######## design 1 ########
Figure 1. The metal 2 layer (design 1).
Cells faint in the background.
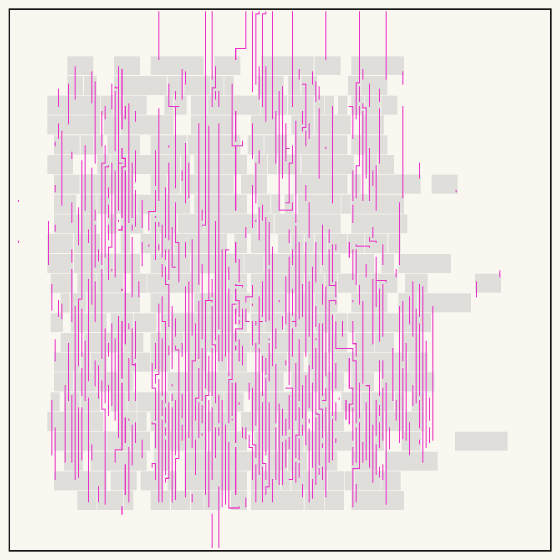
Figure 2. Signal wires on met1 (design 1).
Bar = 20 um. Supply wires on this layer in gray.
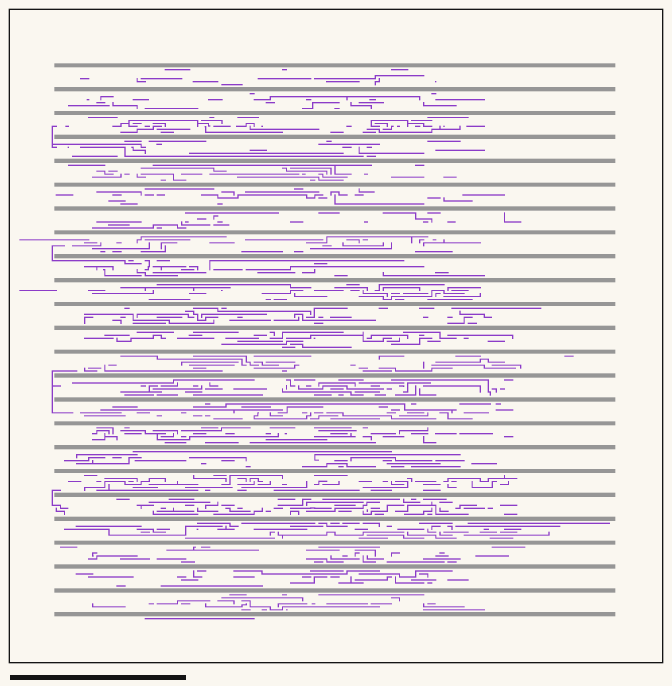
==> src/rtl/uart_cmd_pkg.sv <==
// Shared types and constants for the UART byte-to-command controller.
package uart_cmd_pkg;

  // Controller states: waiting for high byte, waiting for low byte, command pending.
  typedef enum logic [1:0] {
    IDLE    = 2'd0,
    WAIT_LO = 2'd1,
    VALID   = 2'd2
  } cmd_state_t;

  // UART bit period in clk cycles and frame length (start + 8 data + stop).
  localparam int BAUD_DIV      = 2604;
  localparam int BITS_PER_BYTE = 10;

  // Inter-byte window: two byte times (2 * 10 * 2604 = 52080 cycles).
  localparam int DEF_TIMEOUT   = 2 * BITS_PER_BYTE * BAUD_DIV;

endpackage : uart_cmd_pkg

==> src/rtl/uart_cmd_timer.sv <==
// Inter-byte timer: synchronous clear, count enable, terminal-count flag.
// The count saturates at TIMEOUT_CYCLES-1, so it never wraps.
module uart_cmd_timer #(
  parameter int TIMEOUT_CYCLES = 52080,
  parameter int TO_W           = $clog2(TIMEOUT_CYCLES)
) (
  input  logic clk,
  input  logic rst,
  input  logic clr_i,
  input  logic en_i,
  output logic last_o
);

  localparam logic [TO_W-1:0] LAST_CNT = TO_W'(TIMEOUT_CYCLES - 1);

  logic [TO_W-1:0] count_q;
  logic [TO_W-1:0] count_d;

  // Next count: clear wins over enable, and counting stops at the terminal value.
  always_comb begin
    // NOTE: default assignment first so every path drives count_d; no latch is inferred.
    count_d = count_q;
    if (clr_i) begin
      count_d = '0;
    end else if (en_i && !last_o) begin
      count_d = count_q + TO_W'(1);
    end
  end

  // Count register with synchronous active-high reset.
  always_ff @(posedge clk) begin
    // NOTE: non-blocking assignments in clocked logic so every register samples pre-edge values.
    if (rst) begin
      count_q <= '0;
    end else begin
      count_q <= count_d;
    end
  end

  assign last_o = (count_q == LAST_CNT);

endmodule : uart_cmd_timer

==> src/rtl/uart_cmd_ctrl.sv <==
// Byte-to-command controller: pairs two received bytes (high first) into a
// 16-bit command with a cmd_rdy/clr_cmd_rdy handshake, discards an orphaned
// high byte after an inter-byte timeout, and flags bytes dropped while a
// command is still pending.
module uart_cmd_ctrl
  import uart_cmd_pkg::*;
#(
  parameter int TIMEOUT_CYCLES = DEF_TIMEOUT,
  parameter int TO_W           = $clog2(TIMEOUT_CYCLES)
) (
  input  logic        clk,
  input  logic        rst,
  input  logic        rx_rdy,
  input  logic [7:0]  rx_data,
  output logic        rx_clr_rdy,
  output logic [15:0] cmd,
  output logic        cmd_rdy,
  input  logic        clr_cmd_rdy,
  output logic        timeout_err,
  output logic        overrun_err
);

  cmd_state_t  state_q, state_d;
  logic [7:0]  hi_q, hi_d;
  logic [15:0] cmd_q, cmd_d;
  logic        timeout_q, timeout_d;
  logic        overrun_q, overrun_d;

  logic        accept;
  logic        tmr_clr;
  logic        tmr_en;
  logic        tmr_last;

  // A byte is consumed in any state, but never while reset is held.
  assign accept = rx_rdy & ~rst;

  uart_cmd_timer #(
    .TIMEOUT_CYCLES (TIMEOUT_CYCLES),
    .TO_W           (TO_W)
  ) u_timer (
    .clk    (clk),
    .rst    (rst),
    .clr_i  (tmr_clr),
    .en_i   (tmr_en),
    .last_o (tmr_last)
  );

  // State register.
  always_ff @(posedge clk) begin
    if (rst) begin
      state_q <= IDLE;
    end else begin
      state_q <= state_d;
    end
  end

  // Next-state and datapath decisions for each byte/ack/timeout event.
  always_comb begin
    state_d   = state_q;
    hi_d      = hi_q;
    cmd_d     = cmd_q;
    tmr_clr   = 1'b0;
    tmr_en    = 1'b0;
    timeout_d = 1'b0;
    overrun_d = 1'b0;
    unique case (state_q)
      IDLE: begin
        if (accept) begin
          hi_d    = rx_data;
          tmr_clr = 1'b1;
          state_d = WAIT_LO;
        end
      end
      WAIT_LO: begin
        // A low byte in the terminal timer cycle still completes the command.
        if (accept) begin
          cmd_d   = {hi_q, rx_data};
          state_d = VALID;
        end else if (tmr_last) begin
          timeout_d = 1'b1;
          hi_d      = '0;
          state_d   = IDLE;
        end else begin
          tmr_en = 1'b1;
        end
      end
      VALID: begin
        if (clr_cmd_rdy) begin
          // A byte arriving with the acknowledge starts the next command.
          if (accept) begin
            hi_d    = rx_data;
            tmr_clr = 1'b1;
            state_d = WAIT_LO;
          end else begin
            state_d = IDLE;
          end
        end else if (accept) begin
          overrun_d = 1'b1;
        end
      end
      default: begin
        state_d = IDLE;
      end
    endcase
  end

  // Datapath and error-pulse registers.
  always_ff @(posedge clk) begin
    if (rst) begin
      hi_q      <= '0;
      cmd_q     <= '0;
      timeout_q <= 1'b0;
      overrun_q <= 1'b0;
    end else begin
      hi_q      <= hi_d;
      cmd_q     <= cmd_d;
      timeout_q <= timeout_d;
      overrun_q <= overrun_d;
    end
  end

  // Outputs: cmd_rdy is exactly "a command is pending".
  always_comb begin
    rx_clr_rdy  = accept;
    cmd         = cmd_q;
    cmd_rdy     = (state_q == VALID);
    timeout_err = timeout_q;
    overrun_err = overrun_q;
  end

endmodule : uart_cmd_ctrl
==> config.mk <==
export PLATFORM = sky130hd
export DESIGN_NAME = uart_cmd_ctrl
export DESIGN_NICKNAME = d
export VERILOG_FILES = /design/src/rtl/uart_cmd_pkg.sv /design/src/rtl/uart_cmd_timer.sv /design/src/rtl/uart_cmd_ctrl.sv
export SDC_FILE = /design/constraint.sdc
export NUM_CORES = 1
export LEC_CHECK = 0
export ABC_AREA = 0
export CAP_MARGIN = 15
export CORE_MARGIN = 5
export CORE_UTILIZATION = 47
export DETAILED_ROUTE_END_ITERATION = 10
export GPL_ROUTABILITY_DRIVEN = 1
export PLACE_DENSITY = 0.78
export RECOVER_POWER = 50
export SYNTH_ARGS = -nofsm -noshare
export SYNTH_HDL_FRONTEND = slang
export SYNTH_SLANG_ARGS = --single-unit
export TNS_END_PERCENT = 10
==> constraint.sdc <==
create_clock -name clk -period 1.7 [get_ports clk]
set_clock_uncertainty 0.15 [all_clocks]
set_input_delay 0.34 -clock clk [delete_from_list [all_inputs] [get_ports clk]]
set_output_delay 0.34 -clock clk [all_outputs]
set_load 0.01 [all_outputs]
==> PnR_summary.wiki <==
== Flow metrics ==
{| class="wikitable"
! Metric !! Value
|-
| Pins Over Slew Limit || 0
|-
| Post-synth design cell area || 1940 um2
|-
| Final critical-path required period || 1.86 ns
|-
| Largest net degree at the start of global routing || 33
|-
| Number of cells in Yosys stat || 216
|-
| Router iterations before antenna repair || 6
|-
| Skew-Pair Late Insertion Delay || 0.30 ns
|-
| Max-Cap Viols || 0
|-
| Most frequently used flop master after synthesis || dfxtp_1
|-
| Count of warning messages emitted by the tools || 29
|-
| Critical register-to-register path startpoint || u_timer.count_q[4]
|-
| Number of enable flip-flop cells || 0
|-
| Sort of element at the end of the critical path || register
|-
| Worst path depth || 4
|-
| Worst r2r path cells || 4
|-
| Post-synthesis net count || 229
|-
| Yosys stat area || 1940 um2
|-
| Routed length on met3 || 526 um
|-
| Post-synthesis register bit count || 44
|-
| Crit. Startpoint || u_timer.count_q[4]
|-
| Iter 0 DRT Violations || 278
|-
| TritonCTS clock tree || yes
|-
| Final total power || 0.00215 W
|-
| Register-to-register path setup slack || -0.16 ns
|-
| Global routing's busiest layer || met2
|-
| Clock-pin slew on the worst setup and hold paths || 0.08 ns
|-
| Final setup violation count || 22
|-
| Placed wire-length estimate after detailed placement || 3540 um
|-
| Number of H-tree branching levels || 2
|-
| Violations in the final reports || negative setup slack
|-
| Maximum frequency from static timing analysis || 537 MHz
|-
| Antenna Violating Nets Remaining || 0
|-
| Multiplexer share || 0.00515
|-
| Final worst setup slack || -0.163 ns
|-
| Run status || complete, but fails checks
|-
| Data arrival time of the critical path || 1.91 ns
|-
| Post-placement setup slack || -0.426 ns
|}
## Picture notes: Figure 1
- main direction: vertical
- wire length on this layer: 2,810 um
routed wire length: 5960 um
met2 global-route usage: 0.323

## Picture notes: Figure 2
- wire length on this layer: 2,430 um
- main direction: horizontal
- longest straight run: 29.4 um
- share of all routed wire: 41%
- nets with wire on the layer: 277

layout make-up:
cell class,count,area [um2]
clock inverters,2,38.8
inverters,2,7.51
fillers,277,1150
flip-flops and latches,44,895
multi-input cells,159,1110
clock buffers,6,82.6
repair buffers,75,647
well taps,50,62.6
power by group:
group	total [W]	switching [W]	internal, W	leakage [nW]
sequential	0.00107	0.0000174	0.00106	0.361
combinational	0.000232	0.000115	0.000116	0.656
clock	0.000846	0.000366	0.000480	0.0614
total	0.00215	0.000499	0.00165	1.08
tightest hold or removal path: stages (launching register included):
cell and delay [ns]:
dfxtp_1 0.32, nand2_1 0.05, o21ai_1 0.05

######## design 2 ########
$ cat src/rtl/wash_panel_if.sv
// wash_panel_if: signal bundle between the front panel and its surroundings.
//   Parameter CNT_W: width of cycle_count (must match the controller's CNT_W).
//   Panel inputs : start_btn, door_sw (raw, asynchronous), prog_sel[1:0],
//                  door_lock, done (from the wash-cycle FSM).
//   Panel outputs: start, door_close, busy, fault, prog_latched[1:0],
//                  cycle_count[CNT_W-1:0], state_dbg[2:0] (current panel state).
// Handshake with the cycle FSM: start is a level request held until door_lock=1
// acknowledges it; done is a single-cycle pulse while door_lock is still high.
// modport slave  : the controller (receives panel/FSM inputs, drives outputs).
// modport master : the environment (buttons, selector, cycle FSM).
interface wash_panel_if #(
  parameter int CNT_W = 16
);
  logic             start_btn;
  logic             door_sw;
  logic [1:0]       prog_sel;
  logic             door_lock;
  logic             done;
  logic             start;
  logic             door_close;
  logic             busy;
  logic             fault;
  logic [1:0]       prog_latched;
  logic [CNT_W-1:0] cycle_count;
  logic [2:0]       state_dbg;

  modport slave (
    input  start_btn, door_sw, prog_sel, door_lock, done,
    output start, door_close, busy, fault, prog_latched, cycle_count, state_dbg
  );

  modport master (
    output start_btn, door_sw, prog_sel, door_lock, done,
    input  start, door_close, busy, fault, prog_latched, cycle_count, state_dbg
  );
endinterface

$ cat src/rtl/wash_panel_ctrl.sv
// wash_panel_ctrl: front-panel stage ahead of the wash-cycle FSM.
//   Synchronizes and debounces start_btn and door_sw, latches prog_sel on a
//   start request, drives start/door_close to the cycle FSM, tracks progress
//   via door_lock/done, raises fault on handshake errors and counts cycles.
// Ports:
//   clk  - clock, rising edge
//   rst  - asynchronous, active-high reset
//   bus  - wash_panel_if.slave (see interface header for signal list)
// Parameters: DEBOUNCE_CYCLES (>=2), REQ_TIMEOUT (>=3), CNT_W.
// Build option: define WASH_PANEL_CYCLE_COUNT_EN to implement the saturating
//   completed-cycle counter; otherwise cycle_count is tied to zero.
module wash_panel_ctrl #(
  parameter int DEBOUNCE_CYCLES = 16,
  parameter int REQ_TIMEOUT     = 8,
  parameter int CNT_W           = 16
) (
  input  logic         clk,
  input  logic         rst,
  wash_panel_if.slave  bus
);

  localparam int DW = $clog2(DEBOUNCE_CYCLES);
  localparam int TW = $clog2(REQ_TIMEOUT);
  localparam logic [DW-1:0] DEB_LAST = DW'(DEBOUNCE_CYCLES - 1);
  localparam logic [TW-1:0] TO_LAST  = TW'(REQ_TIMEOUT - 1);

  typedef enum logic [2:0] {
    S_IDLE     = 3'd0,
    S_REQUEST  = 3'd1,
    S_RUNNING  = 3'd2,
    S_COMPLETE = 3'd3,
    S_FAULT    = 3'd4
  } state_e;

  // Channel 0 = start button, channel 1 = door switch.
  logic [1:0]    raw_in;
  logic [1:0]    sync1_q, sync2_q;
  logic [1:0]    deb_q, deb_d;
  logic [DW-1:0] deb_cnt_q [2];
  logic [DW-1:0] deb_cnt_d [2];
  logic          btn_prev_q;
  logic          btn_rise;
  logic          door_close;

  state_e        state_q, state_d;
  logic [TW-1:0] timer_q, timer_d;
  logic [1:0]    prog_q, prog_d;
  logic          start_q, busy_q, fault_q;

  assign raw_in = {bus.door_sw, bus.start_btn};

  // A debounced value flips only after DEBOUNCE_CYCLES back-to-back samples
  // disagree with it; one agreeing sample restarts the run.
  always_comb begin
    for (int i = 0; i < 2; i++) begin
      deb_d[i]     = deb_q[i];
      deb_cnt_d[i] = '0;
      if (sync2_q[i] != deb_q[i]) begin
        if (deb_cnt_q[i] == DEB_LAST) deb_d[i] = sync2_q[i];
        else                          deb_cnt_d[i] = deb_cnt_q[i] + DW'(1);
      end
    end
  end

  always_ff @(posedge clk or posedge rst) begin
    if (rst) begin
      sync1_q    <= '0;
      sync2_q    <= '0;
      deb_q      <= '0;
      btn_prev_q <= 1'b0;
      for (int i = 0; i < 2; i++) deb_cnt_q[i] <= '0;
    end else begin
      sync1_q    <= raw_in;
      sync2_q    <= sync1_q;
      deb_q      <= deb_d;
      btn_prev_q <= deb_q[0];
      for (int i = 0; i < 2; i++) deb_cnt_q[i] <= deb_cnt_d[i];
    end
  end

  assign btn_rise   = deb_q[0] & ~btn_prev_q;
  assign door_close = deb_q[1];

  // Next-state logic. REQUEST priority: lock ack, then door open, then timeout.
  // RUNNING priority: done, then loss of door_lock.
  always_comb begin
    state_d = state_q;
    timer_d = timer_q;
    prog_d  = prog_q;
    case (state_q)
      S_IDLE: begin
        if (btn_rise && door_close) begin
          state_d = S_REQUEST;
          prog_d  = bus.prog_sel;
          timer_d = '0;
        end
      end
      S_REQUEST: begin
        if (bus.door_lock)          state_d = S_RUNNING;
        else if (!door_close)       state_d = S_IDLE;
        else if (timer_q == TO_LAST) state_d = S_FAULT;
        else                        timer_d = timer_q + TW'(1);
      end
      S_RUNNING: begin
        if (bus.done)               state_d = S_COMPLETE;
        else if (!bus.door_lock)    state_d = S_FAULT;
      end
      S_COMPLETE: state_d = S_IDLE;
      S_FAULT: begin
        // The clearing press is consumed here; a fresh press is needed to start.
        if (btn_rise) state_d = S_IDLE;
      end
      default: state_d = S_IDLE;
    endcase
  end

  // Outputs are registered from the next state so they align with state_q.
  always_ff @(posedge clk or posedge rst) begin
    if (rst) begin
      state_q <= S_IDLE;
      timer_q <= '0;
      prog_q  <= '0;
      start_q <= 1'b0;
      busy_q  <= 1'b0;
      fault_q <= 1'b0;
    end else begin
      state_q <= state_d;
      timer_q <= timer_d;
      prog_q  <= prog_d;
      start_q <= (state_d == S_REQUEST);
      busy_q  <= (state_d == S_REQUEST) || (state_d == S_RUNNING);
      fault_q <= (state_d == S_FAULT);
    end
  end

`ifdef WASH_PANEL_CYCLE_COUNT_EN
  logic [CNT_W-1:0] cnt_q, cnt_d;

  // COMPLETE is entered exactly once per finished cycle; saturate at all-ones.
  always_comb begin
    cnt_d = cnt_q;
    if (state_d == S_COMPLETE && cnt_q != '1) cnt_d = cnt_q + CNT_W'(1);
  end

  always_ff @(posedge clk or posedge rst) begin
    if (rst) cnt_q <= '0;
    else     cnt_q <= cnt_d;
  end

  assign bus.cycle_count = cnt_q;
`else
  assign bus.cycle_count = '0;
`endif

  assign bus.start        = start_q;
  assign bus.door_close   = door_close;
  assign bus.busy         = busy_q;
  assign bus.fault        = fault_q;
  assign bus.prog_latched = prog_q;
  assign bus.state_dbg    = state_q;

endmodule

$ cat src/flat_wrapper.sv
// flat-port wrapper written by rule: the top's interface ports become plain ports
module wash_panel_ctrl_flat 
#(
  parameter int DEBOUNCE_CYCLES = 16,
  parameter int REQ_TIMEOUT     = 8,
  parameter int CNT_W           = 16
)
  (clk, rst, bus_start_btn, bus_door_sw, bus_prog_sel, bus_door_lock, bus_done, bus_start, bus_door_close, bus_busy, bus_fault, bus_prog_latched, bus_cycle_count, bus_state_dbg);
  wash_panel_if #(.CNT_W(CNT_W)) bus_i ();
  input  logic clk;
  input  logic rst;
  input wire logic [$bits(bus_i.start_btn)-1:0] bus_start_btn;
  input wire logic [$bits(bus_i.door_sw)-1:0] bus_door_sw;
  input wire logic [$bits(bus_i.prog_sel)-1:0] bus_prog_sel;
  input wire logic [$bits(bus_i.door_lock)-1:0] bus_door_lock;
  input wire logic [$bits(bus_i.done)-1:0] bus_done;
  output wire logic [$bits(bus_i.start)-1:0] bus_start;
  output wire logic [$bits(bus_i.door_close)-1:0] bus_door_close;
  output wire logic [$bits(bus_i.busy)-1:0] bus_busy;
  output wire logic [$bits(bus_i.fault)-1:0] bus_fault;
  output wire logic [$bits(bus_i.prog_latched)-1:0] bus_prog_latched;
  output wire logic [$bits(bus_i.cycle_count)-1:0] bus_cycle_count;
  output wire logic [$bits(bus_i.state_dbg)-1:0] bus_state_dbg;
  assign bus_i.start_btn = bus_start_btn;
  assign bus_i.door_sw = bus_door_sw;
  assign bus_i.prog_sel = bus_prog_sel;
  assign bus_i.door_lock = bus_door_lock;
  assign bus_i.done = bus_done;
  assign bus_start = bus_i.start;
  assign bus_door_close = bus_i.door_close;
  assign bus_busy = bus_i.busy;
  assign bus_fault = bus_i.fault;
  assign bus_prog_latched = bus_i.prog_latched;
  assign bus_cycle_count = bus_i.cycle_count;
  assign bus_state_dbg = bus_i.state_dbg;
  wash_panel_ctrl #(.DEBOUNCE_CYCLES(DEBOUNCE_CYCLES), .REQ_TIMEOUT(REQ_TIMEOUT), .CNT_W(CNT_W)) u_core (.clk(clk), .rst(rst), .bus(bus_i));
endmodule
$ cat config.mk
export PLATFORM = sky130hd
export DESIGN_NAME = wash_panel_ctrl_flat
export DESIGN_NICKNAME = d
export VERILOG_FILES = /design/src/rtl/wash_panel_if.sv /design/src/rtl/wash_panel_ctrl.sv /design/src/flat_wrapper.sv
export SDC_FILE = /design/constraint.sdc
export NUM_CORES = 1
export LEC_CHECK = 0
export CELL_PAD_IN_SITES_DETAIL_PLACEMENT = 0
export CELL_PAD_IN_SITES_GLOBAL_PLACEMENT = 1
export CORE_ASPECT_RATIO = 2
export CORE_MARGIN = 2
export CORE_UTILIZATION = 39
export DETAILED_ROUTE_END_ITERATION = 16
export GPL_ROUTABILITY_DRIVEN = 0
export PLACE_DENSITY = 0.79
export SETUP_SLACK_MARGIN = 0.02
export SLEW_MARGIN = 30
export SYNTH_ARGS = -nofsm -noshare
export SYNTH_HDL_FRONTEND = slang
export SYNTH_SLANG_ARGS = --single-unit
$ cat constraint.sdc
create_clock -name clk -period 3 [get_ports clk]
set_clock_uncertainty 0.2 [all_clocks]
set_input_delay 0.9 -clock clk [delete_from_list [all_inputs] [get_ports clk]]
set_output_delay 0.9 -clock clk [all_outputs]
set_load 0.02 [all_outputs]
Figure 3. Signal wires on met1 (design 2).
Bar = 10 um. Supply wires on this layer in gray.
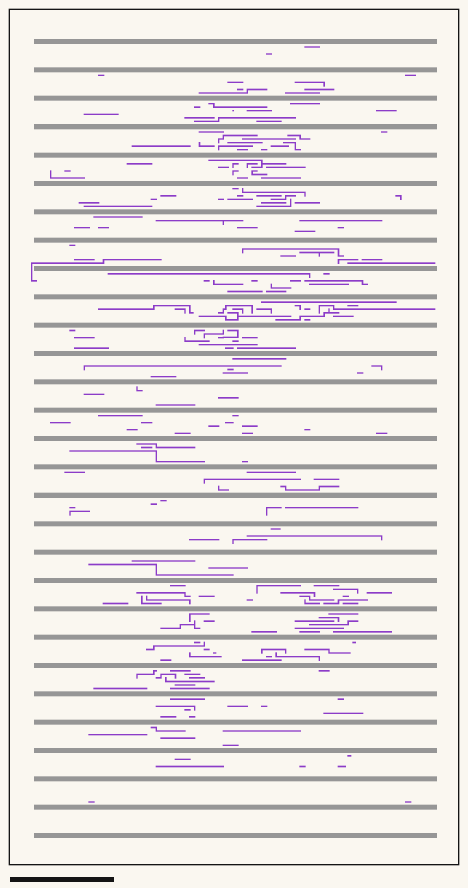
- nets with wire on the layer: 108
- share of all routed wire: 37%
- main direction: horizontal
- wire length on this layer: 702 um
met1 layer usage reported by global route: 0.127
number of vias in the routed layout: 750
routed wire length: 1880 um

Figure 4. The metal 2 layer (design 2).
Cells faint in the background.
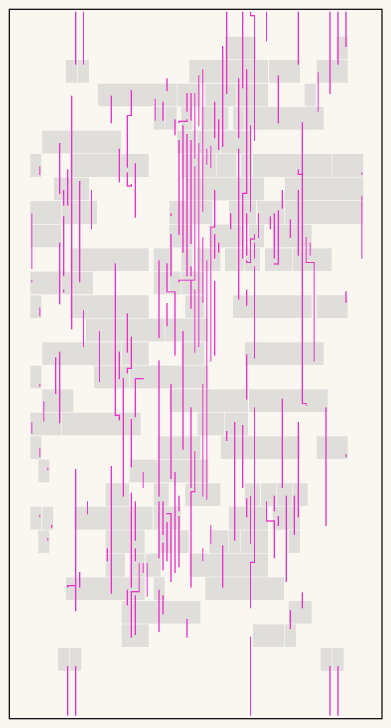
- main direction: vertical
- longest straight run: 32.5 um
- share of all routed wire: 57%
- nets with wire on the layer: 117
- wire length on this layer: 1,070 um
met2 global-route usage: 0.218

Figure 5. M3 wires (design 2).
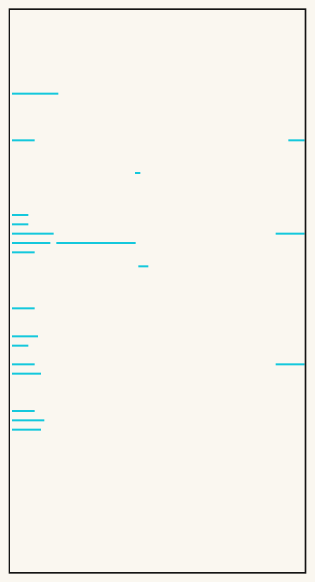
- share of all routed wire: 4.1%
- main direction: horizontal

==> PnR_summary.wiki <==
== Flow metrics ==
{| class="wikitable"
! Metric !! Value
|-
| Leakage Power || 0.641 nW
|-
| Cells after Synth || 102
|-
| Largest Register || u_core.deb_cnt_q
|-
| Net load switching power || 0.000145 W
|-
| Final setup violation count || 0
|-
| Clock network contribution to total cell area || 0.0302
|-
| Chip Area || 3520 um2
|-
| Tapcell Cnt || 30
|-
| Largest delay share family, worst path || buffers and inverters
|-
| Horiz. Die Dim || 43.0 um
|-
| CP max stage delay || 0.66 ns
|-
| Most numerous logic cells after layout || dfrtp_1, conb_1, clkdlybuf4s50_1
|-
| All-layer global routing usage || 0.121
|-
| Yosys stat area || 1180 um2
|-
| Chain of cells forming the critical path || clkdlybuf4s50_1
|-
| Run status || completed
|-
| Vias in the first global route || 726
|-
| Per-cell via count in the routed design || 4.97
|-
| Router iterations before antenna repair || 4
|-
| TritonCTS clock tree || yes
|-
| Adder-cell share of the synthesized area || 0.0423
|-
| Sequential area share after synthesis || 0.550
|-
| Uppermost signal routing layer after detailed routing || met4
|-
| Ratio of cells with drive above 1 in the final layout || 0.0909
|-
| Clock-net power || 0.000189 W
|-
| Resized Gates After CTS || 0
|-
| Maximum frequency from static timing analysis || 394 MHz
|-
| Global routing's busiest layer || met2
|-
| Worst Path Max Fanout || 9
|-
| Power dissipated in sequential cells || 0.000371 W
|-
| Combinational Power Share || 0.095
|-
| Number of H-tree branching levels || 1
|-
| Most frequently used flop master after synthesis || dfrtp_1
|-
| Drt wl/cell || 12.5 um
|-
| Instance area after placement || 1330 um2
|-
| Type of the setup path with the least slack || reg2out
|}
worst paths after layout:
kind,endpoint,from,cells after the start,slack (ns)
setup / recovery,bus_state_dbg[2],u_core.bus.state_dbg[2],1,0.46
max in group asynchronous,u_core.sync2_q[1],rst,3,1.58
setup reg to reg,u_core.timer_q[2],u_core.timer_q[0],5,1.01
hold / removal,u_core.sync2_q[1],u_core.sync1_q[1],0,0.16
min in group asynchronous,u_core.bus.fault,rst,3,0.78
hold reg to reg,u_core.sync2_q[1],u_core.sync1_q[1],0,0.16

######## design 3 ########
===== config.mk =====
export PLATFORM = sky130hd
export DESIGN_NAME = edm_sram_reader
export DESIGN_NICKNAME = d
export VERILOG_FILES = /design/src/rtl/edm_sram_reader_pkg.sv /design/src/rtl/edm_sram_reader_fifo.sv /design/src/rtl/edm_sram_reader.sv
export SDC_FILE = /design/constraint.sdc
export NUM_CORES = 1
export LEC_CHECK = 0
export ABC_AREA = 1
export CAP_MARGIN = 30
export CORE_MARGIN = 3
export CORE_UTILIZATION = 45
export CTS_BUF_LIST = sky130_fd_sc_hd__clkbuf_16
export DETAILED_ROUTE_END_ITERATION = 16
export GPL_TIMING_DRIVEN = 0
export PLACE_DENSITY_LB_ADDON = 0.1
export RECOVER_POWER = 100
export SYNTH_ARGS = -nofsm -noshare
export SYNTH_HDL_FRONTEND = slang
export SYNTH_HIERARCHICAL = 1
export SYNTH_SLANG_ARGS = --single-unit

===== constraint.sdc =====
create_clock -name clk_i -period 5.65 [get_ports clk_i]
set_input_delay 0.8475 -clock clk_i [delete_from_list [all_inputs] [get_ports clk_i]]
set_output_delay 0.8475 -clock clk_i [all_outputs]
set_load 0.1 [all_outputs]

===== src/rtl/edm_sram_reader_pkg.sv =====
// Shared types and constants for the EDM SRAM read engine.
//   - SRAM window bounds, engine defaults
//   - OBI request/response payload structs (croc default configuration)
//   - read-engine FSM state encoding
package edm_sram_reader_pkg;

  localparam logic [31:0] CrocSramAddrOffset = 32'h1000_0000;
  localparam logic [31:0] CrocSramAddrRange  = 32'h0000_4000;

  // Window end is exclusive and kept 33 bits wide so base+len never wraps
  localparam logic [31:0] EdmRdWindowStart = CrocSramAddrOffset;
  localparam logic [32:0] EdmRdWindowEnd   = 33'(CrocSramAddrOffset) + 33'(CrocSramAddrRange);

  localparam int unsigned EdmRdMaxOutstanding = 2;
  localparam int unsigned EdmRdFifoDepth      = 4;

  localparam int unsigned ObiAddrWidth = 32;
  localparam int unsigned ObiDataWidth = 32;

  typedef struct packed {
    logic [ObiAddrWidth-1:0]   addr;
    logic                      we;
    logic [ObiDataWidth/8-1:0] be;
    logic [ObiDataWidth-1:0]   wdata;
  } obi_a_chan_t;

  typedef struct packed {
    logic        req;
    obi_a_chan_t a;
  } obi_req_t;

  typedef struct packed {
    logic [ObiDataWidth-1:0] rdata;
    logic                    err;
  } obi_r_chan_t;

  typedef struct packed {
    logic        gnt;
    logic        rvalid;
    obi_r_chan_t r;
  } obi_rsp_t;

  typedef enum logic [1:0] {
    IDLE  = 2'd0,
    RUN   = 2'd1,
    DRAIN = 2'd2,
    DONE  = 2'd3
  } edm_rd_state_e;

endpackage


===== src/rtl/edm_sram_reader_fifo.sv =====
// Response buffer for the EDM read engine (fifo_v3 style, no fall-through).
// Ports: clk_i/rst_ni, push_i+data_i write side, pop_i read side,
//        data_o head word, empty_o, usage_o fill level.
module edm_sram_reader_fifo #(
  parameter int unsigned DataWidth = 32,
  parameter int unsigned Depth     = 4
) (
  input  logic                           clk_i,
  input  logic                           rst_ni,
  input  logic                           push_i,
  input  logic [DataWidth-1:0]           data_i,
  input  logic                           pop_i,
  output logic [DataWidth-1:0]           data_o,
  output logic                           empty_o,
  output logic [$clog2(Depth+1)-1:0]     usage_o
);

  localparam int unsigned PtrW = (Depth > 1) ? $clog2(Depth) : 1;
  localparam int unsigned CntW = $clog2(Depth + 1);

  logic [DataWidth-1:0] mem_q [Depth];
  logic [PtrW-1:0]      rd_q, wr_q;
  logic [CntW-1:0]      cnt_q;
  logic                 full, do_push, do_pop;

  function automatic logic [PtrW-1:0] ptr_inc(input logic [PtrW-1:0] p);
    return (32'(p) == Depth - 1) ? '0 : p + PtrW'(1);
  endfunction

  assign full    = (32'(cnt_q) == Depth);
  assign empty_o = (cnt_q == '0);
  assign do_push = push_i & ~full;
  assign do_pop  = pop_i & ~empty_o;
  assign data_o  = mem_q[rd_q];
  assign usage_o = cnt_q;

  // Pointers and fill level
  always_ff @(posedge clk_i or negedge rst_ni) begin
    if (!rst_ni) begin
      rd_q  <= '0;
      wr_q  <= '0;
      cnt_q <= '0;
    end else begin
      if (do_push) wr_q <= ptr_inc(wr_q);
      if (do_pop)  rd_q <= ptr_inc(rd_q);
      if (do_push && !do_pop)      cnt_q <= cnt_q + CntW'(1);
      else if (do_pop && !do_push) cnt_q <= cnt_q - CntW'(1);
    end
  end

  // Storage needs no reset; contents are only observed when count > 0
  always_ff @(posedge clk_i) begin
    if (do_push) mem_q[wr_q] <= data_i;
  end

endmodule


===== src/rtl/edm_sram_reader.sv =====
// OBI manager read engine feeding the EDM datapath from SRAM0.
// Ports: clk_i/rst_ni; start_i, base_addr_i, num_words_i job request;
//        busy_o, done_o, err_o job status; obi_req_o/obi_rsp_i OBI manager port;
//        data_o/valid_o/ready_i output word stream.
module edm_sram_reader #(
  parameter type         obi_req_t      = edm_sram_reader_pkg::obi_req_t,
  parameter type         obi_rsp_t      = edm_sram_reader_pkg::obi_rsp_t,
  parameter int unsigned MaxOutstanding = edm_sram_reader_pkg::EdmRdMaxOutstanding,
  parameter int unsigned FifoDepth      = edm_sram_reader_pkg::EdmRdFifoDepth
) (
  input  logic        clk_i,
  input  logic        rst_ni,
  input  logic        start_i,
  input  logic [31:0] base_addr_i,
  input  logic [15:0] num_words_i,
  output logic        busy_o,
  output logic        done_o,
  output logic        err_o,
  output obi_req_t    obi_req_o,
  input  obi_rsp_t    obi_rsp_i,
  output logic [31:0] data_o,
  output logic        valid_o,
  input  logic        ready_i
);

  import edm_sram_reader_pkg::*;

  localparam int unsigned OutW = $clog2(MaxOutstanding + 1);
  localparam int unsigned CntW = $clog2(FifoDepth + 1);

  edm_rd_state_e   state_q, state_d;
  logic [31:0]     addr_q, addr_d;
  logic [15:0]     num_q, num_d;
  logic [15:0]     issued_q, issued_d;
  logic [OutW-1:0] outst_q, outst_d;
  logic            err_q, err_d;
  logic            hold_q, hold_d;

  logic            range_fail;
  logic [32:0]     range_end;
  logic            can_issue, req_c, req_fire, rsp_err, push;
  logic            fifo_empty;
  logic [CntW-1:0] fifo_usage;

  // Window check on the raw start inputs
  always_comb begin
    range_end  = 33'(base_addr_i) + 33'({num_words_i, 2'b00});
    range_fail = (base_addr_i[1:0] != 2'b00) || (num_words_i == '0) ||
                 (base_addr_i < EdmRdWindowStart) || (range_end > EdmRdWindowEnd);
  end

  // Credit: never hold more words in flight + buffered than the FIFO can take.
  // A request that was raised but not yet granted is held regardless of state.
  always_comb begin
    can_issue = (state_q == RUN) && !err_q && (issued_q < num_q) &&
                (outst_q < OutW'(MaxOutstanding)) &&
                ((32'(outst_q) + 32'(fifo_usage)) < FifoDepth);
    req_c     = can_issue || hold_q;
    req_fire  = req_c && obi_rsp_i.gnt;
    rsp_err   = obi_rsp_i.rvalid && obi_rsp_i.r.err;
    push      = obi_rsp_i.rvalid && !obi_rsp_i.r.err && !err_q;
  end

  // Next-state and datapath updates
  always_comb begin
    state_d  = state_q;
    addr_d   = addr_q;
    num_d    = num_q;
    issued_d = issued_q;
    err_d    = err_q;
    hold_d   = req_c && !obi_rsp_i.gnt;
    outst_d  = outst_q + OutW'(req_fire) - OutW'(obi_rsp_i.rvalid);

    if (req_fire) begin
      addr_d   = addr_q + 32'd4;
      issued_d = issued_q + 16'd1;
    end
    if (rsp_err) err_d = 1'b1;

    unique case (state_q)
      IDLE: begin
        if (start_i) begin
          if (range_fail) begin
            err_d   = 1'b1;
            state_d = DONE;
          end else begin
            addr_d   = base_addr_i;
            num_d    = num_words_i;
            issued_d = '0;
            err_d    = 1'b0;
            state_d  = RUN;
          end
        end
      end
      RUN: begin
        if (rsp_err || (issued_d == num_q)) state_d = DRAIN;
      end
      DRAIN: begin
        if ((outst_q == '0) && fifo_empty && !hold_q) state_d = DONE;
      end
      DONE:    state_d = IDLE;
      default: state_d = IDLE;
    endcase
  end

  always_ff @(posedge clk_i or negedge rst_ni) begin
    if (!rst_ni) begin
      state_q  <= IDLE;
      addr_q   <= '0;
      num_q    <= '0;
      issued_q <= '0;
      outst_q  <= '0;
      err_q    <= 1'b0;
      hold_q   <= 1'b0;
    end else begin
      state_q  <= state_d;
      addr_q   <= addr_d;
      num_q    <= num_d;
      issued_q <= issued_d;
      outst_q  <= outst_d;
      err_q    <= err_d;
      hold_q   <= hold_d;
    end
  end

  // Read-only request; address comes straight from the register so it is
  // stable for as long as req waits for gnt
  always_comb begin
    obi_req_o         = '0;
    obi_req_o.req     = req_c;
    obi_req_o.a.addr  = addr_q;
    obi_req_o.a.we    = 1'b0;
    obi_req_o.a.be    = 4'hF;
    obi_req_o.a.wdata = '0;
  end

  assign busy_o  = (state_q == RUN) || (state_q == DRAIN);
  assign done_o  = (state_q == DONE);
  assign err_o   = err_q;
  assign valid_o = !fifo_empty;

  edm_sram_reader_fifo #(
    .DataWidth (32),
    .Depth     (FifoDepth)
  ) i_rsp_fifo (
    .clk_i   (clk_i),
    .rst_ni  (rst_ni),
    .push_i  (push),
    .data_i  (obi_rsp_i.r.rdata),
    .pop_i   (valid_o && ready_i),
    .data_o  (data_o),
    .empty_o (fifo_empty),
    .usage_o (fifo_usage)
  );

endmodule


==> PnR_summary.wiki <==
== Flow metrics ==
{| class="wikitable"
! Metric !! Value
|-
| Critical Path End || issued_q[11]
|-
| Die Y || 173 um
|-
| Top area cell types || edfxtp_1, dfrtp_1, nand2_1, inv_1, nand3_1
|-
| Final total power || 0.00729 W
|-
| Resized Gates After CTS || 0
|-
| Max rail drop VDD || 0.338 mV
|-
| Number of hold-repair buffers added at the cts stage || 0
|-
| Comb area || 5470 um2
|-
| Signal buffers || 237
|-
| Max-Cap Viols || 3
|-
| Post-synthesis register bit count || 205
|-
| Area leader share || 0.305
|-
| Yosys warning count || 6
|-
| Placed cell count || 2,142
|-
| Number of design rule violations left after detail routing || 0
|-
| Run status || complete, but fails checks
|-
| Fraction of standard cell area that is sequential || 0.372
|-
| Initial antenna violation count || 1
|-
| Routed length on met3 || 2380 um
|-
| Cell Rows || 60
|-
| Maximum buffer depth of the clock tree || 3
|-
| Post-layout util || 0.570
|-
| Adder-cell share of the synthesized area || 0.0498
|-
| Iter 0 DRT Violations || 722
|-
| Clock skew || 0.0125 ns
|-
| Post-Synth XOR/XNOR Area || 0.0278
|-
| Number of logic inverters in the finished layout || 258
|-
| Ratio of cells with drive above 1 in the final layout || 0.0677
|-
| Hold slack final || 0.371 ns
|-
| Final-report hold violation count || 0
|-
| Simple-gate share of the synthesized area || 0.269
|-
| Fraction of standard cell area in multi-input logic || 0.352
|-
| Violations in the final reports || max-capacitance violations, max-slew violations
|-
| Layout buffering overhead excluding clock cells || 0.130
|-
| Worst Path Max Fanout || 10
|-
| Multi-In Gates || 1,070
|-
| Multiplexer share || 0
|-
| Chain of cells forming the critical path || dlygate4sd3_1, ha_1, nand2_1, nor2_1, inv_1, nor2_1, nand4_1, nand3_1, nand2_1, or4_1, nand2_1, nor2_1, nand3_1, clkbuf_1, clkbuf_1, nand3_1, inv_1
|-
| Setup repair after global routing missed its margin || false
|-
| Chip Area || 30,000 um2
|-
| TritonCTS clock tree || yes
|-
| Largest net degree at the start of global routing || 64
|-
| CP max-delay cell || clkbuf_1
|-
| Clock buf count || 26
|-
| Worst r2r path cells || 19
|-
| Most common library cells after synthesis || nand2_1, inv_1, nand3_1, edfxtp_1, nor2_1
|-
| Number of enable flip-flop cells || 128
|-
| Clock network fraction of design power || 0.219
|-
| Crit path buf inv count || 5
|-
| Number of library cell types mapped by synthesis || 46
|-
| Pins Over Slew Limit || 91
|-
| Area of the core region || 27,300 um2
|-
| Largest area contributor in the synthesized netlist || edfxtp_1
|-
| Worst Path Required || 6.12 ns
|-
| Pre-Place Util || 0.462
|-
| Routed length on met1 || 16,200 um
|-
| Relative slew margins || -1.47
|-
| Post-route cell area || 15,500 um2
|-
| Switching share of power || 0.509
|-
| Sequential area share after synthesis || 0.458
|-
| Final setup violation count || 0
|-
| Sinks on the clock net || 205
|-
| Biggest area consumer among cell classes || registers
|-
| Num sequential || 205
|-
| Critical register-to-register path startpoint || issued_q[3]
|-
| Period utilization || 0.893
|}
## registers in the layout, summed over array words and instances, names as in the netlist, 2 cells and up
| register | cells |
|---|---|
| outst_q | 2 |
| i_rsp_fifo/rd_q | 2 |
| addr_q | 32 |
| issued_q | 16 |
| num_q | 16 |
| state_q | 2 |
| i_rsp_fifo/wr_q | 2 |
| i_rsp_fifo/usage_o | 3 |
| i_rsp_fifo/mem_q | 128 |
Figure 6. Routing congestion map (design 3).
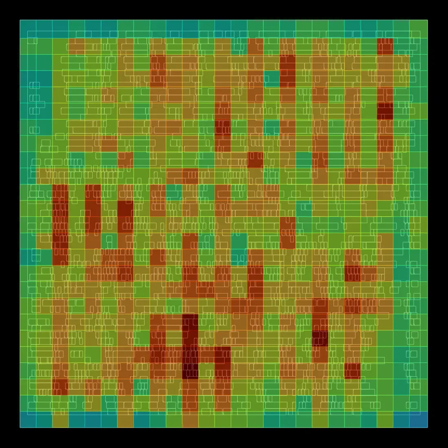
drt wl/cell: 16.4 um
met1 layer usage reported by global route: 0.329
all-layer global routing usage: 0.236
global routing's busiest layer: met2

Figure 7. M3 wires (design 3).
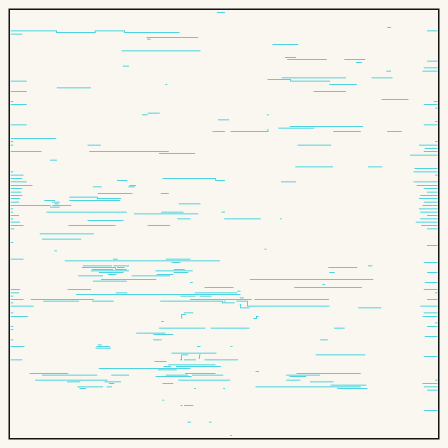
- nets with wire on the layer: 216
- wire length on this layer: 2,380 um
met3 global-route usage: 0.0348
number of vias in the routed layout: 11,089
routed wire length: 35,800 um


######## design 4 ########
Figure 8. Signal wires on met1 (design 4).
Bar = 20 um. Supply wires on this layer in gray.
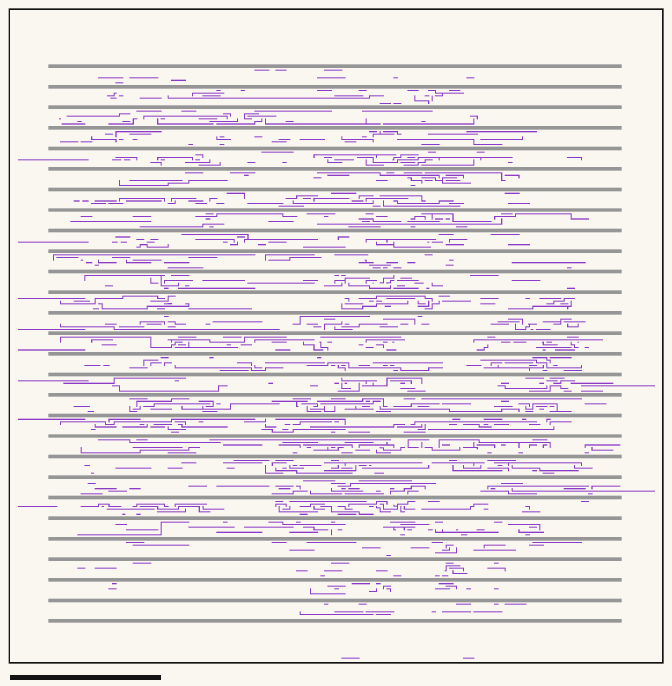
===== src/rtl/block_coeff_expand.sv =====
// Expands run/level words from a FWFT FIFO into 64 scan-ordered coefficients per 8x8 block.
// An EOB word zero-fills the rest of the block; malformed words raise a sticky error.
`ifndef INFO_BLOCK_CODE
`define INFO_BLOCK_CODE 14'h0001
`endif
`ifndef INFO_BLOCK_CODE_EOB
`define INFO_BLOCK_CODE_EOB 14'h0002
`endif

module block_coeff_expand (
  input  logic        clock,
  input  logic        resetn,
  input  logic        Start_I,
  output logic        Block_Done_O,
  output logic        Error_O,
  input  logic [31:0] Buffer_Value_I,
  input  logic        Buffer_Empty_I,
  output logic        Buffer_Read_En_O,
  input  logic        Hold_I,
  output logic [11:0] Coeff_Value_O,
  output logic [5:0]  Coeff_Index_O,
  output logic        Coeff_Write_En_O
);

  typedef enum logic [2:0] {IDLE, FETCH, ZERO_RUN, LEVEL, FILL, DONE} state_t;

  state_t      state_q;
  logic [6:0]  idx_q;
  logic [5:0]  run_q;
  logic [11:0] level_q;
  logic        done_q;
  logic        err_q;
  logic        we_q;
  logic [11:0] val_q;
  logic [5:0]  oidx_q;

  logic [13:0] info_d;
  logic [5:0]  run_d;
  logic [11:0] level_d;
  logic        idx_full_d;
  logic [6:0]  idx_inc_d;

  assign info_d     = Buffer_Value_I[31:18];
  assign run_d      = Buffer_Value_I[17:12];
  assign level_d    = Buffer_Value_I[11:0];
  // the index counter only ever reaches 64 through increments, so bit 6 marks "block full"
  assign idx_full_d = idx_q[6];
  assign idx_inc_d  = idx_q + 7'd1;

  assign Buffer_Read_En_O = (state_q == FETCH) && !Buffer_Empty_I && !Hold_I;

  assign Block_Done_O     = done_q;
  assign Error_O          = err_q;
  assign Coeff_Value_O    = val_q;
  assign Coeff_Index_O    = oidx_q;
  assign Coeff_Write_En_O = we_q;

  always_ff @(posedge clock or negedge resetn) begin
    if (!resetn) begin
      state_q <= IDLE;
      idx_q   <= 7'd0;
      run_q   <= 6'd0;
      level_q <= 12'd0;
      done_q  <= 1'b0;
      err_q   <= 1'b0;
      we_q    <= 1'b0;
      val_q   <= 12'd0;
      oidx_q  <= 6'd0;
    end else begin
      we_q   <= 1'b0;
      done_q <= 1'b0;
      case (state_q)
        IDLE: begin
          if (Start_I) begin
            idx_q   <= 7'd0;
            err_q   <= 1'b0;
            state_q <= FETCH;
          end
        end
        FETCH: begin
          if (Buffer_Read_En_O) begin
            if (info_d == `INFO_BLOCK_CODE) begin
              if (idx_full_d) begin
                err_q <= 1'b1;
              end else begin
                run_q   <= run_d;
                level_q <= level_d;
                state_q <= (run_d != 6'd0) ? ZERO_RUN : LEVEL;
              end
            end else if (info_d == `INFO_BLOCK_CODE_EOB) begin
              if (idx_full_d) begin
                state_q <= DONE;
                done_q  <= 1'b1;
              end else begin
                state_q <= FILL;
              end
            end else begin
              err_q <= 1'b1;
            end
          end
        end
        ZERO_RUN: begin
          if (!Hold_I) begin
            if (idx_full_d) begin
              err_q   <= 1'b1;
              state_q <= FETCH;
            end else begin
              we_q    <= 1'b1;
              val_q   <= 12'd0;
              oidx_q  <= idx_q[5:0];
              idx_q   <= idx_inc_d;
              run_q   <= run_q - 6'd1;
              if (run_q == 6'd1) state_q <= LEVEL;
            end
          end
        end
        LEVEL: begin
          if (!Hold_I) begin
            if (idx_full_d) begin
              err_q <= 1'b1;
            end else begin
              we_q   <= 1'b1;
              val_q  <= level_q;
              oidx_q <= idx_q[5:0];
              idx_q  <= idx_inc_d;
            end
            state_q <= FETCH;
          end
        end
        FILL: begin
          if (!Hold_I) begin
            we_q   <= 1'b1;
            val_q  <= 12'd0;
            oidx_q <= idx_q[5:0];
            idx_q  <= idx_inc_d;
            if (idx_q == 7'd63) begin
              state_q <= DONE;
              done_q  <= 1'b1;
            end
          end
        end
        DONE: begin
          state_q <= IDLE;
        end
        default: begin
          state_q <= IDLE;
        end
      endcase
    end
  end

endmodule


===== config.mk =====
export PLATFORM = sky130hd
export DESIGN_NAME = block_coeff_expand
export DESIGN_NICKNAME = d
export VERILOG_FILES = /design/src/rtl/block_coeff_expand.sv
export SDC_FILE = /design/constraint.sdc
export NUM_CORES = 1
export LEC_CHECK = 0
export ABC_AREA = 1
export ABC_CLOCK_PERIOD_IN_PS = 2100
export CAP_MARGIN = 15
export CORE_MARGIN = 5
export CORE_UTILIZATION = 45
export DETAILED_ROUTE_END_ITERATION = 10
export GPL_TIMING_DRIVEN = 0
export PLACE_DENSITY = 0.73
export SLEW_MARGIN = 20
export SYNTH_ARGS = -nofsm -noshare
export SYNTH_HDL_FRONTEND = slang
export SYNTH_SLANG_ARGS = --single-unit

===== constraint.sdc =====
create_clock -name clock -period 2.1 [get_ports clock]
set_input_delay 0.315 -clock clock [delete_from_list [all_inputs] [get_ports clock]]
set_output_delay 0.315 -clock clock [all_outputs]
set_load 0.01 [all_outputs]

==> PnR_summary.wiki <==
== Flow metrics ==
{| class="wikitable"
! Metric !! Value
|-
| Drt wl/cell || 12.7 um
|-
| Top-level port count || 59
|-
| Largest area contributor in the synthesized netlist || dfrtp_1
|-
| Clock-pin slew on the worst setup and hold paths || 0.09 ns
|-
| Cells after Synth || 330
|-
| Total setup buffers inserted after CTS || 0
|-
| CP max stage delay || 0.45 ns
|-
| Worst Path Max Fanout || 6
|-
| Instance area after placement || 3310 um2
|-
| Simple-gate share of the synthesized area || 0.277
|-
| Most frequently used cell type in the post-synthesis netlist || nand2_1
|-
| Final worst setup slack || 0.339 ns
|-
| Critical R2R Capture || idx_q[6]
|-
| Max-Cap Viols || 0
|-
| Final-report hold violation count || 0
|-
| Post-route cell area || 3420 um2
|-
| Horiz. Die Dim || 86.3 um
|-
| Number of H-tree branching levels || 2
|-
| Detailed-routed wire length on met2 || 2930 um
|-
| Number of cells in Yosys stat || 330
|-
| Clock skew || 0.00249 ns
|-
| Iter 0 DRT Violations || 157
|-
| Period utilization || 0.839
|-
| Met3 global-route usage || 0.0323
|-
| Resized Gates After CTS || 3
|-
| Storage element area || 1230 um2
|-
| Vias in the first global route || 2,318
|-
| Final total power || 0.00255 W
|-
| Post-synthesis net count || 371
|-
| Routed length on met3 || 292 um
|-
| Yosys warning count || 0
|-
| All-layer global routing usage || 0.170
|-
| Aggregate negative setup slack || 0 ns
|-
| Main logic family || simple AND/OR/NAND/NOR gates
|-
| Worst Path Required || 2.28 ns
|-
| Root Driver || clkbuf_8
|-
| Crit. Startpoint || idx_q[0]
|-
| Die Y || 86.3 um
|-
| Critical Path End || idx_q[6]
|-
| Most frequently used flop master after synthesis || dfrtp_1
|-
| Placed cell count || 461
|-
| Maximum buffer depth of the clock tree || 2
|-
| Per-cell via count in the routed design || 4.98
|-
| Number of hold-repair buffers added at the cts stage || 0
|-
| Largest net degree at the start of global routing || 27
|-
| Most numerous logic cells after layout || nand2_1, clkdlybuf4s50_1, dfrtp_1
|-
| Sinks on the clock net || 49
|-
| Fill cell count || 506
|-
| Worst r2r path cells || 11
|-
| Hold slack final || 0.0215 ns
|-
| Chain of cells forming the critical path || ha_1, nand2_1, inv_1, nand3_1, inv_1, nand2_1, ha_1, nand2_1, o21ai_0, nor2_1, a21oi_1
|-
| Pins Over Slew Limit || 0
|-
| Placed wire-length estimate after detailed placement || 4580 um
|-
| Run status || completed
|-
| Most common library cells after synthesis || nand2_1, dfrtp_1, inv_1, nor2_1, o21ai_0
|-
| Yosys stat area || 2620 um2
|-
| Async set-reset flop share out of synthesis || 1.00
|-
| Synthesis-to-layout area growth || 30.5%
|-
| Ratio of cells with drive above 1 in the final layout || 0.138
|-
| Sort of element at the end of the critical path || register
|-
| Max rail drop VDD || 0.340 mV
|-
| Routed length on met1 || 2700 um
|-
| Top area cell types || dfrtp_1, nand2_1, o21ai_2, inv_1, o21ai_0
|}
## Picture notes: Figure 8
- wire length on this layer: 2,700 um
- main direction: horizontal
- share of all routed wire: 45%
- longest straight run: 26.7 um
- nets with wire on the layer: 391
routed wire length: 5970 um
number of vias in the routed layout: 2,345
met1 layer usage reported by global route: 0.221

==> area by class of cell <==
| class | count | share of cell area |
|---|---|---|
| Buffer | 7 | 0.0154 |
| Clock buffer | 6 | 0.0212 |
| Clock inverter | 2 | 0.00402 |
| Inverter | 37 | 0.0406 |
| Multi-Input combinational cell | 237 | 0.352 |
| Sequential cell | 49 | 0.359 |
| Tap cell | 72 | 0.0263 |
| Timing Repair Buffer | 61 | 0.181 |
==> report_power, final <==
group / internal (W) / switching (W)
logic: 0.000352 / 0.000541
clock network: 0.000238 / 0.000325
registers: 0.00102 / 0.0000701
total: 0.00161 / 0.000936

######## design 5 ########
Figure 9. Signal wires on met1 (design 5).
Bar = 50 um. Supply wires on this layer in gray.
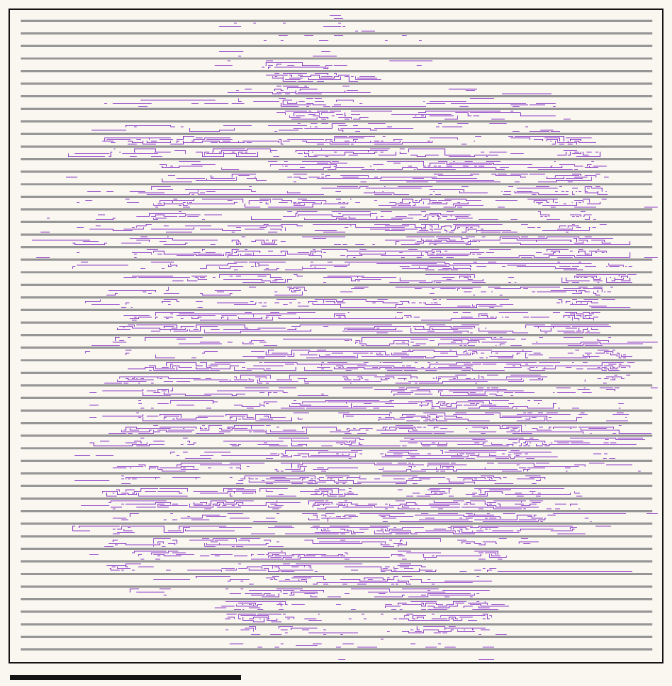
Figure 10. Routing congestion map (design 5).
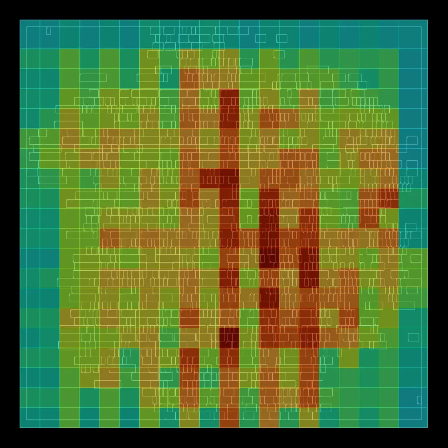
Figure 11. M3 wires (design 5).
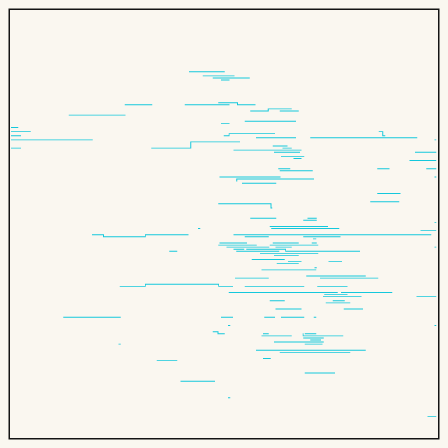
$ cat src/rtl/rpn.sv
// rpn: 8-bit RPN calculator top level; define RPN_DIV_EN to turn op 11 from swap into divide.
module rpn #(
  parameter int DEPTH = 8
) (
  input  logic [3:0] KEY,
  input  logic [9:0] SW,
  output logic [9:0] LEDR,
  output logic [6:0] HEX0,
  output logic [6:0] HEX1,
  output logic [6:0] HEX2,
  output logic [6:0] HEX3,
  output logic [6:0] HEX4,
  output logic [6:0] HEX5,
  input  logic       CLOCK_50
);
  logic rst;
  logic [2:0] s1, s2, p, fall;
  logic [7:0] stk [DEPTH];
  logic [7:0] stk_n [DEPTH];
  logic [3:0] sp, sp_n;
  logic err, err_n, flag, flag_n;
  logic [7:0] t, s, res;
  logic [8:0] sum, dif;
  logic [15:0] prod;
  logic fl, bad;
  assign rst = ~KEY[1];
  // bit0 enter, bit1 operate, bit2 drop
  always_ff @(posedge CLOCK_50 or posedge rst)
    if (rst) begin
      s1 <= '1;
      s2 <= '1;
      p <= '1;
    end else begin
      s1 <= {KEY[3], KEY[2], KEY[0]};
      s2 <= s1;
      p <= s2;
    end
  assign fall = p & ~s2;
  assign t = stk[0];
  assign s = stk[1];
  assign sum = {1'b0, s} + {1'b0, t};
  assign dif = {1'b0, s} - {1'b0, t};
  assign prod = s * t;
  always_comb begin
`ifdef RPN_DIV_EN
    bad = sp < 4'd2 || (SW[9:8] == 2'b11 && t == 8'd0);
    res = SW[9:8] == 2'b00 ? sum[7:0] : SW[9:8] == 2'b01 ? dif[7:0] :
          SW[9:8] == 2'b10 ? prod[7:0] : s / t;
    fl = SW[9:8] == 2'b00 ? sum[8] : SW[9:8] == 2'b01 ? dif[8] :
         SW[9:8] == 2'b10 ? |prod[15:8] : (s % t) != 8'd0;
`else
    bad = sp < 4'd2;
    res = SW[9:8] == 2'b00 ? sum[7:0] : SW[9:8] == 2'b01 ? dif[7:0] : prod[7:0];
    fl = SW[9:8] == 2'b00 ? sum[8] : SW[9:8] == 2'b01 ? dif[8] :
         SW[9:8] == 2'b10 ? |prod[15:8] : 1'b0;
`endif
  end
  // stk[0] is the top of stack; pushes shift down, pops shift up
  always_comb begin
    stk_n = stk;
    sp_n = sp;
    err_n = err;
    flag_n = flag;
    if (fall[0]) begin
      if (sp < 4'(DEPTH)) begin
        for (int i = 1; i < DEPTH; i++) stk_n[i] = stk[i-1];
        stk_n[0] = SW[7:0];
        sp_n = sp + 4'd1;
        err_n = 1'b0;
        flag_n = 1'b0;
      end else err_n = 1'b1;
    end else if (fall[1]) begin
      if (bad) err_n = 1'b1;
`ifndef RPN_DIV_EN
      else if (SW[9:8] == 2'b11) begin
        stk_n[0] = s;
        stk_n[1] = t;
        err_n = 1'b0;
        flag_n = 1'b0;
      end
`endif
      else begin
        stk_n[0] = res;
        for (int i = 1; i < DEPTH - 1; i++) stk_n[i] = stk[i+1];
        stk_n[DEPTH-1] = 8'd0;
        sp_n = sp - 4'd1;
        err_n = 1'b0;
        flag_n = fl;
      end
    end else if (fall[2]) begin
      if (sp == 4'd0) err_n = 1'b1;
      else begin
        for (int i = 0; i < DEPTH - 1; i++) stk_n[i] = stk[i+1];
        stk_n[DEPTH-1] = 8'd0;
        sp_n = sp - 4'd1;
        err_n = 1'b0;
        flag_n = 1'b0;
      end
    end
  end
  always_ff @(posedge CLOCK_50 or posedge rst)
    if (rst) begin
      for (int i = 0; i < DEPTH; i++) stk[i] <= 8'd0;
      sp <= 4'd0;
      err <= 1'b0;
      flag <= 1'b0;
    end else begin
      stk <= stk_n;
      sp <= sp_n;
      err <= err_n;
      flag <= flag_n;
    end
  function automatic logic [6:0] seg(input logic [3:0] d);
    case (d)
      4'h0: seg = 7'h40;
      4'h1: seg = 7'h79;
      4'h2: seg = 7'h24;
      4'h3: seg = 7'h30;
      4'h4: seg = 7'h19;
      4'h5: seg = 7'h12;
      4'h6: seg = 7'h02;
      4'h7: seg = 7'h78;
      4'h8: seg = 7'h00;
      4'h9: seg = 7'h10;
      4'hA: seg = 7'h08;
      4'hB: seg = 7'h03;
      4'hC: seg = 7'h46;
      4'hD: seg = 7'h21;
      4'hE: seg = 7'h06;
      default: seg = 7'h0E;
    endcase
  endfunction
  assign HEX0 = sp >= 4'd1 ? seg(t[3:0]) : 7'h7F;
  assign HEX1 = sp >= 4'd1 ? seg(t[7:4]) : 7'h7F;
  assign HEX2 = sp >= 4'd2 ? seg(s[3:0]) : 7'h7F;
  assign HEX3 = sp >= 4'd2 ? seg(s[7:4]) : 7'h7F;
  assign HEX4 = seg(sp);
  assign HEX5 = err ? 7'h06 : 7'h7F;
  assign LEDR = {err, flag, 4'd0, sp};
endmodule

$ cat config.mk
export PLATFORM = sky130hd
export DESIGN_NAME = rpn
export DESIGN_NICKNAME = d
export VERILOG_FILES = /design/src/rtl/rpn.sv
export SDC_FILE = /design/constraint.sdc
export NUM_CORES = 1
export LEC_CHECK = 0
export ABC_AREA = 1
export CORE_MARGIN = 2
export CORE_UTILIZATION = 45
export CTS_BUF_LIST = sky130_fd_sc_hd__clkbuf_4 sky130_fd_sc_hd__clkbuf_8
export DETAILED_ROUTE_END_ITERATION = 8
export PLACE_DENSITY = 0.75
export SETUP_SLACK_MARGIN = 0.3
export SYNTH_ARGS = -nofsm -noshare
export SYNTH_HDL_FRONTEND = slang
export SYNTH_SLANG_ARGS = --single-unit
$ cat constraint.sdc
create_clock -name CLOCK_50 -period 6 [get_ports CLOCK_50]
set_input_delay 0.9 -clock CLOCK_50 [delete_from_list [all_inputs] [get_ports CLOCK_50]]
set_output_delay 0.9 -clock CLOCK_50 [all_outputs]
set_load 0.005 [all_outputs]
==> PnR_summary.wiki <==
== Flow metrics ==
{| class="wikitable"
! Metric !! Value
|-
| Clock buf count || 11
|-
| Met1 layer usage reported by global route || 0.277
|-
| Multi-In Gates || 800
|-
| Cells after Synth || 1,175
|-
| First-pass GRT wire length || 32,700 um
|-
| Crit path buf inv count || 4
|-
| Largest delay share family, worst path || adder cells
|-
| Avg Cell Area, Syn || 7.19 um2
|-
| Critical R2R Capture || flag
|-
| Signal buffers || 62
|-
| Number of H-tree branching levels || 3
|-
| Net total in the final layout || 1,317
|-
| Per-cell via count in the routed design || 5.13
|-
| Number of hold-repair buffers added at the cts stage || 0
|-
| Worst Path Required || 6.26 ns
|-
| Data arrival time of the critical path || 4.99 ns
|-
| Setup repair after global routing missed its margin || false
|-
| Compound-Gate Fraction of Synth Area || 0.164
|-
| Number of design rule violations left after detail routing || 0
|-
| Total global routing overflow || 0
|-
| Routed length on met3 || 1230 um
|-
| Async set-reset flop share out of synthesis || 1.00
|-
| Number of enable flip-flop cells || 0
|-
| Register-to-register path setup slack || 1.27 ns
|-
| Tally of buffers added on design ports || 60
|-
| Area of the core region || 18,600 um2
|-
| Clock network contribution to total cell area || 0.0232
|-
| Number of library cell types mapped by synthesis || 51
|-
| Yosys warning count || 0
|-
| Critical register-to-register path startpoint || s[2]
|-
| Max rail drop VDD || 0.198 mV
|-
| Maximum buffer depth of the clock tree || 2
|-
| Type of the setup path with the least slack || reg2reg
|-
| Total setup buffers inserted after CTS || 0
|-
| Fraction of standard cell area that is sequential || 0.217
|-
| Post-synthesis register bit count || 79
|-
| Most frequently used flop master after synthesis || dfrtp_1
|-
| Chip Area || 19,900 um2
|-
| Sinks on the clock net || 79
|-
| Tapcell Cnt || 234
|-
| Area leader share || 0.207
|-
| Leakage Power || 4.72 nW
|-
| Clock skew || 0.0132 ns
|-
| Critical Path End || flag
|-
| Router iterations before antenna repair || 7
|-
| Storage element area || 1990 um2
|-
| Maximum frequency from static timing analysis || 211 MHz
|-
| Uppermost signal routing layer after detailed routing || met4
|-
| Yosys stat area || 8450 um2
|-
| Skew-Pair Late Insertion Delay || 0.37 ns
|-
| Power density cells || 524 nW/um2
|-
| Max reg flops || 48
|-
| Period utilization || 0.788
|-
| Tightest Pin Transition || 1.08 ns
|-
| Num sequential || 79
|-
| Final critical-path required period || 4.73 ns
|-
| Max-Cap Viols || 0
|-
| Clock-pin slew on the worst setup and hold paths || 0.08 ns
|-
| Post-route cell area || 9180 um2
|-
| Commonest non-fill, non-tap cell in the layout || nand2_1
|-
| Hold Path Class || reg2reg
|-
| Multiplexer share || 0
|-
| Run status || completed
|-
| RD Place Congestion || 0.931
|}
Notes on Figure 9 above:
- nets with wire on the layer: 1,202
- wire length on this layer: 8,960 um
- longest straight run: 29.9 um
- main direction: horizontal

Notes on Figure 10 above:
global routing's busiest layer: met2
met2 global-route usage: 0.329
met3 global-route usage: 0.0374

Notes on Figure 11 above:
- share of all routed wire: 6.3%
- longest straight run: 64.9 um
number of vias in the routed layout: 7,292
routed wire length: 19,700 um

-- through the flow --
stage	power [W]	instances	hold slack [ns]	util
floorplan	0.00329	1179	0.345	-
global placement	0.00432	1405	0.346	0.483
detailed placement	0.00436	1405	0.347	0.483
CTS	0.00482	1421	0.360	0.494
global route	0.00532	1421	0.363	0.494
finish	0.00481	1421	0.359	0.494
-- power breakdown --
part / internal [W] / switching, W / leakage, nW
Sequential: 0.000651 / 0.000360 / 1.04
Clock: 0.000218 / 0.000213 / 0.110
Combinational: 0.00142 / 0.00195 / 3.57

######## design 6 ########
## src/rtl/tester_secuencial.sv

```systemverilog
// tester_secuencial: stimulus generator producing (A,B) operand vectors in
// directed, exhaustive-sweep or LFSR-random order over a valid/ready handshake.
`default_nettype none

module tester_secuencial #(
  parameter int          K     = 4,
  parameter int          N_VEC = 16,
  parameter logic [15:0] SEED  = 16'hACE1
) (
  input  logic           clk,
  input  logic           rst_n,
  input  logic           start,
  input  logic [1:0]     modo,
  input  logic           out_ready,
  output logic [K-1:0]   A_valor,
  output logic [K-1:0]   B_valor,
  output logic           out_valid,
  output logic [2*K-1:0] idx,
  output logic           done
);

  localparam int W = 2 * K;

  localparam logic [1:0] C_MODO_DIR   = 2'b00;
  localparam logic [1:0] C_MODO_SWEEP = 2'b01;
  localparam logic [1:0] C_MODO_RAND  = 2'b10;

  localparam logic [K-1:0] C_ONES = '1;
  localparam logic [K-1:0] C_A1   = C_ONES ^ (K'(1) << 1);
  localparam logic [K-1:0] C_B1   = C_ONES ^ (K'(1) << 2);

  typedef enum logic [1:0] {
    ST_IDLE = 2'd0,
    ST_RUN  = 2'd1,
    ST_FIN  = 2'd2
  } state_t;

  state_t         state_q, state_d;
  logic [1:0]     modo_q, modo_d;
  logic [W-1:0]   idx_q, idx_d;
  logic [15:0]    lfsr_q, lfsr_d;
  logic [K-1:0]   a_q, a_d;
  logic [K-1:0]   b_q, b_d;
  logic           valid_q, valid_d;
  logic           done_q, done_d;

  logic [1:0]     modo_norm;
  logic [15:0]    lfsr_next;
  logic [W-1:0]   last_idx;
  logic [W-1:0]   idx_inc;

  // Returns {A,B} for a given mode, index and current LFSR contents.
  function automatic logic [W-1:0] vector_of(input logic [1:0]   m,
                                             input logic [W-1:0] i,
                                             input logic [W-1:0] l);
    logic [W-1:0] v;
    case (m)
      C_MODO_SWEEP: v = i;
      C_MODO_RAND:  v = {l[K-1:0], l[W-1:K]};
      default: begin
        if (i == W'(0))      v = {C_ONES, C_ONES};
        else if (i == W'(1)) v = {C_A1, C_B1};
        else                 v = {{K{1'b0}}, C_B1};
      end
    endcase
    return v;
  endfunction

  always_comb begin
    modo_norm = (modo == 2'b11) ? C_MODO_DIR : modo;
    lfsr_next = {lfsr_q[14:0], lfsr_q[15] ^ lfsr_q[13] ^ lfsr_q[12] ^ lfsr_q[10]};
    idx_inc   = idx_q + W'(1);
    case (modo_q)
      C_MODO_SWEEP: last_idx = '1;
      C_MODO_RAND:  last_idx = W'(N_VEC - 1);
      default:      last_idx = W'(2);
    endcase
  end

  always_comb begin
    state_d = state_q;
    modo_d  = modo_q;
    idx_d   = idx_q;
    lfsr_d  = lfsr_q;
    a_d     = a_q;
    b_d     = b_q;
    valid_d = valid_q;
    done_d  = done_q;
    case (state_q)
      ST_IDLE, ST_FIN: begin
        if (start) begin
          state_d    = ST_RUN;
          modo_d     = modo_norm;
          idx_d      = '0;
          lfsr_d     = SEED;
          {a_d, b_d} = vector_of(modo_norm, '0, SEED[W-1:0]);
          valid_d    = 1'b1;
          done_d     = 1'b0;
        end
      end
      ST_RUN: begin
        if (valid_q && out_ready) begin
          if (idx_q == last_idx) begin
            // Final transfer: operands and index stay frozen for inspection.
            state_d = ST_FIN;
            valid_d = 1'b0;
            done_d  = 1'b1;
          end else begin
            idx_d      = idx_inc;
            lfsr_d     = lfsr_next;
            {a_d, b_d} = vector_of(modo_q, idx_inc, lfsr_next[W-1:0]);
          end
        end
      end
      default: state_d = ST_IDLE;
    endcase
  end

  always_ff @(posedge clk or negedge rst_n) begin
    if (!rst_n) begin
      state_q <= ST_IDLE;
      modo_q  <= C_MODO_DIR;
      idx_q   <= '0;
      lfsr_q  <= SEED;
      a_q     <= '0;
      b_q     <= '0;
      valid_q <= 1'b0;
      done_q  <= 1'b0;
    end else begin
      state_q <= state_d;
      modo_q  <= modo_d;
      idx_q   <= idx_d;
      lfsr_q  <= lfsr_d;
      a_q     <= a_d;
      b_q     <= b_d;
      valid_q <= valid_d;
      done_q  <= done_d;
    end
  end

  assign A_valor   = a_q;
  assign B_valor   = b_q;
  assign out_valid = valid_q;
  assign idx       = idx_q;
  assign done      = done_q;

endmodule

`default_nettype wire

```

## config.mk

```make
export PLATFORM = sky130hd
export DESIGN_NAME = tester_secuencial
export DESIGN_NICKNAME = d
export VERILOG_FILES = /design/src/rtl/tester_secuencial.sv
export SDC_FILE = /design/constraint.sdc
export NUM_CORES = 1
export LEC_CHECK = 0
export CAP_MARGIN = 20
export CORE_MARGIN = 1.5
export CORE_UTILIZATION = 32
export CTS_CLUSTER_DIAMETER = 200
export DETAILED_ROUTE_END_ITERATION = 16
export GPL_ROUTABILITY_DRIVEN = 1
export GPL_TIMING_DRIVEN = 0
export PLACE_DENSITY_LB_ADDON = 0.3
export SETUP_SLACK_MARGIN = 0.3
export SLEW_MARGIN = 40
export SYNTH_ARGS = -nofsm -noshare
export SYNTH_HDL_FRONTEND = slang
export SYNTH_SLANG_ARGS = --single-unit
```

## constraint.sdc

```tcl
create_clock -name clk -period 3.6 [get_ports clk]
set_input_delay 0.54 -clock clk [delete_from_list [all_inputs] [get_ports clk]]
set_output_delay 0.54 -clock clk [all_outputs]
set_load 0.005 [all_outputs]
```

Figure 12. Signal wires on met1 (design 6).
Bar = 20 um. Supply wires on this layer in gray.
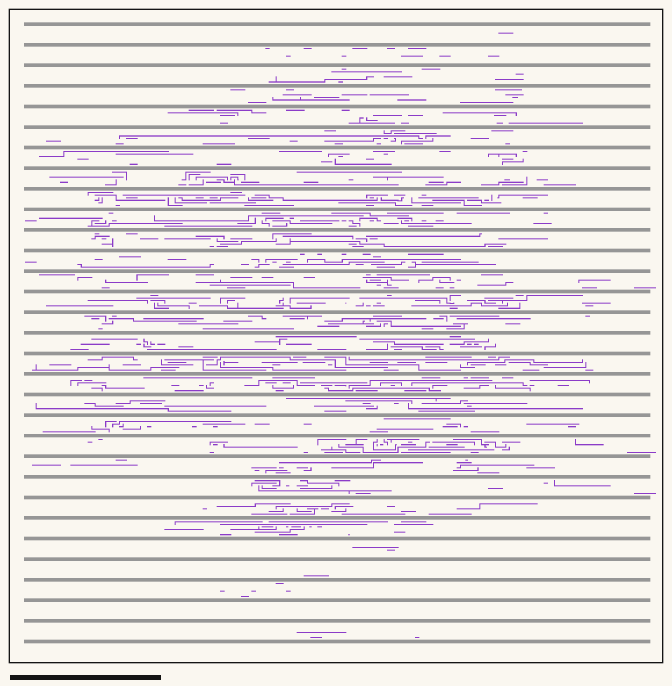
- longest straight run: 39.6 um
- wire length on this layer: 2,440 um
- nets with wire on the layer: 255
- share of all routed wire: 47%
number of vias in the routed layout: 1,800
met1 layer usage reported by global route: 0.202

Figure 13. Placement by cell class (design 6).
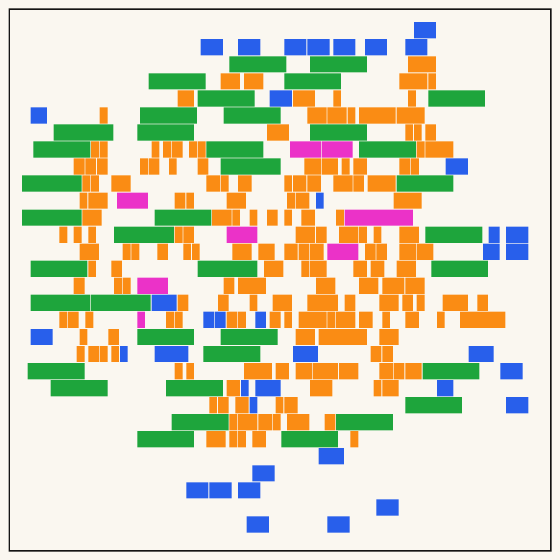
- magenta: clock drivers and dummy loads (cells 8; share of their area 4.5%)
- orange: remaining logic cells (cells 181; share of their area 44%)
- green: registers (cells 38; share of their area 38%)
- blue: remaining buffers and delay cells (cells 39; share of their area 14%)

==> PnR_summary.wiki <==
== Flow metrics ==
{| class="wikitable"
! Metric !! Value
|-
| Number of design rule violations left after detail routing || 0
|-
| Most common library cells after synthesis || nand2_1, dfrtp_1, nor2_1, nand3_1, xnor2_1
|-
| Sequential area share after synthesis || 0.434
|-
| Fraction of standard cell area that is sequential || 0.361
|-
| Die Y || 86.2 um
|-
| Cell Rows || 30
|-
| Switching share of power || 0.403
|-
| Biggest area consumer among cell classes || combinational gates
|-
| Multi-In Gates || 174
|-
| Yosys stat area || 2210 um2
|-
| Top-level port count || 24
|-
| Data arrival time of the critical path || 2.53 ns
|-
| Commonest non-fill, non-tap cell in the layout || nand2_1
|-
| Worst r2r path cells || 8
|-
| Detailed-routed wire length on met2 || 2530 um
|-
| Number of logic inverters in the finished layout || 7
|-
| Most frequently used flop master after synthesis || dfrtp_1
|-
| First-pass GRT wire length || 8610 um
|-
| Met2 global-route usage || 0.247
|-
| Total setup buffers inserted after CTS || 0
|-
| Worst Path Max Fanout || 10
|-
| Hold slack final || 0.218 ns
|-
| Ratio of cells with drive above 1 in the final layout || 0.150
|-
| Maximum buffer depth of the clock tree || 2
|-
| Antenna Violating Nets Remaining || 0
|-
| Group with the largest share of power || combinational logic
|-
| Cells after Synth || 235
|-
| Setup repair after global routing missed its margin || false
|-
| Horiz. Die Dim || 86.2 um
|-
| Fraction of standard cell area in multi-input logic || 0.416
|-
| Placed cell count || 338
|-
| Routed length on met3 || 200 um
|-
| Tapcell Cnt || 80
|-
| Startpoint class of the critical path || register
|-
| Number of hold-repair buffers added at the cts stage || 0
|-
| Power density cells || 878 nW/um2
|-
| Clock buffers created by TritonCTS || 5
|-
| All-layer global routing usage || 0.151
|-
| Number of H-tree branching levels || 2
|-
| Design internal power || 0.00139 W
|-
| Number of cells in Yosys stat || 235
|-
| Synthesis-to-layout area growth || 20.1%
|-
| Routed wire length || 5180 um
|-
| Net load switching power || 0.000942 W
|-
| Drt wl/cell || 15.0 um
|-
| Top area cell types || dfrtp_1, dfstp_2, nand2_1, ha_1, nor2_1
|-
| Aggregate negative setup slack || 0 ns
|-
| Critical register-to-register path startpoint || modo_q[0]
|-
| Initial antenna violation count || 0
|-
| Routed length on met1 || 2440 um
|-
| Placed wire-length estimate after detailed placement || 3790 um
|-
| Area of the core region || 6760 um2
|-
| Worst path depth || 8
|-
| Critical R2R Capture || B_valor[2]
|-
| Async set-reset flop share out of synthesis || 1.00
|-
| Run status || completed
|-
| Met3 global-route usage || 0.0324
|-
| Critical Path End || B_valor[2]
|-
| Net total in the final layout || 279
|-
| Max reg flops || 16
|-
| Router iterations before antenna repair || 4
|-
| Worst Path Required || 3.77 ns
|-
| CP max-delay cell || dfrtp_1
|-
| Count of warning messages emitted by the tools || 31
|-
| Clock skew || 0.00556 ns
|}
metrics by stage:
step	worst slack (ns)	power [W]	utilization	instance area, um2
after floorplan	1.58	0.00157	-	2210
after global placement	0.894	0.00197	0.377	2540
after detailed placement	0.935	0.00198	0.376	2540
after CTS	1.23	0.00236	0.394	2660
after global routing	1.05	0.00253	0.394	2660
final	1.23	0.00234	0.394	2660
cell families after synthesis:
family          count (synthesis)  synth area share
xor+xnor                       11            0.0435
compound gates                 50             0.180
flops                          38             0.434
mux                             1           0.00452
simple gates                  104             0.226
buf+inv                        23            0.0667
fa+ha+maj                       8            0.0452

######## design 7 ########
===== config.mk =====
export PLATFORM = sky130hd
export DESIGN_NAME = calc_controller
export DESIGN_NICKNAME = d
export VERILOG_FILES = /design/src/rtl/calc_pkg.sv /design/src/rtl/calc_controller_edge_rise.sv /design/src/rtl/calc_controller.sv
export SDC_FILE = /design/constraint.sdc
export NUM_CORES = 1
export LEC_CHECK = 0
export CORE_MARGIN = 2
export CORE_UTILIZATION = 45
export DETAILED_ROUTE_END_ITERATION = 10
export GPL_TIMING_DRIVEN = 0
export PLACE_DENSITY = 0.84
export SYNTH_ARGS = -nofsm -noshare
export SYNTH_HDL_FRONTEND = slang
export SYNTH_SLANG_ARGS = --single-unit

===== constraint.sdc =====
create_clock -name clk -period 2.7 [get_ports clk]
set_clock_uncertainty 0.05 [all_clocks]
set_input_delay 0.405 -clock clk [delete_from_list [all_inputs] [get_ports clk]]
set_output_delay 0.405 -clock clk [all_outputs]
set_load 0.01 [all_outputs]

===== src/rtl/calc_pkg.sv =====
// Shared constants for the calculator sequencing controller: state encodings,
// opcode values and operand width.
package calc_pkg;

  localparam int CALC_W = 8;

  // State encodings (exposed on state_code for the display).
  localparam logic [1:0] ST_IDLE   = 2'd0;
  localparam logic [1:0] ST_WAIT_B = 2'd1;
  localparam logic [1:0] ST_EXEC   = 2'd2;
  localparam logic [1:0] ST_DONE   = 2'd3;

  localparam logic [2:0] OP_XOR  = 3'd0;
  localparam logic [2:0] OP_AND  = 3'd1;
  localparam logic [2:0] OP_OR   = 3'd2;
  localparam logic [2:0] OP_ADD  = 3'd3;
  localparam logic [2:0] OP_SUB  = 3'd4;
  localparam logic [2:0] OP_LAST = OP_SUB;

  function automatic logic op_supported(input logic [2:0] op);
    return (op <= OP_LAST);
  endfunction

endpackage


===== src/rtl/calc_controller_edge_rise.sv =====
// Registered rising-edge detector; the sampled copy resets low so a level
// held high through reset release reads as one rising edge.
module edge_rise (
  input  logic clk,
  input  logic rst_n,
  input  logic d,
  output logic rise
);

  logic d_q;

  always_ff @(posedge clk or negedge rst_n) begin
    if (!rst_n) d_q <= 1'b0;
    else        d_q <= d;
  end

  assign rise = d & ~d_q;

endmodule


===== src/rtl/calc_controller.sv =====
// Sequencing controller for the 8-bit calculator: captures A, B and opcode on
// Enter events, holds ALU inputs for a settle interval, then latches the result.
module calc_controller
  import calc_pkg::*;
#(
  parameter int SETTLE_CYCLES = 2
) (
  input  logic              clk,
  input  logic              rst_n,
  input  logic              enter,
  input  logic              clear,
  input  logic [CALC_W-1:0] sw,
  input  logic [2:0]        op_sel,
  output logic [2:0]        alu_opcode,
  output logic [CALC_W-1:0] alu_in1,
  output logic [CALC_W-1:0] alu_in2,
  input  logic [CALC_W-1:0] alu_result,
  output logic [CALC_W-1:0] result,
  output logic              result_valid,
  output logic              busy,
  output logic              op_err,
  output logic [2:0]        state_code
);

  localparam logic [3:0] SETTLE_LAST = 4'(SETTLE_CYCLES - 1);

  // Handshake: there is no valid/ready pair here; an Enter rising edge is the
  // only request, accepted in IDLE/WAIT_B/DONE and dropped while in EXEC.
  logic              enter_rise;
  logic [1:0]        state;
  logic [CALC_W-1:0] a_reg;
  logic [CALC_W-1:0] b_reg;
  logic [2:0]        op_reg;
  logic [CALC_W-1:0] result_reg;
  logic              op_err_reg;
  logic [3:0]        settle_cnt;

  edge_rise u_enter_rise (
    .clk   (clk),
    .rst_n (rst_n),
    .d     (enter),
    .rise  (enter_rise)
  );

  always_ff @(posedge clk or negedge rst_n) begin
    if (!rst_n) begin
      state      <= ST_IDLE;
      a_reg      <= '0;
      b_reg      <= '0;
      op_reg     <= '0;
      result_reg <= '0;
      op_err_reg <= 1'b0;
      settle_cnt <= '0;
    end else if (clear) begin
      state      <= ST_IDLE;
      a_reg      <= '0;
      b_reg      <= '0;
      op_reg     <= '0;
      result_reg <= '0;
      op_err_reg <= 1'b0;
      settle_cnt <= '0;
    end else begin
      case (state)
        ST_IDLE: begin
          if (enter_rise) begin
            a_reg <= sw;
            state <= ST_WAIT_B;
          end
        end
        ST_WAIT_B: begin
          if (enter_rise) begin
            b_reg  <= sw;
            op_reg <= op_sel;
            if (op_supported(op_sel)) begin
              op_err_reg <= 1'b0;
              settle_cnt <= '0;
              state      <= ST_EXEC;
            end else begin
              // Unsupported opcode skips the settle interval entirely.
              result_reg <= '0;
              op_err_reg <= 1'b1;
              state      <= ST_DONE;
            end
          end
        end
        ST_EXEC: begin
          settle_cnt <= settle_cnt + 4'd1;
          if (settle_cnt == SETTLE_LAST) begin
            result_reg <= alu_result;
            state      <= ST_DONE;
          end
        end
        ST_DONE: begin
          // Chaining: the held result becomes operand A.
          if (enter_rise) begin
            a_reg <= result_reg;
            state <= ST_WAIT_B;
          end
        end
        default: state <= ST_IDLE;
      endcase
    end
  end

  assign alu_opcode   = op_reg;
  assign alu_in1      = a_reg;
  assign alu_in2      = b_reg;
  assign result       = result_reg;
  assign op_err       = op_err_reg;
  assign result_valid = (state == ST_DONE);
  assign busy         = (state == ST_EXEC);
  assign state_code   = {1'b0, state};

endmodule


Figure 14. Signal wires on met1 (design 7).
Bar = 20 um. Supply wires on this layer in gray.
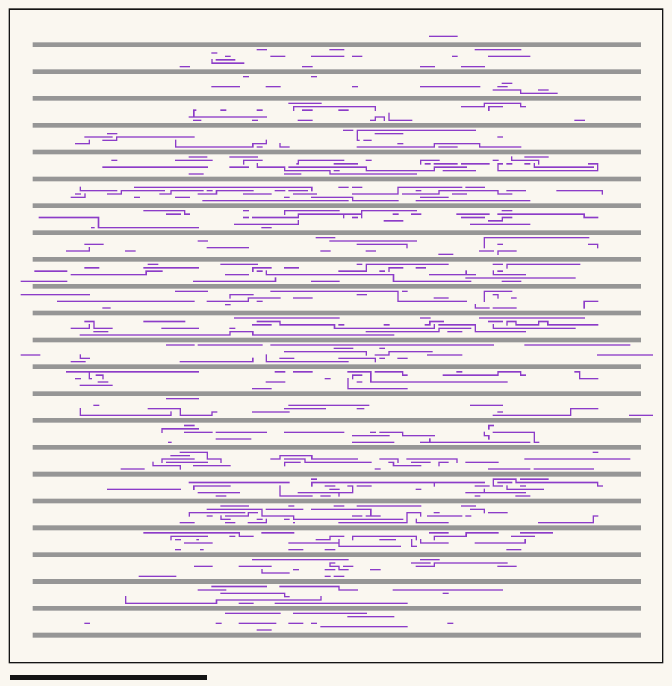
- longest straight run: 22.5 um
- nets with wire on the layer: 200
- wire length on this layer: 1,610 um
met1 layer usage reported by global route: 0.215
number of vias in the routed layout: 1,320
routed wire length: 3680 um

Figure 15. The metal 2 layer (design 7).
Cells faint in the background.
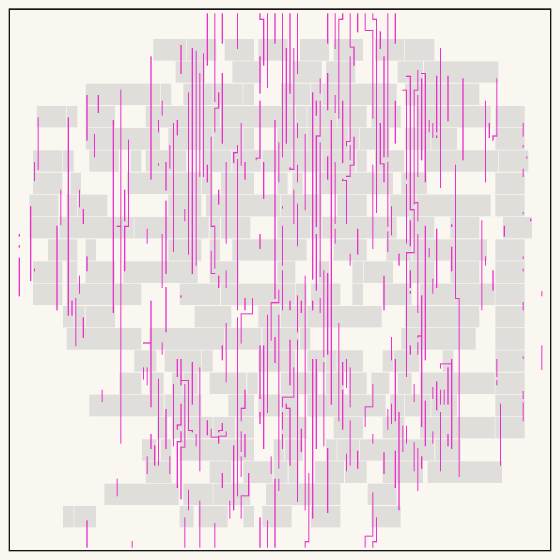
- wire length on this layer: 1,810 um
- main direction: vertical
- nets with wire on the layer: 205
- share of all routed wire: 49%

-- report_power, final --
group | internal (W) | total [W] | switching (W)
clock network | 0.000181 | 0.000362 | 0.000182
registers | 0.000607 | 0.000679 | 0.0000726
logic | 0.000353 | 0.000649 | 0.000296
total | 0.00114 | 0.00169 | 0.000550
-- logic make-up after synthesis --
| logic type | Yosys count | synth area share |
|---|---|---|
| mux | 24 | 0.144 |
| buf+inv | 19 | 0.0440 |
| fa+ha+maj | 9 | 0.0649 |
| other cells | 1 | 0.00216 |
| flops | 35 | 0.505 |
| simple gates | 35 | 0.0981 |
| compound gates | 28 | 0.141 |
==> PnR_summary.wiki <==
== Flow metrics ==
{| class="wikitable"
! Metric !! Value
|-
| Met2 global-route usage || 0.301
|-
| Total setup buffers inserted after CTS || 0
|-
| Setup repair after global routing missed its margin || false
|-
| Drt wl/cell || 14.1 um
|-
| Yosys warning count || 0
|-
| Fraction of standard cell area in multi-input logic || 0.324
|-
| Post-route cell area || 2410 um2
|-
| RD Place Congestion || 0.887
|-
| Worst Path Max Fanout || 8
|-
| Clock buffers created by TritonCTS || 5
|-
| Detailed-routed wire length on met2 || 1810 um
|-
| Register-to-register path setup slack || 0.56 ns
|-
| Aggregate negative setup slack || 0 ns
|-
| Iter 0 DRT Violations || 86
|-
| Number of H-tree branching levels || 2
|-
| Run status || completed
|-
| Post-placement setup slack || 0.461 ns
|-
| Fraction of standard cell area that is sequential || 0.363
|-
| Relative slew margins || 0.482
|-
| Net total in the final layout || 244
|-
| Max rail drop VDD || 0.354 mV
|-
| Number of cells in Yosys stat || 151
|-
| Initial antenna violation count || 0
|-
| Largest delay share family, worst path || flip-flops
|-
| Largest area contributor in the synthesized netlist || dfrtp_1
|-
| Post-synthesis register bit count || 35
|-
| Chip Area || 4370 um2
|-
| Type of the setup path with the least slack || reg2reg
|-
| Hold slack final || 0.138 ns
|-
| Avg Cell Area, Syn || 11.5 um2
|-
| Router iterations before antenna repair || 4
|-
| Antenna Violating Nets Remaining || 0
|-
| Power density cells || 701 nW/um2
|-
| Post-synthesis net count || 183
|-
| Critical R2R Capture || alu_in1[0]
|-
| All-layer global routing usage || 0.181
|-
| Routed length on met1 || 1610 um
|-
| TritonCTS clock tree || yes
|-
| Total global routing overflow || 0
|-
| Top area cell types || dfrtp_1, mux2i_1, ha_1, a22o_1, mux2_2
|-
| Period utilization || 0.792
|-
| Vias in the first global route || 1,238
|-
| Number of design rule violations left after detail routing || 0
|}

######## design 8 ########
Figure 16. Signal wires on met1 (design 8).
Bar = 20 um. Supply wires on this layer in gray.
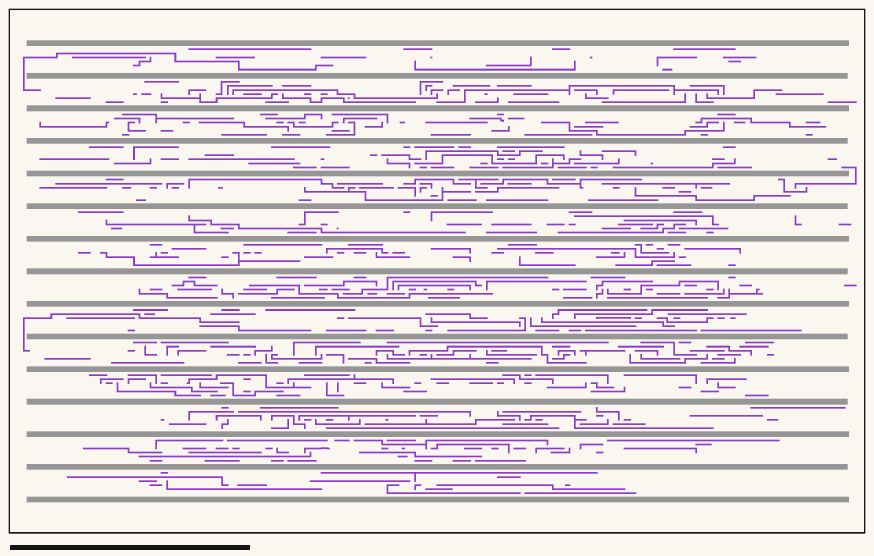
Figure 17. The metal 2 layer (design 8).
Cells faint in the background.
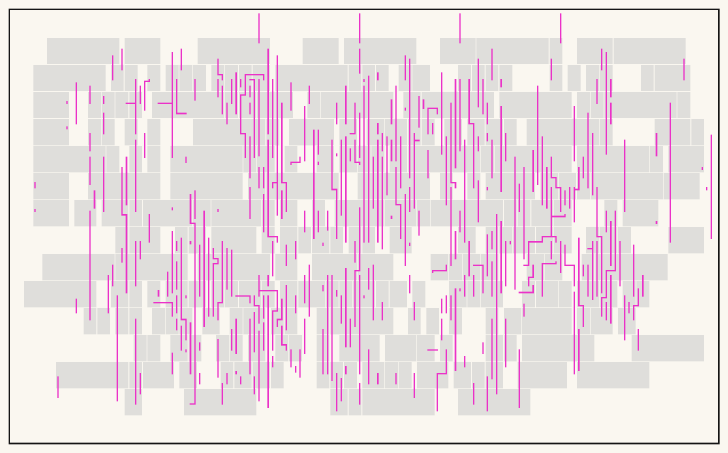
===== config.mk =====
export PLATFORM = sky130hd
export DESIGN_NAME = uart_rx_flat
export DESIGN_NICKNAME = d
export VERILOG_FILES = /design/src/rtl/uart_pkg.sv /design/src/rtl/uart_rx_if.sv /design/src/rtl/bit_sync.sv /design/src/rtl/uart_rx.sv /design/src/flat_wrapper.sv
export SDC_FILE = /design/constraint.sdc
export NUM_CORES = 1
export LEC_CHECK = 0
export ABC_AREA = 1
export CAP_MARGIN = 5
export CORE_ASPECT_RATIO = 0.6
export CORE_UTILIZATION = 60
export DETAILED_ROUTE_END_ITERATION = 6
export GPL_ROUTABILITY_DRIVEN = 0
export PLACE_DENSITY = 0.88
export SYNTH_ARGS = -nofsm -noshare
export SYNTH_HDL_FRONTEND = slang
export SYNTH_SLANG_ARGS = --single-unit

===== constraint.sdc =====
create_clock -name clk -period 2.6 [get_ports clk]
set_input_delay 0.39 -clock clk [delete_from_list [all_inputs] [get_ports clk]]
set_output_delay 0.39 -clock clk [all_outputs]
set_load 0.05 [all_outputs]

===== src/rtl/uart_pkg.sv =====
// Shared types and constants for the 8N1 UART receiver.
package uart_pkg;

  typedef enum logic [2:0] {
    IDLE  = 3'd0,
    START = 3'd1,
    DATA  = 3'd2,
    STOP  = 3'd3,
    BREAK = 3'd4
  } uart_state_e;

  localparam int unsigned UART_DIVISOR_115200 = 417;
  localparam int unsigned UART_DATA_BITS      = 8;

endpackage


===== src/rtl/uart_rx_if.sv =====
// Serial line plus valid/ready byte port of the UART receiver.
interface uart_rx_if;
  import uart_pkg::*;

  logic                      serial_rxd;
  logic [UART_DATA_BITS-1:0] data;
  logic                      valid;
  logic                      ready;
  logic                      framing_err;
  logic                      overrun;

  modport master (
    input  serial_rxd,
    input  ready,
    output data,
    output valid,
    output framing_err,
    output overrun
  );

  modport slave (
    output serial_rxd,
    output ready,
    input  data,
    input  valid,
    input  framing_err,
    input  overrun
  );

endinterface


===== src/rtl/bit_sync.sv =====
// Two-flop synchronizer for a single asynchronous bit, reset to RESET_VAL.
module bit_sync #(
  parameter logic RESET_VAL = 1'b1
) (
  input  logic clk,
  input  logic reset,
  input  logic i_d,
  output logic o_q
);

  logic r_meta;
  logic r_sync;

  always_ff @(posedge clk) begin
    if (reset) begin
      r_meta <= RESET_VAL;
      r_sync <= RESET_VAL;
    end else begin
      r_meta <= i_d;
      r_sync <= r_meta;
    end
  end

  assign o_q = r_sync;

endmodule


===== src/rtl/uart_rx.sv =====
// 8N1 UART receiver: mid-bit sampling from a clock divisor, byte out on valid/ready.
module uart_rx
  import uart_pkg::*;
#(
  parameter int unsigned DIVISOR = UART_DIVISOR_115200
) (
  input logic       clk,
  input logic       reset,
  uart_rx_if.master bus
);

  localparam int unsigned HALF     = DIVISOR / 2;
  localparam int unsigned CW       = $clog2(DIVISOR);
  localparam int unsigned IW       = $clog2(UART_DATA_BITS);
  localparam logic [CW-1:0] CNT_HALF = CW'(HALF - 1);
  localparam logic [CW-1:0] CNT_BIT  = CW'(DIVISOR - 1);
  localparam logic [IW-1:0] LAST_BIT = IW'(UART_DATA_BITS - 1);

  logic                      w_rx_s;
  logic                      w_sample;
  uart_state_e               r_state, w_state;
  logic [CW-1:0]             r_cnt, w_cnt;
  logic [IW-1:0]             r_idx, w_idx;
  logic [UART_DATA_BITS-1:0] r_shift, w_shift;
  logic [UART_DATA_BITS-1:0] r_data, w_data;
  logic                      r_valid, w_valid;
  logic                      r_fe, w_fe;
  logic                      r_ov, w_ov;

  bit_sync #(
    .RESET_VAL (1'b1)
  ) u_sync (
    .clk   (clk),
    .reset (reset),
    .i_d   (bus.serial_rxd),
    .o_q   (w_rx_s)
  );

  always_comb begin
    w_sample = (r_cnt == '0);
    w_state  = r_state;
    w_cnt    = r_cnt;
    w_idx    = r_idx;
    w_shift  = r_shift;
    w_data   = r_data;
    w_valid  = r_valid;
    w_fe     = 1'b0;
    w_ov     = 1'b0;

    if (r_valid && bus.ready) w_valid = 1'b0;

    unique case (r_state)
      IDLE: begin
        if (!w_rx_s) begin
          w_state = START;
          w_cnt   = CNT_HALF;
        end
      end
      START: begin
        if (!w_sample) begin
          w_cnt = r_cnt - CW'(1);
        end else if (!w_rx_s) begin
          w_state = DATA;
          w_idx   = '0;
          w_cnt   = CNT_BIT;
        end else begin
          w_state = IDLE;
        end
      end
      DATA: begin
        if (!w_sample) begin
          w_cnt = r_cnt - CW'(1);
        end else begin
          w_shift = {w_rx_s, r_shift[UART_DATA_BITS-1:1]};
          w_cnt   = CNT_BIT;
          if (r_idx == LAST_BIT) w_state = STOP;
          else                   w_idx   = r_idx + IW'(1);
        end
      end
      STOP: begin
        if (!w_sample) begin
          w_cnt = r_cnt - CW'(1);
        end else if (w_rx_s) begin
          w_state = IDLE;
          // A same-edge handshake frees the slot, so the new byte is taken.
          if (r_valid && !bus.ready) begin
            w_ov = 1'b1;
          end else begin
            w_data  = r_shift;
            w_valid = 1'b1;
          end
        end else begin
          w_fe    = 1'b1;
          w_state = BREAK;
        end
      end
      BREAK: begin
        if (w_rx_s) w_state = IDLE;
      end
      default: w_state = IDLE;
    endcase
  end

  always_ff @(posedge clk) begin
    if (reset) begin
      r_state <= IDLE;
      r_cnt   <= '0;
      r_idx   <= '0;
      r_shift <= '0;
      r_data  <= '0;
      r_valid <= 1'b0;
      r_fe    <= 1'b0;
      r_ov    <= 1'b0;
    end else begin
      r_state <= w_state;
      r_cnt   <= w_cnt;
      r_idx   <= w_idx;
      r_shift <= w_shift;
      r_data  <= w_data;
      r_valid <= w_valid;
      r_fe    <= w_fe;
      r_ov    <= w_ov;
    end
  end

  assign bus.data        = r_data;
  assign bus.valid       = r_valid;
  assign bus.framing_err = r_fe;
  assign bus.overrun     = r_ov;

endmodule

===== src/flat_wrapper.sv =====
// flat-port wrapper written by rule: the top's interface ports become plain ports
module uart_rx_flat import uart_pkg::*;
#(
  parameter int unsigned DIVISOR = UART_DIVISOR_115200
)
  (clk, reset, bus_serial_rxd, bus_ready, bus_data, bus_valid, bus_framing_err, bus_overrun);
  uart_rx_if bus_i ();
  input logic clk;
  input logic reset;
  input wire logic [$bits(bus_i.serial_rxd)-1:0] bus_serial_rxd;
  input wire logic [$bits(bus_i.ready)-1:0] bus_ready;
  output wire logic [$bits(bus_i.data)-1:0] bus_data;
  output wire logic [$bits(bus_i.valid)-1:0] bus_valid;
  output wire logic [$bits(bus_i.framing_err)-1:0] bus_framing_err;
  output wire logic [$bits(bus_i.overrun)-1:0] bus_overrun;
  assign bus_i.serial_rxd = bus_serial_rxd;
  assign bus_i.ready = bus_ready;
  assign bus_data = bus_i.data;
  assign bus_valid = bus_i.valid;
  assign bus_framing_err = bus_i.framing_err;
  assign bus_overrun = bus_i.overrun;
  uart_rx #(.DIVISOR(DIVISOR)) u_core (.clk(clk), .reset(reset), .bus(bus_i));
endmodule

==> PnR_summary.wiki <==
== Flow metrics ==
{| class="wikitable"
! Metric !! Value
|-
| Cells after Synth || 245
|-
| Power density cells || 928 nW/um2
|-
| Chip Area || 3110 um2
|-
| Ratio of cells with drive above 1 in the final layout || 0.115
|-
| Root Driver || clkbuf_8
|-
| Number of hold-repair buffers added at the cts stage || 0
|-
| Tightest Pin Transition || 0.548 ns
|-
| Violations in the final reports || design-rule violations
|-
| Worst Path Required || 2.21 ns
|-
| Post-synthesis register bit count || 36
|-
| Antenna diode instance count || 0
|-
| Number of design rule violations left after detail routing || 2
|-
| Skew-Pair Late Insertion Delay || 0.28 ns
|-
| Crit. Startpoint || u_core.bus.data[7]
|-
| Run status || complete, but fails checks
|-
| Sort of element at the end of the critical path || output port
|-
| Aggregate negative setup slack || 0 ns
|-
| Sequential area share after synthesis || 0.417
|}
Notes on Figure 16 above:
- wire length on this layer: 1,890 um
- share of all routed wire: 54%
- nets with wire on the layer: 252
- main direction: horizontal
- longest straight run: 23.0 um

Notes on Figure 17 above:
- main direction: vertical
- longest straight run: 18.2 um
- nets with wire on the layer: 193
- wire length on this layer: 1,270 um
- share of all routed wire: 37%
met2 global-route usage: 0.343
routed wire length: 3460 um

-- where the power goes --
group	leakage (nW)	switching [W]	total (W)	internal (W)
sequential	0.293	0.0000668	0.000685	0.000618
combinational	0.533	0.000497	0.000736	0.000239
clock	0.0455	0.000187	0.000403	0.000216
-- area by class of cell --
class	count	area, um2	share of cell area
clock buffer	8	90.1	0.0459
inverter	29	114	0.0580
multi-input combinational	174	852	0.434
sequential	36	721	0.367
tap	32	40.0	0.0204
timing repair buffer	15	148	0.0752

######## design 9 ########
$ cat src/rtl/fpm_booth_pkg.sv
// Shared types and helpers for the FPM radix-4 Booth mantissa multiplier.
//
// Contents:
//   state_e        - sequencer states of the iterative core
//   booth_digit_t  - one-hot Booth select {one, two, neg}, same encoding as the
//                    partial-product selectors upstream
//   booth_dims_t   - derived widths (N, NDIG, PW, AW) for a given mantissa width
//   booth_dims()   - computes booth_dims_t from the stored mantissa width
//   booth_decode() - maps a 3-bit Booth window onto a booth_digit_t
package fpm_booth_pkg;

    typedef enum logic [1:0] {
        IDLE = 2'd0,
        ITER = 2'd1,
        DONE = 2'd2
    } state_e;

    // Exactly one of one/two is set for a non-zero digit; neg flags a negative digit.
    typedef struct packed {
        logic one;
        logic two;
        logic neg;
    } booth_digit_t;

    typedef struct packed {
        int unsigned n;     // significand width incl. hidden bit
        int unsigned ndig;  // Booth digits walked, one extra for the zero-extended top
        int unsigned pw;    // exact product width
        int unsigned aw;    // accumulator width, 2 bits of headroom for signed partials
    } booth_dims_t;

    // man_w must be odd so that the significand width n is even.
    function automatic booth_dims_t booth_dims(input int unsigned man_w);
        booth_dims_t d;
        d.n    = man_w + 1;
        d.ndig = d.n / 2 + 1;
        d.pw   = 2 * d.n;
        d.aw   = 2 * d.n + 2;
        return d;
    endfunction

    // Window {x[2i+1], x[2i], x[2i-1]} -> digit in {-2, -1, 0, +1, +2}.
    function automatic booth_digit_t booth_decode(input logic [2:0] w);
        booth_digit_t d;
        d = '0;
        unique case (w)
            3'b000, 3'b111: d = '{one: 1'b0, two: 1'b0, neg: 1'b0};
            3'b001, 3'b010: d = '{one: 1'b1, two: 1'b0, neg: 1'b0};
            3'b011:         d = '{one: 1'b0, two: 1'b1, neg: 1'b0};
            3'b100:         d = '{one: 1'b0, two: 1'b1, neg: 1'b1};
            3'b101, 3'b110: d = '{one: 1'b1, two: 1'b0, neg: 1'b1};
            default:        d = '0;
        endcase
        return d;
    endfunction

endpackage

$ cat src/rtl/fpm_booth_pp_gen.sv
// Radix-4 Booth partial-product generator (combinational).
//
// Ports:
//   window in  3    Booth window {x[2i+1], x[2i], x[2i-1]}
//   y      in  N    multiplicand significand (hidden bit restored)
//   pp     out N+2  ones'-complement partial product (signed, N+2 bits)
//   neg    out 1    digit is negative; the consumer adds this as a carry-in at
//                   the partial product's weight to complete the negation
module fpm_booth_pp_gen
    import fpm_booth_pkg::*;
#(
    parameter int unsigned N = 24
) (
    input  logic [2:0]   window,
    input  logic [N-1:0] y,
    output logic [N+1:0] pp,
    output logic         neg
);

    booth_digit_t dig;
    logic [N+1:0] mag;

    always_comb begin
        dig = booth_decode(window);
        mag = '0;
        if (dig.one) begin
            mag = {2'b00, y};
        end else if (dig.two) begin
            mag = {1'b0, y, 1'b0};
        end
        // Invert only; the +1 goes in as the accumulator carry-in so no extra adder here.
        pp  = dig.neg ? ~mag : mag;
        neg = dig.neg;
    end

endmodule

$ cat src/rtl/fpm_booth_iter_mul.sv
// Iterative radix-4 Booth significand multiplier for the FPM datapath.
// Restores the hidden 1s, then retires one Booth digit per cycle into a signed
// accumulator and presents the exact unnormalised product on a valid/ready port.
//
// Ports:
//   clk       in  1      clock, rising edge
//   rst       in  1      asynchronous active-high reset
//   in_valid  in  1      operand pair valid
//   in_ready  out 1      core idle and accepting
//   a_man     in  MAN_W  multiplicand stored mantissa (hidden 1 implied)
//   b_man     in  MAN_W  multiplier stored mantissa (hidden 1 implied)
//   out_valid out 1      product valid
//   out_ready in  1      downstream accepts product
//   out_prod  out PW     exact product {1,a_man} * {1,b_man}
//   out_ovf   out 1      out_prod[PW-1]: product >= 2.0
module fpm_booth_iter_mul
    import fpm_booth_pkg::*;
#(
    parameter  int unsigned MAN_W = 23,  // must be odd
    localparam booth_dims_t DIMS  = booth_dims(MAN_W),
    localparam int unsigned N     = DIMS.n,
    localparam int unsigned NDIG  = DIMS.ndig,
    localparam int unsigned PW    = DIMS.pw,
    localparam int unsigned AW    = DIMS.aw
) (
    input  logic             clk,
    input  logic             rst,
    input  logic             in_valid,
    output logic             in_ready,
    input  logic [MAN_W-1:0] a_man,
    input  logic [MAN_W-1:0] b_man,
    output logic             out_valid,
    input  logic             out_ready,
    output logic [PW-1:0]    out_prod,
    output logic             out_ovf
);

    localparam int unsigned CW = $clog2(NDIG);
    localparam int unsigned XW = N + 3;  // {2'b00, significand, x[-1]}

    state_e        state_q;
    logic [CW-1:0] cnt_q;
    logic [AW-1:0] acc_q;
    logic [N-1:0]  y_q;
    logic [XW-1:0] x_q;

    logic [CW:0]   shamt;
    logic [2:0]    window;
    logic [N+1:0]  pp;
    logic          pp_neg;
    logic [AW-1:0] pp_sext;
    logic [AW-1:0] acc_sum;

    fpm_booth_pp_gen #(
        .N (N)
    ) u_pp_gen (
        .window (window),
        .y      (y_q),
        .pp     (pp),
        .neg    (pp_neg)
    );

    // Digit cnt carries weight 4^cnt, i.e. a left shift by 2*cnt.
    always_comb begin
        shamt   = {cnt_q, 1'b0};
        window  = x_q[shamt +: 3];
        pp_sext = {{(AW - N - 2){pp[N+1]}}, pp};
        // Accumulate modulo 2^AW; the neg carry-in completes the two's-complement.
        acc_sum = acc_q + (pp_sext << shamt) + (AW'(pp_neg) << shamt);
    end

    always_ff @(posedge clk or posedge rst) begin
        if (rst) begin
            state_q   <= IDLE;
            cnt_q     <= '0;
            acc_q     <= '0;
            y_q       <= '0;
            x_q       <= '0;
            in_ready  <= 1'b1;
            out_valid <= 1'b0;
            out_prod  <= '0;
            out_ovf   <= 1'b0;
        end else begin
            unique case (state_q)
                IDLE: begin
                    if (in_valid && in_ready) begin
                        y_q      <= {1'b1, a_man};
                        // Zero extension keeps the top digit in {0, +1}, so the
                        // multiplier is treated as unsigned.
                        x_q      <= {2'b00, 1'b1, b_man, 1'b0};
                        acc_q    <= '0;
                        cnt_q    <= '0;
                        in_ready <= 1'b0;
                        state_q  <= ITER;
                    end
                end
                ITER: begin
                    acc_q <= acc_sum;
                    cnt_q <= cnt_q + CW'(1);
                    if (cnt_q == CW'(NDIG - 1)) begin
                        out_valid <= 1'b1;
                        out_prod  <= acc_sum[PW-1:0];
                        out_ovf   <= acc_sum[PW-1];
                        state_q   <= DONE;
                    end
                end
                DONE: begin
                    // No accept here: IDLE always sits for one cycle after the handshake.
                    if (out_ready) begin
                        out_valid <= 1'b0;
                        in_ready  <= 1'b1;
                        state_q   <= IDLE;
                    end
                end
                default: begin
                    state_q <= IDLE;
                end
            endcase
        end
    end

    // Product of two N-bit unsigned values never reaches the headroom bits.
    acc_headroom_zero: assert property (
        @(posedge clk) disable iff (rst)
        (state_q == DONE) |-> (acc_q[AW-1:PW] == '0)
    );

endmodule

$ cat config.mk
export PLATFORM = sky130hd
export DESIGN_NAME = fpm_booth_iter_mul
export DESIGN_NICKNAME = d
export VERILOG_FILES = /design/src/rtl/fpm_booth_pkg.sv /design/src/rtl/fpm_booth_pp_gen.sv /design/src/rtl/fpm_booth_iter_mul.sv
export SDC_FILE = /design/constraint.sdc
export NUM_CORES = 1
export LEC_CHECK = 0
export ABC_AREA = 1
export CORE_MARGIN = 1
export CORE_UTILIZATION = 59
export DETAILED_ROUTE_END_ITERATION = 16
export DONT_BUFFER_PORTS = 1
export PLACE_DENSITY_LB_ADDON = 0.12
export SKIP_LAST_GASP = 1
export SYNTH_ARGS = -nofsm -noshare
export SYNTH_HDL_FRONTEND = slang
export SYNTH_SLANG_ARGS = --single-unit
$ cat constraint.sdc
create_clock -name clk -period 5.8 [get_ports clk]
set_input_delay 0.58 -clock clk [delete_from_list [all_inputs] [get_ports clk]]
set_output_delay 0.58 -clock clk [all_outputs]
set_load 0.05 [all_outputs]
==> PnR_summary.wiki <==
== Flow metrics ==
{| class="wikitable"
! Metric !! Value
|-
| Number of logic inverters in the finished layout || 118
|-
| Max-Cap Viols || 0
|-
| Compound-Gate Fraction of Synth Area || 0.147
|-
| Largest delay share family, worst path || AND-OR/OR-AND gates
|-
| Critical R2R Capture || out_prod[38]
|-
| Aggregate negative setup slack || 0 ns
|-
| Number of vias in the routed layout || 11,203
|-
| Most common library cells after synthesis || nand2_1, nand3_1, dfrtp_1, o21ai_0, inv_1
|-
| Register-to-register path setup slack || 0.09 ns
|-
| Relative slew margins || 0.304
|-
| Total global routing overflow || 0
|-
| Number of design rule violations left after detail routing || 0
|-
| Antenna diode instance count || 0
|-
| Largest area contributor in the synthesized netlist || dfrtp_1
|-
| Run status || completed
|-
| Sinks on the clock net || 151
|-
| Clock skew || 0.0116 ns
|-
| All-layer global routing usage || 0.349
|-
| Clock buf count || 17
|-
| Clock buffers created by TritonCTS || 17
|-
| Fill cell count || 1,603
|-
| Multi-In Gates || 1,247
|-
| Comb area || 7470 um2
|-
| Tightest Pin Transition || 1.04 ns
|-
| Avg Cell Area, Syn || 7.29 um2
|-
| Placed cell count || 1,841
|-
| Number of cells in Yosys stat || 1,580
|-
| Post-route cell area || 13,400 um2
|-
| Routed length on met1 || 15,500 um
|-
| Resized Gates After CTS || 6
|-
| Count of warning messages emitted by the tools || 30
|-
| Most frequently used flop master after synthesis || dfrtp_1
|-
| Post-route insts no fill || 1,901
|-
| Most numerous logic cells after layout || nand2_1, nand3_1, dfrtp_1
|-
| Horiz. Die Dim || 142 um
|-
| Most frequently used cell type in the post-synthesis netlist || nand2_1
|-
| Net total in the final layout || 1,777
|-
| Crit path buf inv count || 8
|-
| Area of the core region || 18,900 um2
|-
| Clock network contribution to total cell area || 0.0447
|-
| Post-placement setup slack || -0.0387 ns
|-
| Tally of buffers added on design ports || 0
|-
| Worst Path Max Fanout || 7
|-
| Worst r2r path cells || 35
|-
| Largest net degree at the start of global routing || 89
|-
| Main logic family || simple AND/OR/NAND/NOR gates
|-
| Tapcell Cnt || 260
|-
| Data arrival time of the critical path || 6.07 ns
|-
| Number of H-tree branching levels || 4
|-
| Final setup violation count || 0
|}
[registers in the layout, indices dropped and copies added, names as in the netlist]
signal / cells
out_prod: 48
out_valid: 1
acc_q: 48
in_ready: 1
cnt_q: 4
y_q: 24
state_q: 2
x_q: 23
[logic make-up (layout without fill, tap and decap cells)]
group / count (synthesis) / in the layout
AOI/OAI and AO/OA: 298 / 298
muxes: 5 / 5
adders and majority gates: 99 / 99
DFF: 151 / 151
buffers and inverters: 185 / 243
xor gates and xnor gates: 40 / 40
other: 1 / 4
and+or+nand+nor: 801 / 801
Figure 18. Signal wires on met1 (design 9).
Bar = 50 um. Supply wires on this layer in gray.
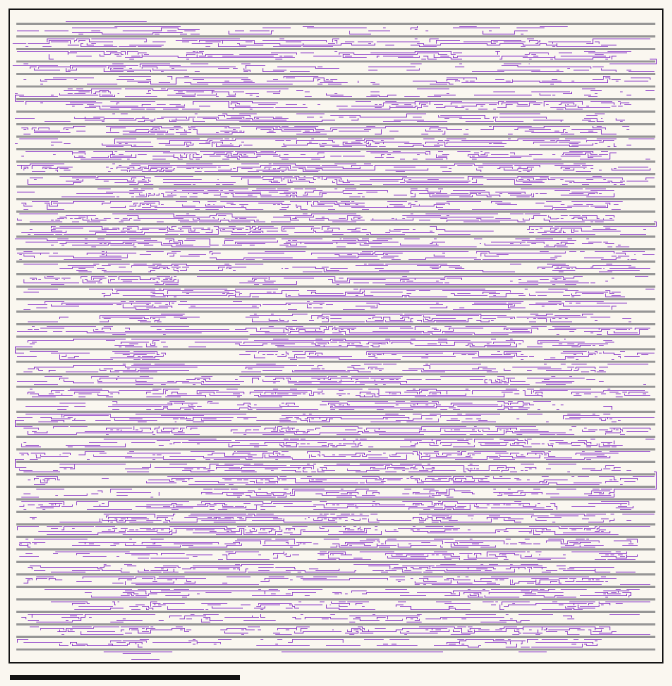
- longest straight run: 65.8 um
- nets with wire on the layer: 1,684
- main direction: horizontal
- share of all routed wire: 44%
- wire length on this layer: 15,500 um

Figure 19. The metal 2 layer (design 9).
Cells faint in the background.
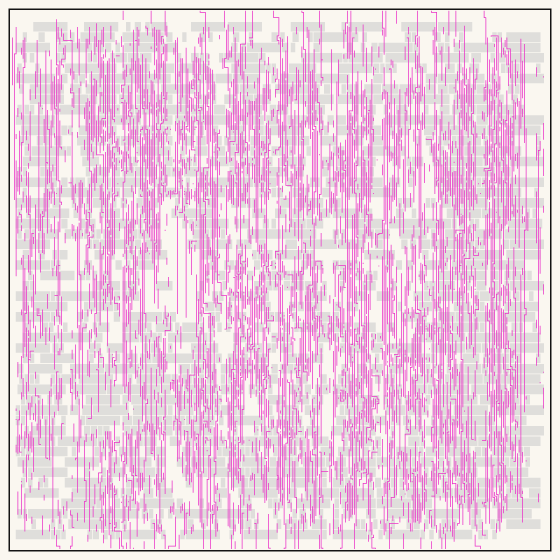
- share of all routed wire: 46%
- main direction: vertical
routed wire length: 35,300 um
met2 global-route usage: 0.568


######## design 10 ########
[config.mk]
export PLATFORM = sky130hd
export DESIGN_NAME = ifetch_unit_flat
export DESIGN_NICKNAME = d
export VERILOG_FILES = /design/src/rtl/ifetch_unit_if.sv /design/src/rtl/ifetch_unit.sv /design/src/flat_wrapper.sv
export SDC_FILE = /design/constraint.sdc
export NUM_CORES = 1
export LEC_CHECK = 0
export CAP_MARGIN = 20
export CORE_MARGIN = 5
export CORE_UTILIZATION = 53
export DETAILED_ROUTE_END_ITERATION = 12
export DONT_BUFFER_PORTS = 1
export PLACE_DENSITY = 0.73
export SLEW_MARGIN = 20
export SYNTH_ARGS = -nofsm -noshare
export SYNTH_HDL_FRONTEND = slang
export SYNTH_SLANG_ARGS = --single-unit
[constraint.sdc]
create_clock -name clk -period 3.9 [get_ports clk]
set_clock_uncertainty 0.2 [all_clocks]
set_input_delay 0.39 -clock clk [delete_from_list [all_inputs] [get_ports clk]]
set_output_delay 0.39 -clock clk [all_outputs]
set_load 0.02 [all_outputs]
[src/rtl/ifetch_unit_if.sv]
// Fetch-unit bus bundle: instruction memory read port plus decode-stage handshake.
// master = fetch unit, slave = memory/decode environment.
interface ifetch_unit_if #(
  parameter int unsigned ADDR_W = 16
);
  logic [ADDR_W-1:0] mem_addr;
  logic              mem_req;
  logic              mem_ack;
  logic [15:0]       mem_rdata;
  logic [15:0]       instr;
  logic [15:0]       imm_word;
  logic              two_word;
  logic [ADDR_W-1:0] instr_pc;
  logic              instr_valid;
  logic              instr_accept;
  logic              branch_en;
  logic [ADDR_W-1:0] branch_target;
  logic              fault;

  modport master (
    output mem_addr, mem_req, instr, imm_word, two_word, instr_pc, instr_valid, fault,
    input  mem_ack, mem_rdata, instr_accept, branch_en, branch_target
  );

  modport slave (
    input  mem_addr, mem_req, instr, imm_word, two_word, instr_pc, instr_valid, fault,
    output mem_ack, mem_rdata, instr_accept, branch_en, branch_target
  );
endinterface

[src/rtl/ifetch_unit.sv]
// Instruction fetch sequencer: assembles one/two-word instructions, handles redirects.
// Optional macro IFETCH_ALIGN_CHECK_EN enables odd-branch-target fault detection.
`ifndef OPC_MOVB_R0
`define OPC_MOVB_R0 8'hB0
`endif
`ifndef OPC_MOVB_R7
`define OPC_MOVB_R7 8'hB7
`endif

module ifetch_unit #(
  parameter int unsigned          ADDR_W   = 16,
  parameter logic [ADDR_W-1:0]    RESET_PC = '0
) (
  input  logic          clk,
  input  logic          rst_n,
  ifetch_unit_if.master bus
);

  localparam logic [ADDR_W-1:0] STEP1 = ADDR_W'(2);
  localparam logic [ADDR_W-1:0] STEP2 = ADDR_W'(4);

  typedef enum logic [2:0] {
    S_BOOT  = 3'd0,
    S_REQ1  = 3'd1,
    S_REQ2  = 3'd2,
    S_VALID = 3'd3,
    S_DRAIN = 3'd4
`ifdef IFETCH_ALIGN_CHECK_EN
    , S_FAULT = 3'd5
`endif
  } state_t;

  state_t            state;
  logic [ADDR_W-1:0] pc;
  logic [ADDR_W-1:0] mem_addr_q;
  logic              mem_req_q;
  logic [15:0]       instr_q;
  logic [15:0]       imm_q;
  logic              two_q;
  logic [ADDR_W-1:0] instr_pc_q;
  logic              valid_q;
  logic              fault_q;

  logic [ADDR_W-1:0] tgt;
  logic [ADDR_W-1:0] pc_next_seq;
  logic [7:0]        opc;
  logic              is_two;

  // MOVB immediates live in the low byte, so those opcodes stay one word long.
  assign opc         = bus.mem_rdata[15:8];
  assign is_two      = bus.mem_rdata[15] && !((opc >= `OPC_MOVB_R0) && (opc <= `OPC_MOVB_R7));
  assign pc_next_seq = pc + (two_q ? STEP2 : STEP1);

`ifdef IFETCH_ALIGN_CHECK_EN
  logic bad_br;
  logic fault_go;

  assign tgt    = bus.branch_target;
  assign bad_br = bus.branch_en && bus.branch_target[0];

  // Odd target: enter the fault state once no read is left outstanding.
  always_comb begin
    fault_go = 1'b0;
    case (state)
      S_REQ1, S_REQ2: fault_go = bus.mem_ack && bad_br;
      S_DRAIN:        fault_go = bus.mem_ack && (fault_q || bad_br);
      S_VALID:        fault_go = bad_br;
      default:        fault_go = 1'b0;
    endcase
  end
`else
  logic unused_tgt0;

  assign tgt         = {bus.branch_target[ADDR_W-1:1], 1'b0};
  assign unused_tgt0 = bus.branch_target[0];
`endif

  always_ff @(posedge clk or negedge rst_n) begin
    if (!rst_n) begin
      state      <= S_BOOT;
      pc         <= RESET_PC;
      mem_addr_q <= '0;
      mem_req_q  <= 1'b0;
      instr_q    <= 16'h0000;
      imm_q      <= 16'h0000;
      two_q      <= 1'b0;
      instr_pc_q <= '0;
      valid_q    <= 1'b0;
      fault_q    <= 1'b0;
    end else begin
      case (state)
        S_BOOT: begin
          state      <= S_REQ1;
          mem_req_q  <= 1'b1;
          mem_addr_q <= pc;
        end

        S_REQ1, S_REQ2: begin
          if (bus.branch_en) begin
            pc <= tgt;
            // Without an ack the old read must finish before re-issuing.
            if (bus.mem_ack) begin
              state      <= S_REQ1;
              mem_addr_q <= tgt;
            end else begin
              state <= S_DRAIN;
            end
          end else if (bus.mem_ack) begin
            if (state == S_REQ1) begin
              instr_q    <= bus.mem_rdata;
              instr_pc_q <= pc;
              if (is_two) begin
                two_q      <= 1'b1;
                state      <= S_REQ2;
                mem_addr_q <= pc + STEP1;
              end else begin
                two_q     <= 1'b0;
                imm_q     <= 16'h0000;
                state     <= S_VALID;
                mem_req_q <= 1'b0;
                valid_q   <= 1'b1;
              end
            end else begin
              imm_q     <= bus.mem_rdata;
              state     <= S_VALID;
              mem_req_q <= 1'b0;
              valid_q   <= 1'b1;
            end
          end
        end

        S_VALID: begin
          // Redirect wins over a same-cycle accept.
          if (bus.branch_en) begin
            pc         <= tgt;
            valid_q    <= 1'b0;
            state      <= S_REQ1;
            mem_req_q  <= 1'b1;
            mem_addr_q <= tgt;
          end else if (bus.instr_accept) begin
            pc         <= pc_next_seq;
            valid_q    <= 1'b0;
            state      <= S_REQ1;
            mem_req_q  <= 1'b1;
            mem_addr_q <= pc_next_seq;
          end
        end

        S_DRAIN: begin
          if (bus.branch_en) begin
            pc <= tgt;
          end
          if (bus.mem_ack) begin
            state      <= S_REQ1;
            mem_addr_q <= bus.branch_en ? tgt : pc;
          end
        end

        default: begin
          state <= state;
        end
      endcase

`ifdef IFETCH_ALIGN_CHECK_EN
      if (bad_br && (state != S_BOOT) && (state != S_FAULT)) begin
        fault_q <= 1'b1;
      end
      if (fault_go) begin
        state     <= S_FAULT;
        mem_req_q <= 1'b0;
        valid_q   <= 1'b0;
      end
`endif
    end
  end

  assign bus.mem_addr    = mem_addr_q;
  assign bus.mem_req     = mem_req_q;
  assign bus.instr       = instr_q;
  assign bus.imm_word    = imm_q;
  assign bus.two_word    = two_q;
  assign bus.instr_pc    = instr_pc_q;
  assign bus.instr_valid = valid_q;
  assign bus.fault       = fault_q;

endmodule

[src/flat_wrapper.sv]
// flat-port wrapper written by rule: the top's interface ports become plain ports
module ifetch_unit_flat 
#(
  parameter int unsigned          ADDR_W   = 16,
  parameter logic [ADDR_W-1:0]    RESET_PC = '0
)
  (clk, rst_n, bus_mem_addr, bus_mem_req, bus_instr, bus_imm_word, bus_two_word, bus_instr_pc, bus_instr_valid, bus_fault, bus_mem_ack, bus_mem_rdata, bus_instr_accept, bus_branch_en, bus_branch_target);
  ifetch_unit_if #(.ADDR_W(ADDR_W)) bus_i ();
  input  logic clk;
  input  logic rst_n;
  output wire logic [$bits(bus_i.mem_addr)-1:0] bus_mem_addr;
  output wire logic [$bits(bus_i.mem_req)-1:0] bus_mem_req;
  output wire logic [$bits(bus_i.instr)-1:0] bus_instr;
  output wire logic [$bits(bus_i.imm_word)-1:0] bus_imm_word;
  output wire logic [$bits(bus_i.two_word)-1:0] bus_two_word;
  output wire logic [$bits(bus_i.instr_pc)-1:0] bus_instr_pc;
  output wire logic [$bits(bus_i.instr_valid)-1:0] bus_instr_valid;
  output wire logic [$bits(bus_i.fault)-1:0] bus_fault;
  input wire logic [$bits(bus_i.mem_ack)-1:0] bus_mem_ack;
  input wire logic [$bits(bus_i.mem_rdata)-1:0] bus_mem_rdata;
  input wire logic [$bits(bus_i.instr_accept)-1:0] bus_instr_accept;
  input wire logic [$bits(bus_i.branch_en)-1:0] bus_branch_en;
  input wire logic [$bits(bus_i.branch_target)-1:0] bus_branch_target;
  assign bus_mem_addr = bus_i.mem_addr;
  assign bus_mem_req = bus_i.mem_req;
  assign bus_instr = bus_i.instr;
  assign bus_imm_word = bus_i.imm_word;
  assign bus_two_word = bus_i.two_word;
  assign bus_instr_pc = bus_i.instr_pc;
  assign bus_instr_valid = bus_i.instr_valid;
  assign bus_fault = bus_i.fault;
  assign bus_i.mem_ack = bus_mem_ack;
  assign bus_i.mem_rdata = bus_mem_rdata;
  assign bus_i.instr_accept = bus_instr_accept;
  assign bus_i.branch_en = bus_branch_en;
  assign bus_i.branch_target = bus_branch_target;
  ifetch_unit #(.ADDR_W(ADDR_W), .RESET_PC(RESET_PC)) u_core (.clk(clk), .rst_n(rst_n), .bus(bus_i));
endmodule
Figure 20. Signal wires on met1 (design 10).
Bar = 20 um. Supply wires on this layer in gray.
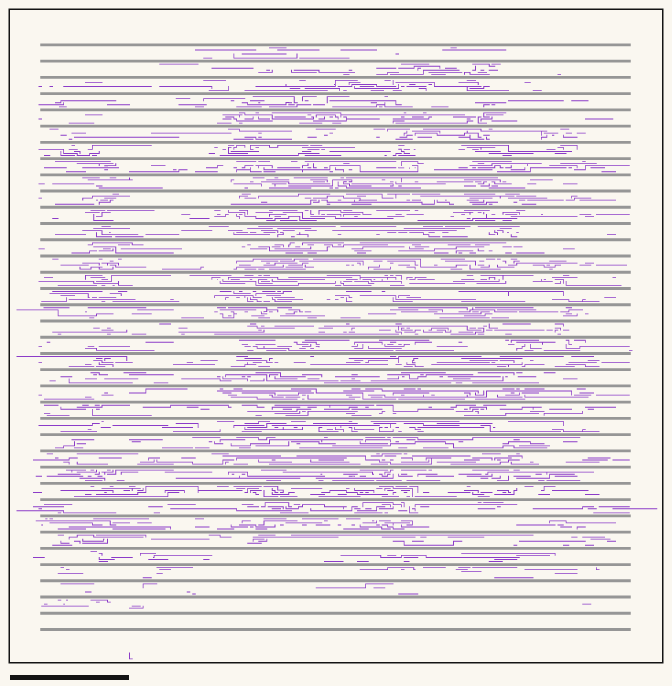
- wire length on this layer: 5,820 um
- share of all routed wire: 39%
- longest straight run: 40.5 um
number of vias in the routed layout: 4,716
met1 layer usage reported by global route: 0.337
routed wire length: 15,100 um

==> PnR_summary.wiki <==
== Flow metrics ==
{| class="wikitable"
! Metric !! Value
|-
| Worst r2r path cells || 9
|-
| Hold slack final || 0.0283 ns
|-
| Pins Over Slew Limit || 0
|-
| Logic power comb || 0.00267 W
|-
| Cell Rows || 36
|-
| Post-Synth XOR/XNOR Area || 0.0168
|-
| Critical Path End || u_core.bus.mem_addr[15]
|-
| Cells after Synth || 581
|-
| Instance area after placement || 5250 um2
|-
| Post-route cell area || 5610 um2
|-
| Worst Path Required || 3.94 ns
|-
| Post-synthesis net count || 622
|-
| Max-Cap Viols || 0
|-
| Final worst setup slack || 0.643 ns
|-
| Sort of element at the end of the critical path || register
|-
| Uppermost signal routing layer after detailed routing || met4
|-
| Portion of total power attributed to sequential cells || 0.414
|-
| Run status || completed
|-
| Final critical-path required period || 3.26 ns
|-
| Most numerous logic cells after layout || dfrtp_1, o21ai_0, nor2_1
|-
| Top area cell types || dfrtp_1, mux2_2, o21ai_0, a21oi_1, nor2_1
|-
| Root Driver || clkbuf_8
|-
| Design internal power || 0.00264 W
|-
| Horiz. Die Dim || 109 um
|-
| Worst hold path cell count || 1
|-
| Power dissipated in sequential cells || 0.00227 W
|-
| TritonCTS clock tree || yes
|-
| RD Place Congestion || 0.934
|-
| Commonest non-fill, non-tap cell in the layout || dfrtp_1
|-
| Hold Path Class || in2reg
|}
==> cell type report <==
type / count / area (um2) / area share
flip-flops and latches: 86 / 2150 / 0.384
well taps: 133 / 166 / 0.0297
repair buffers: 33 / 310 / 0.0553
clock inverters: 4 / 25.0 / 0.00446
clock buffers: 11 / 131 / 0.0234
inverters: 31 / 116 / 0.0208
multi-input cells: 408 / 2710 / 0.482
==> critical path, stage by stage, from the launching register on <==
cell      delay (ns)
dfrtp_1         0.50
inv_1           0.15
ha_1            0.20
inv_1           0.06
fa_1            0.45
nand3b_1        0.40
nor4_1          0.61
xor2_1          0.15
a221oi_1        0.30
o31ai_1         0.11


==> layout pictures side by side <==
Routing congestion map.
(a)
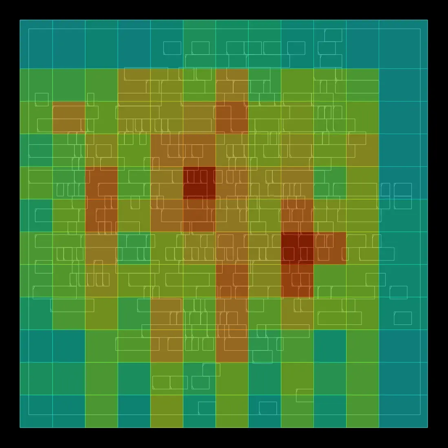
(b)
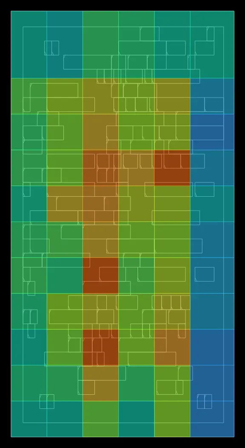
(c)
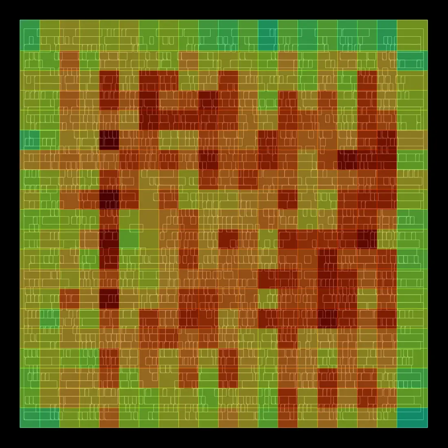
(d)
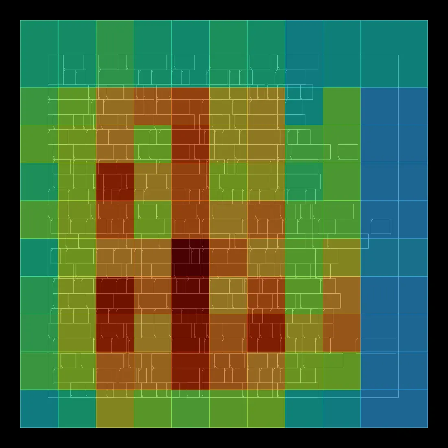
(e)
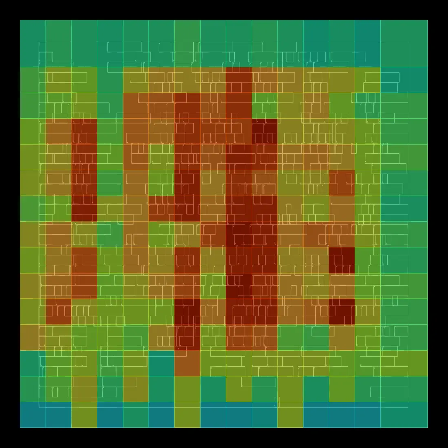
(f)
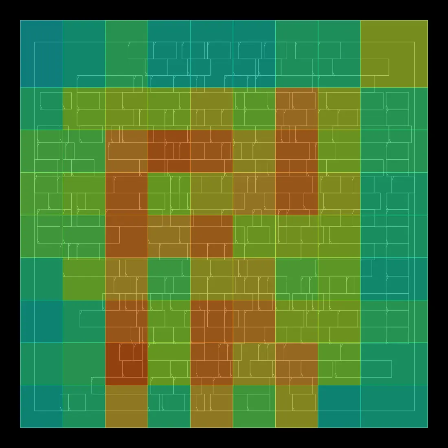
(d) comes from design 1.
(b) comes from design 2.
(a) comes from design 6.
(e) comes from design 10.
(f) comes from design 7.
(c) comes from design 9.
Of these, lowest utilization: (a)
Of these, lowest track usage: (b)


==> gallery <==
Placement by cell class.
Plate I
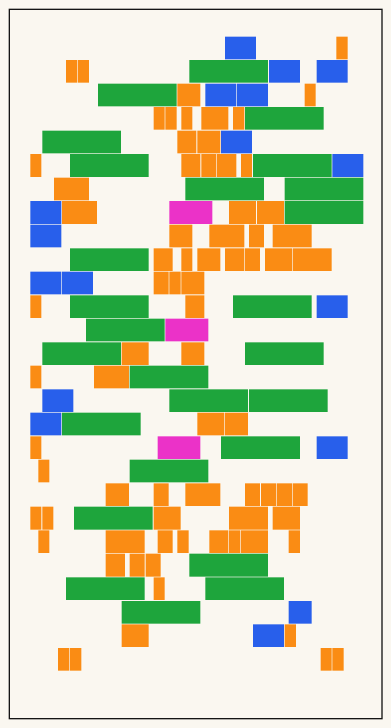
Plate II
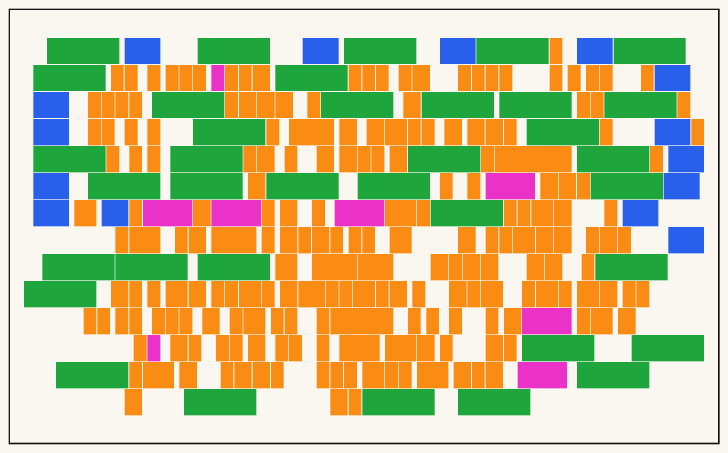
Plate III
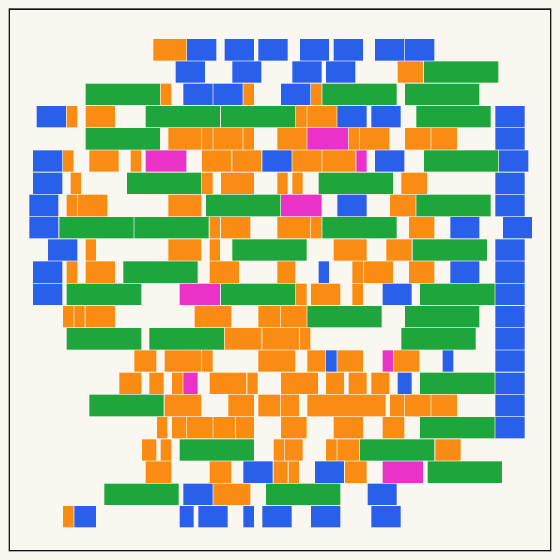
Plate IV
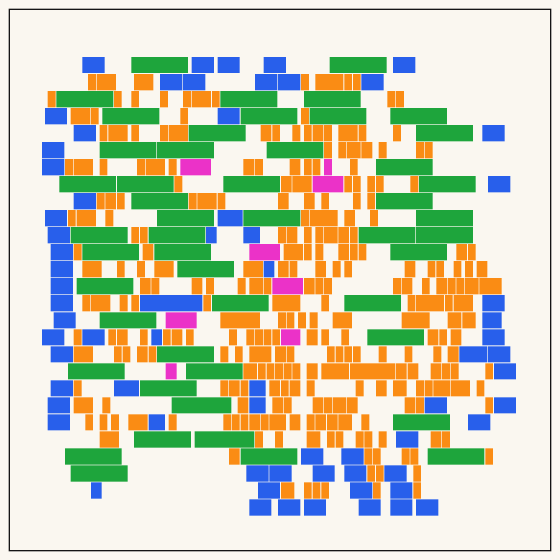
- design 7 = Plate III
- design 4 = Plate IV
- design 2 = Plate I
- design 8 = Plate II
- fewest sequential cells: Plate I
- lowest utilization: Plate I

Power figures rest on the tool's default switching activity, not on a simulated workload.
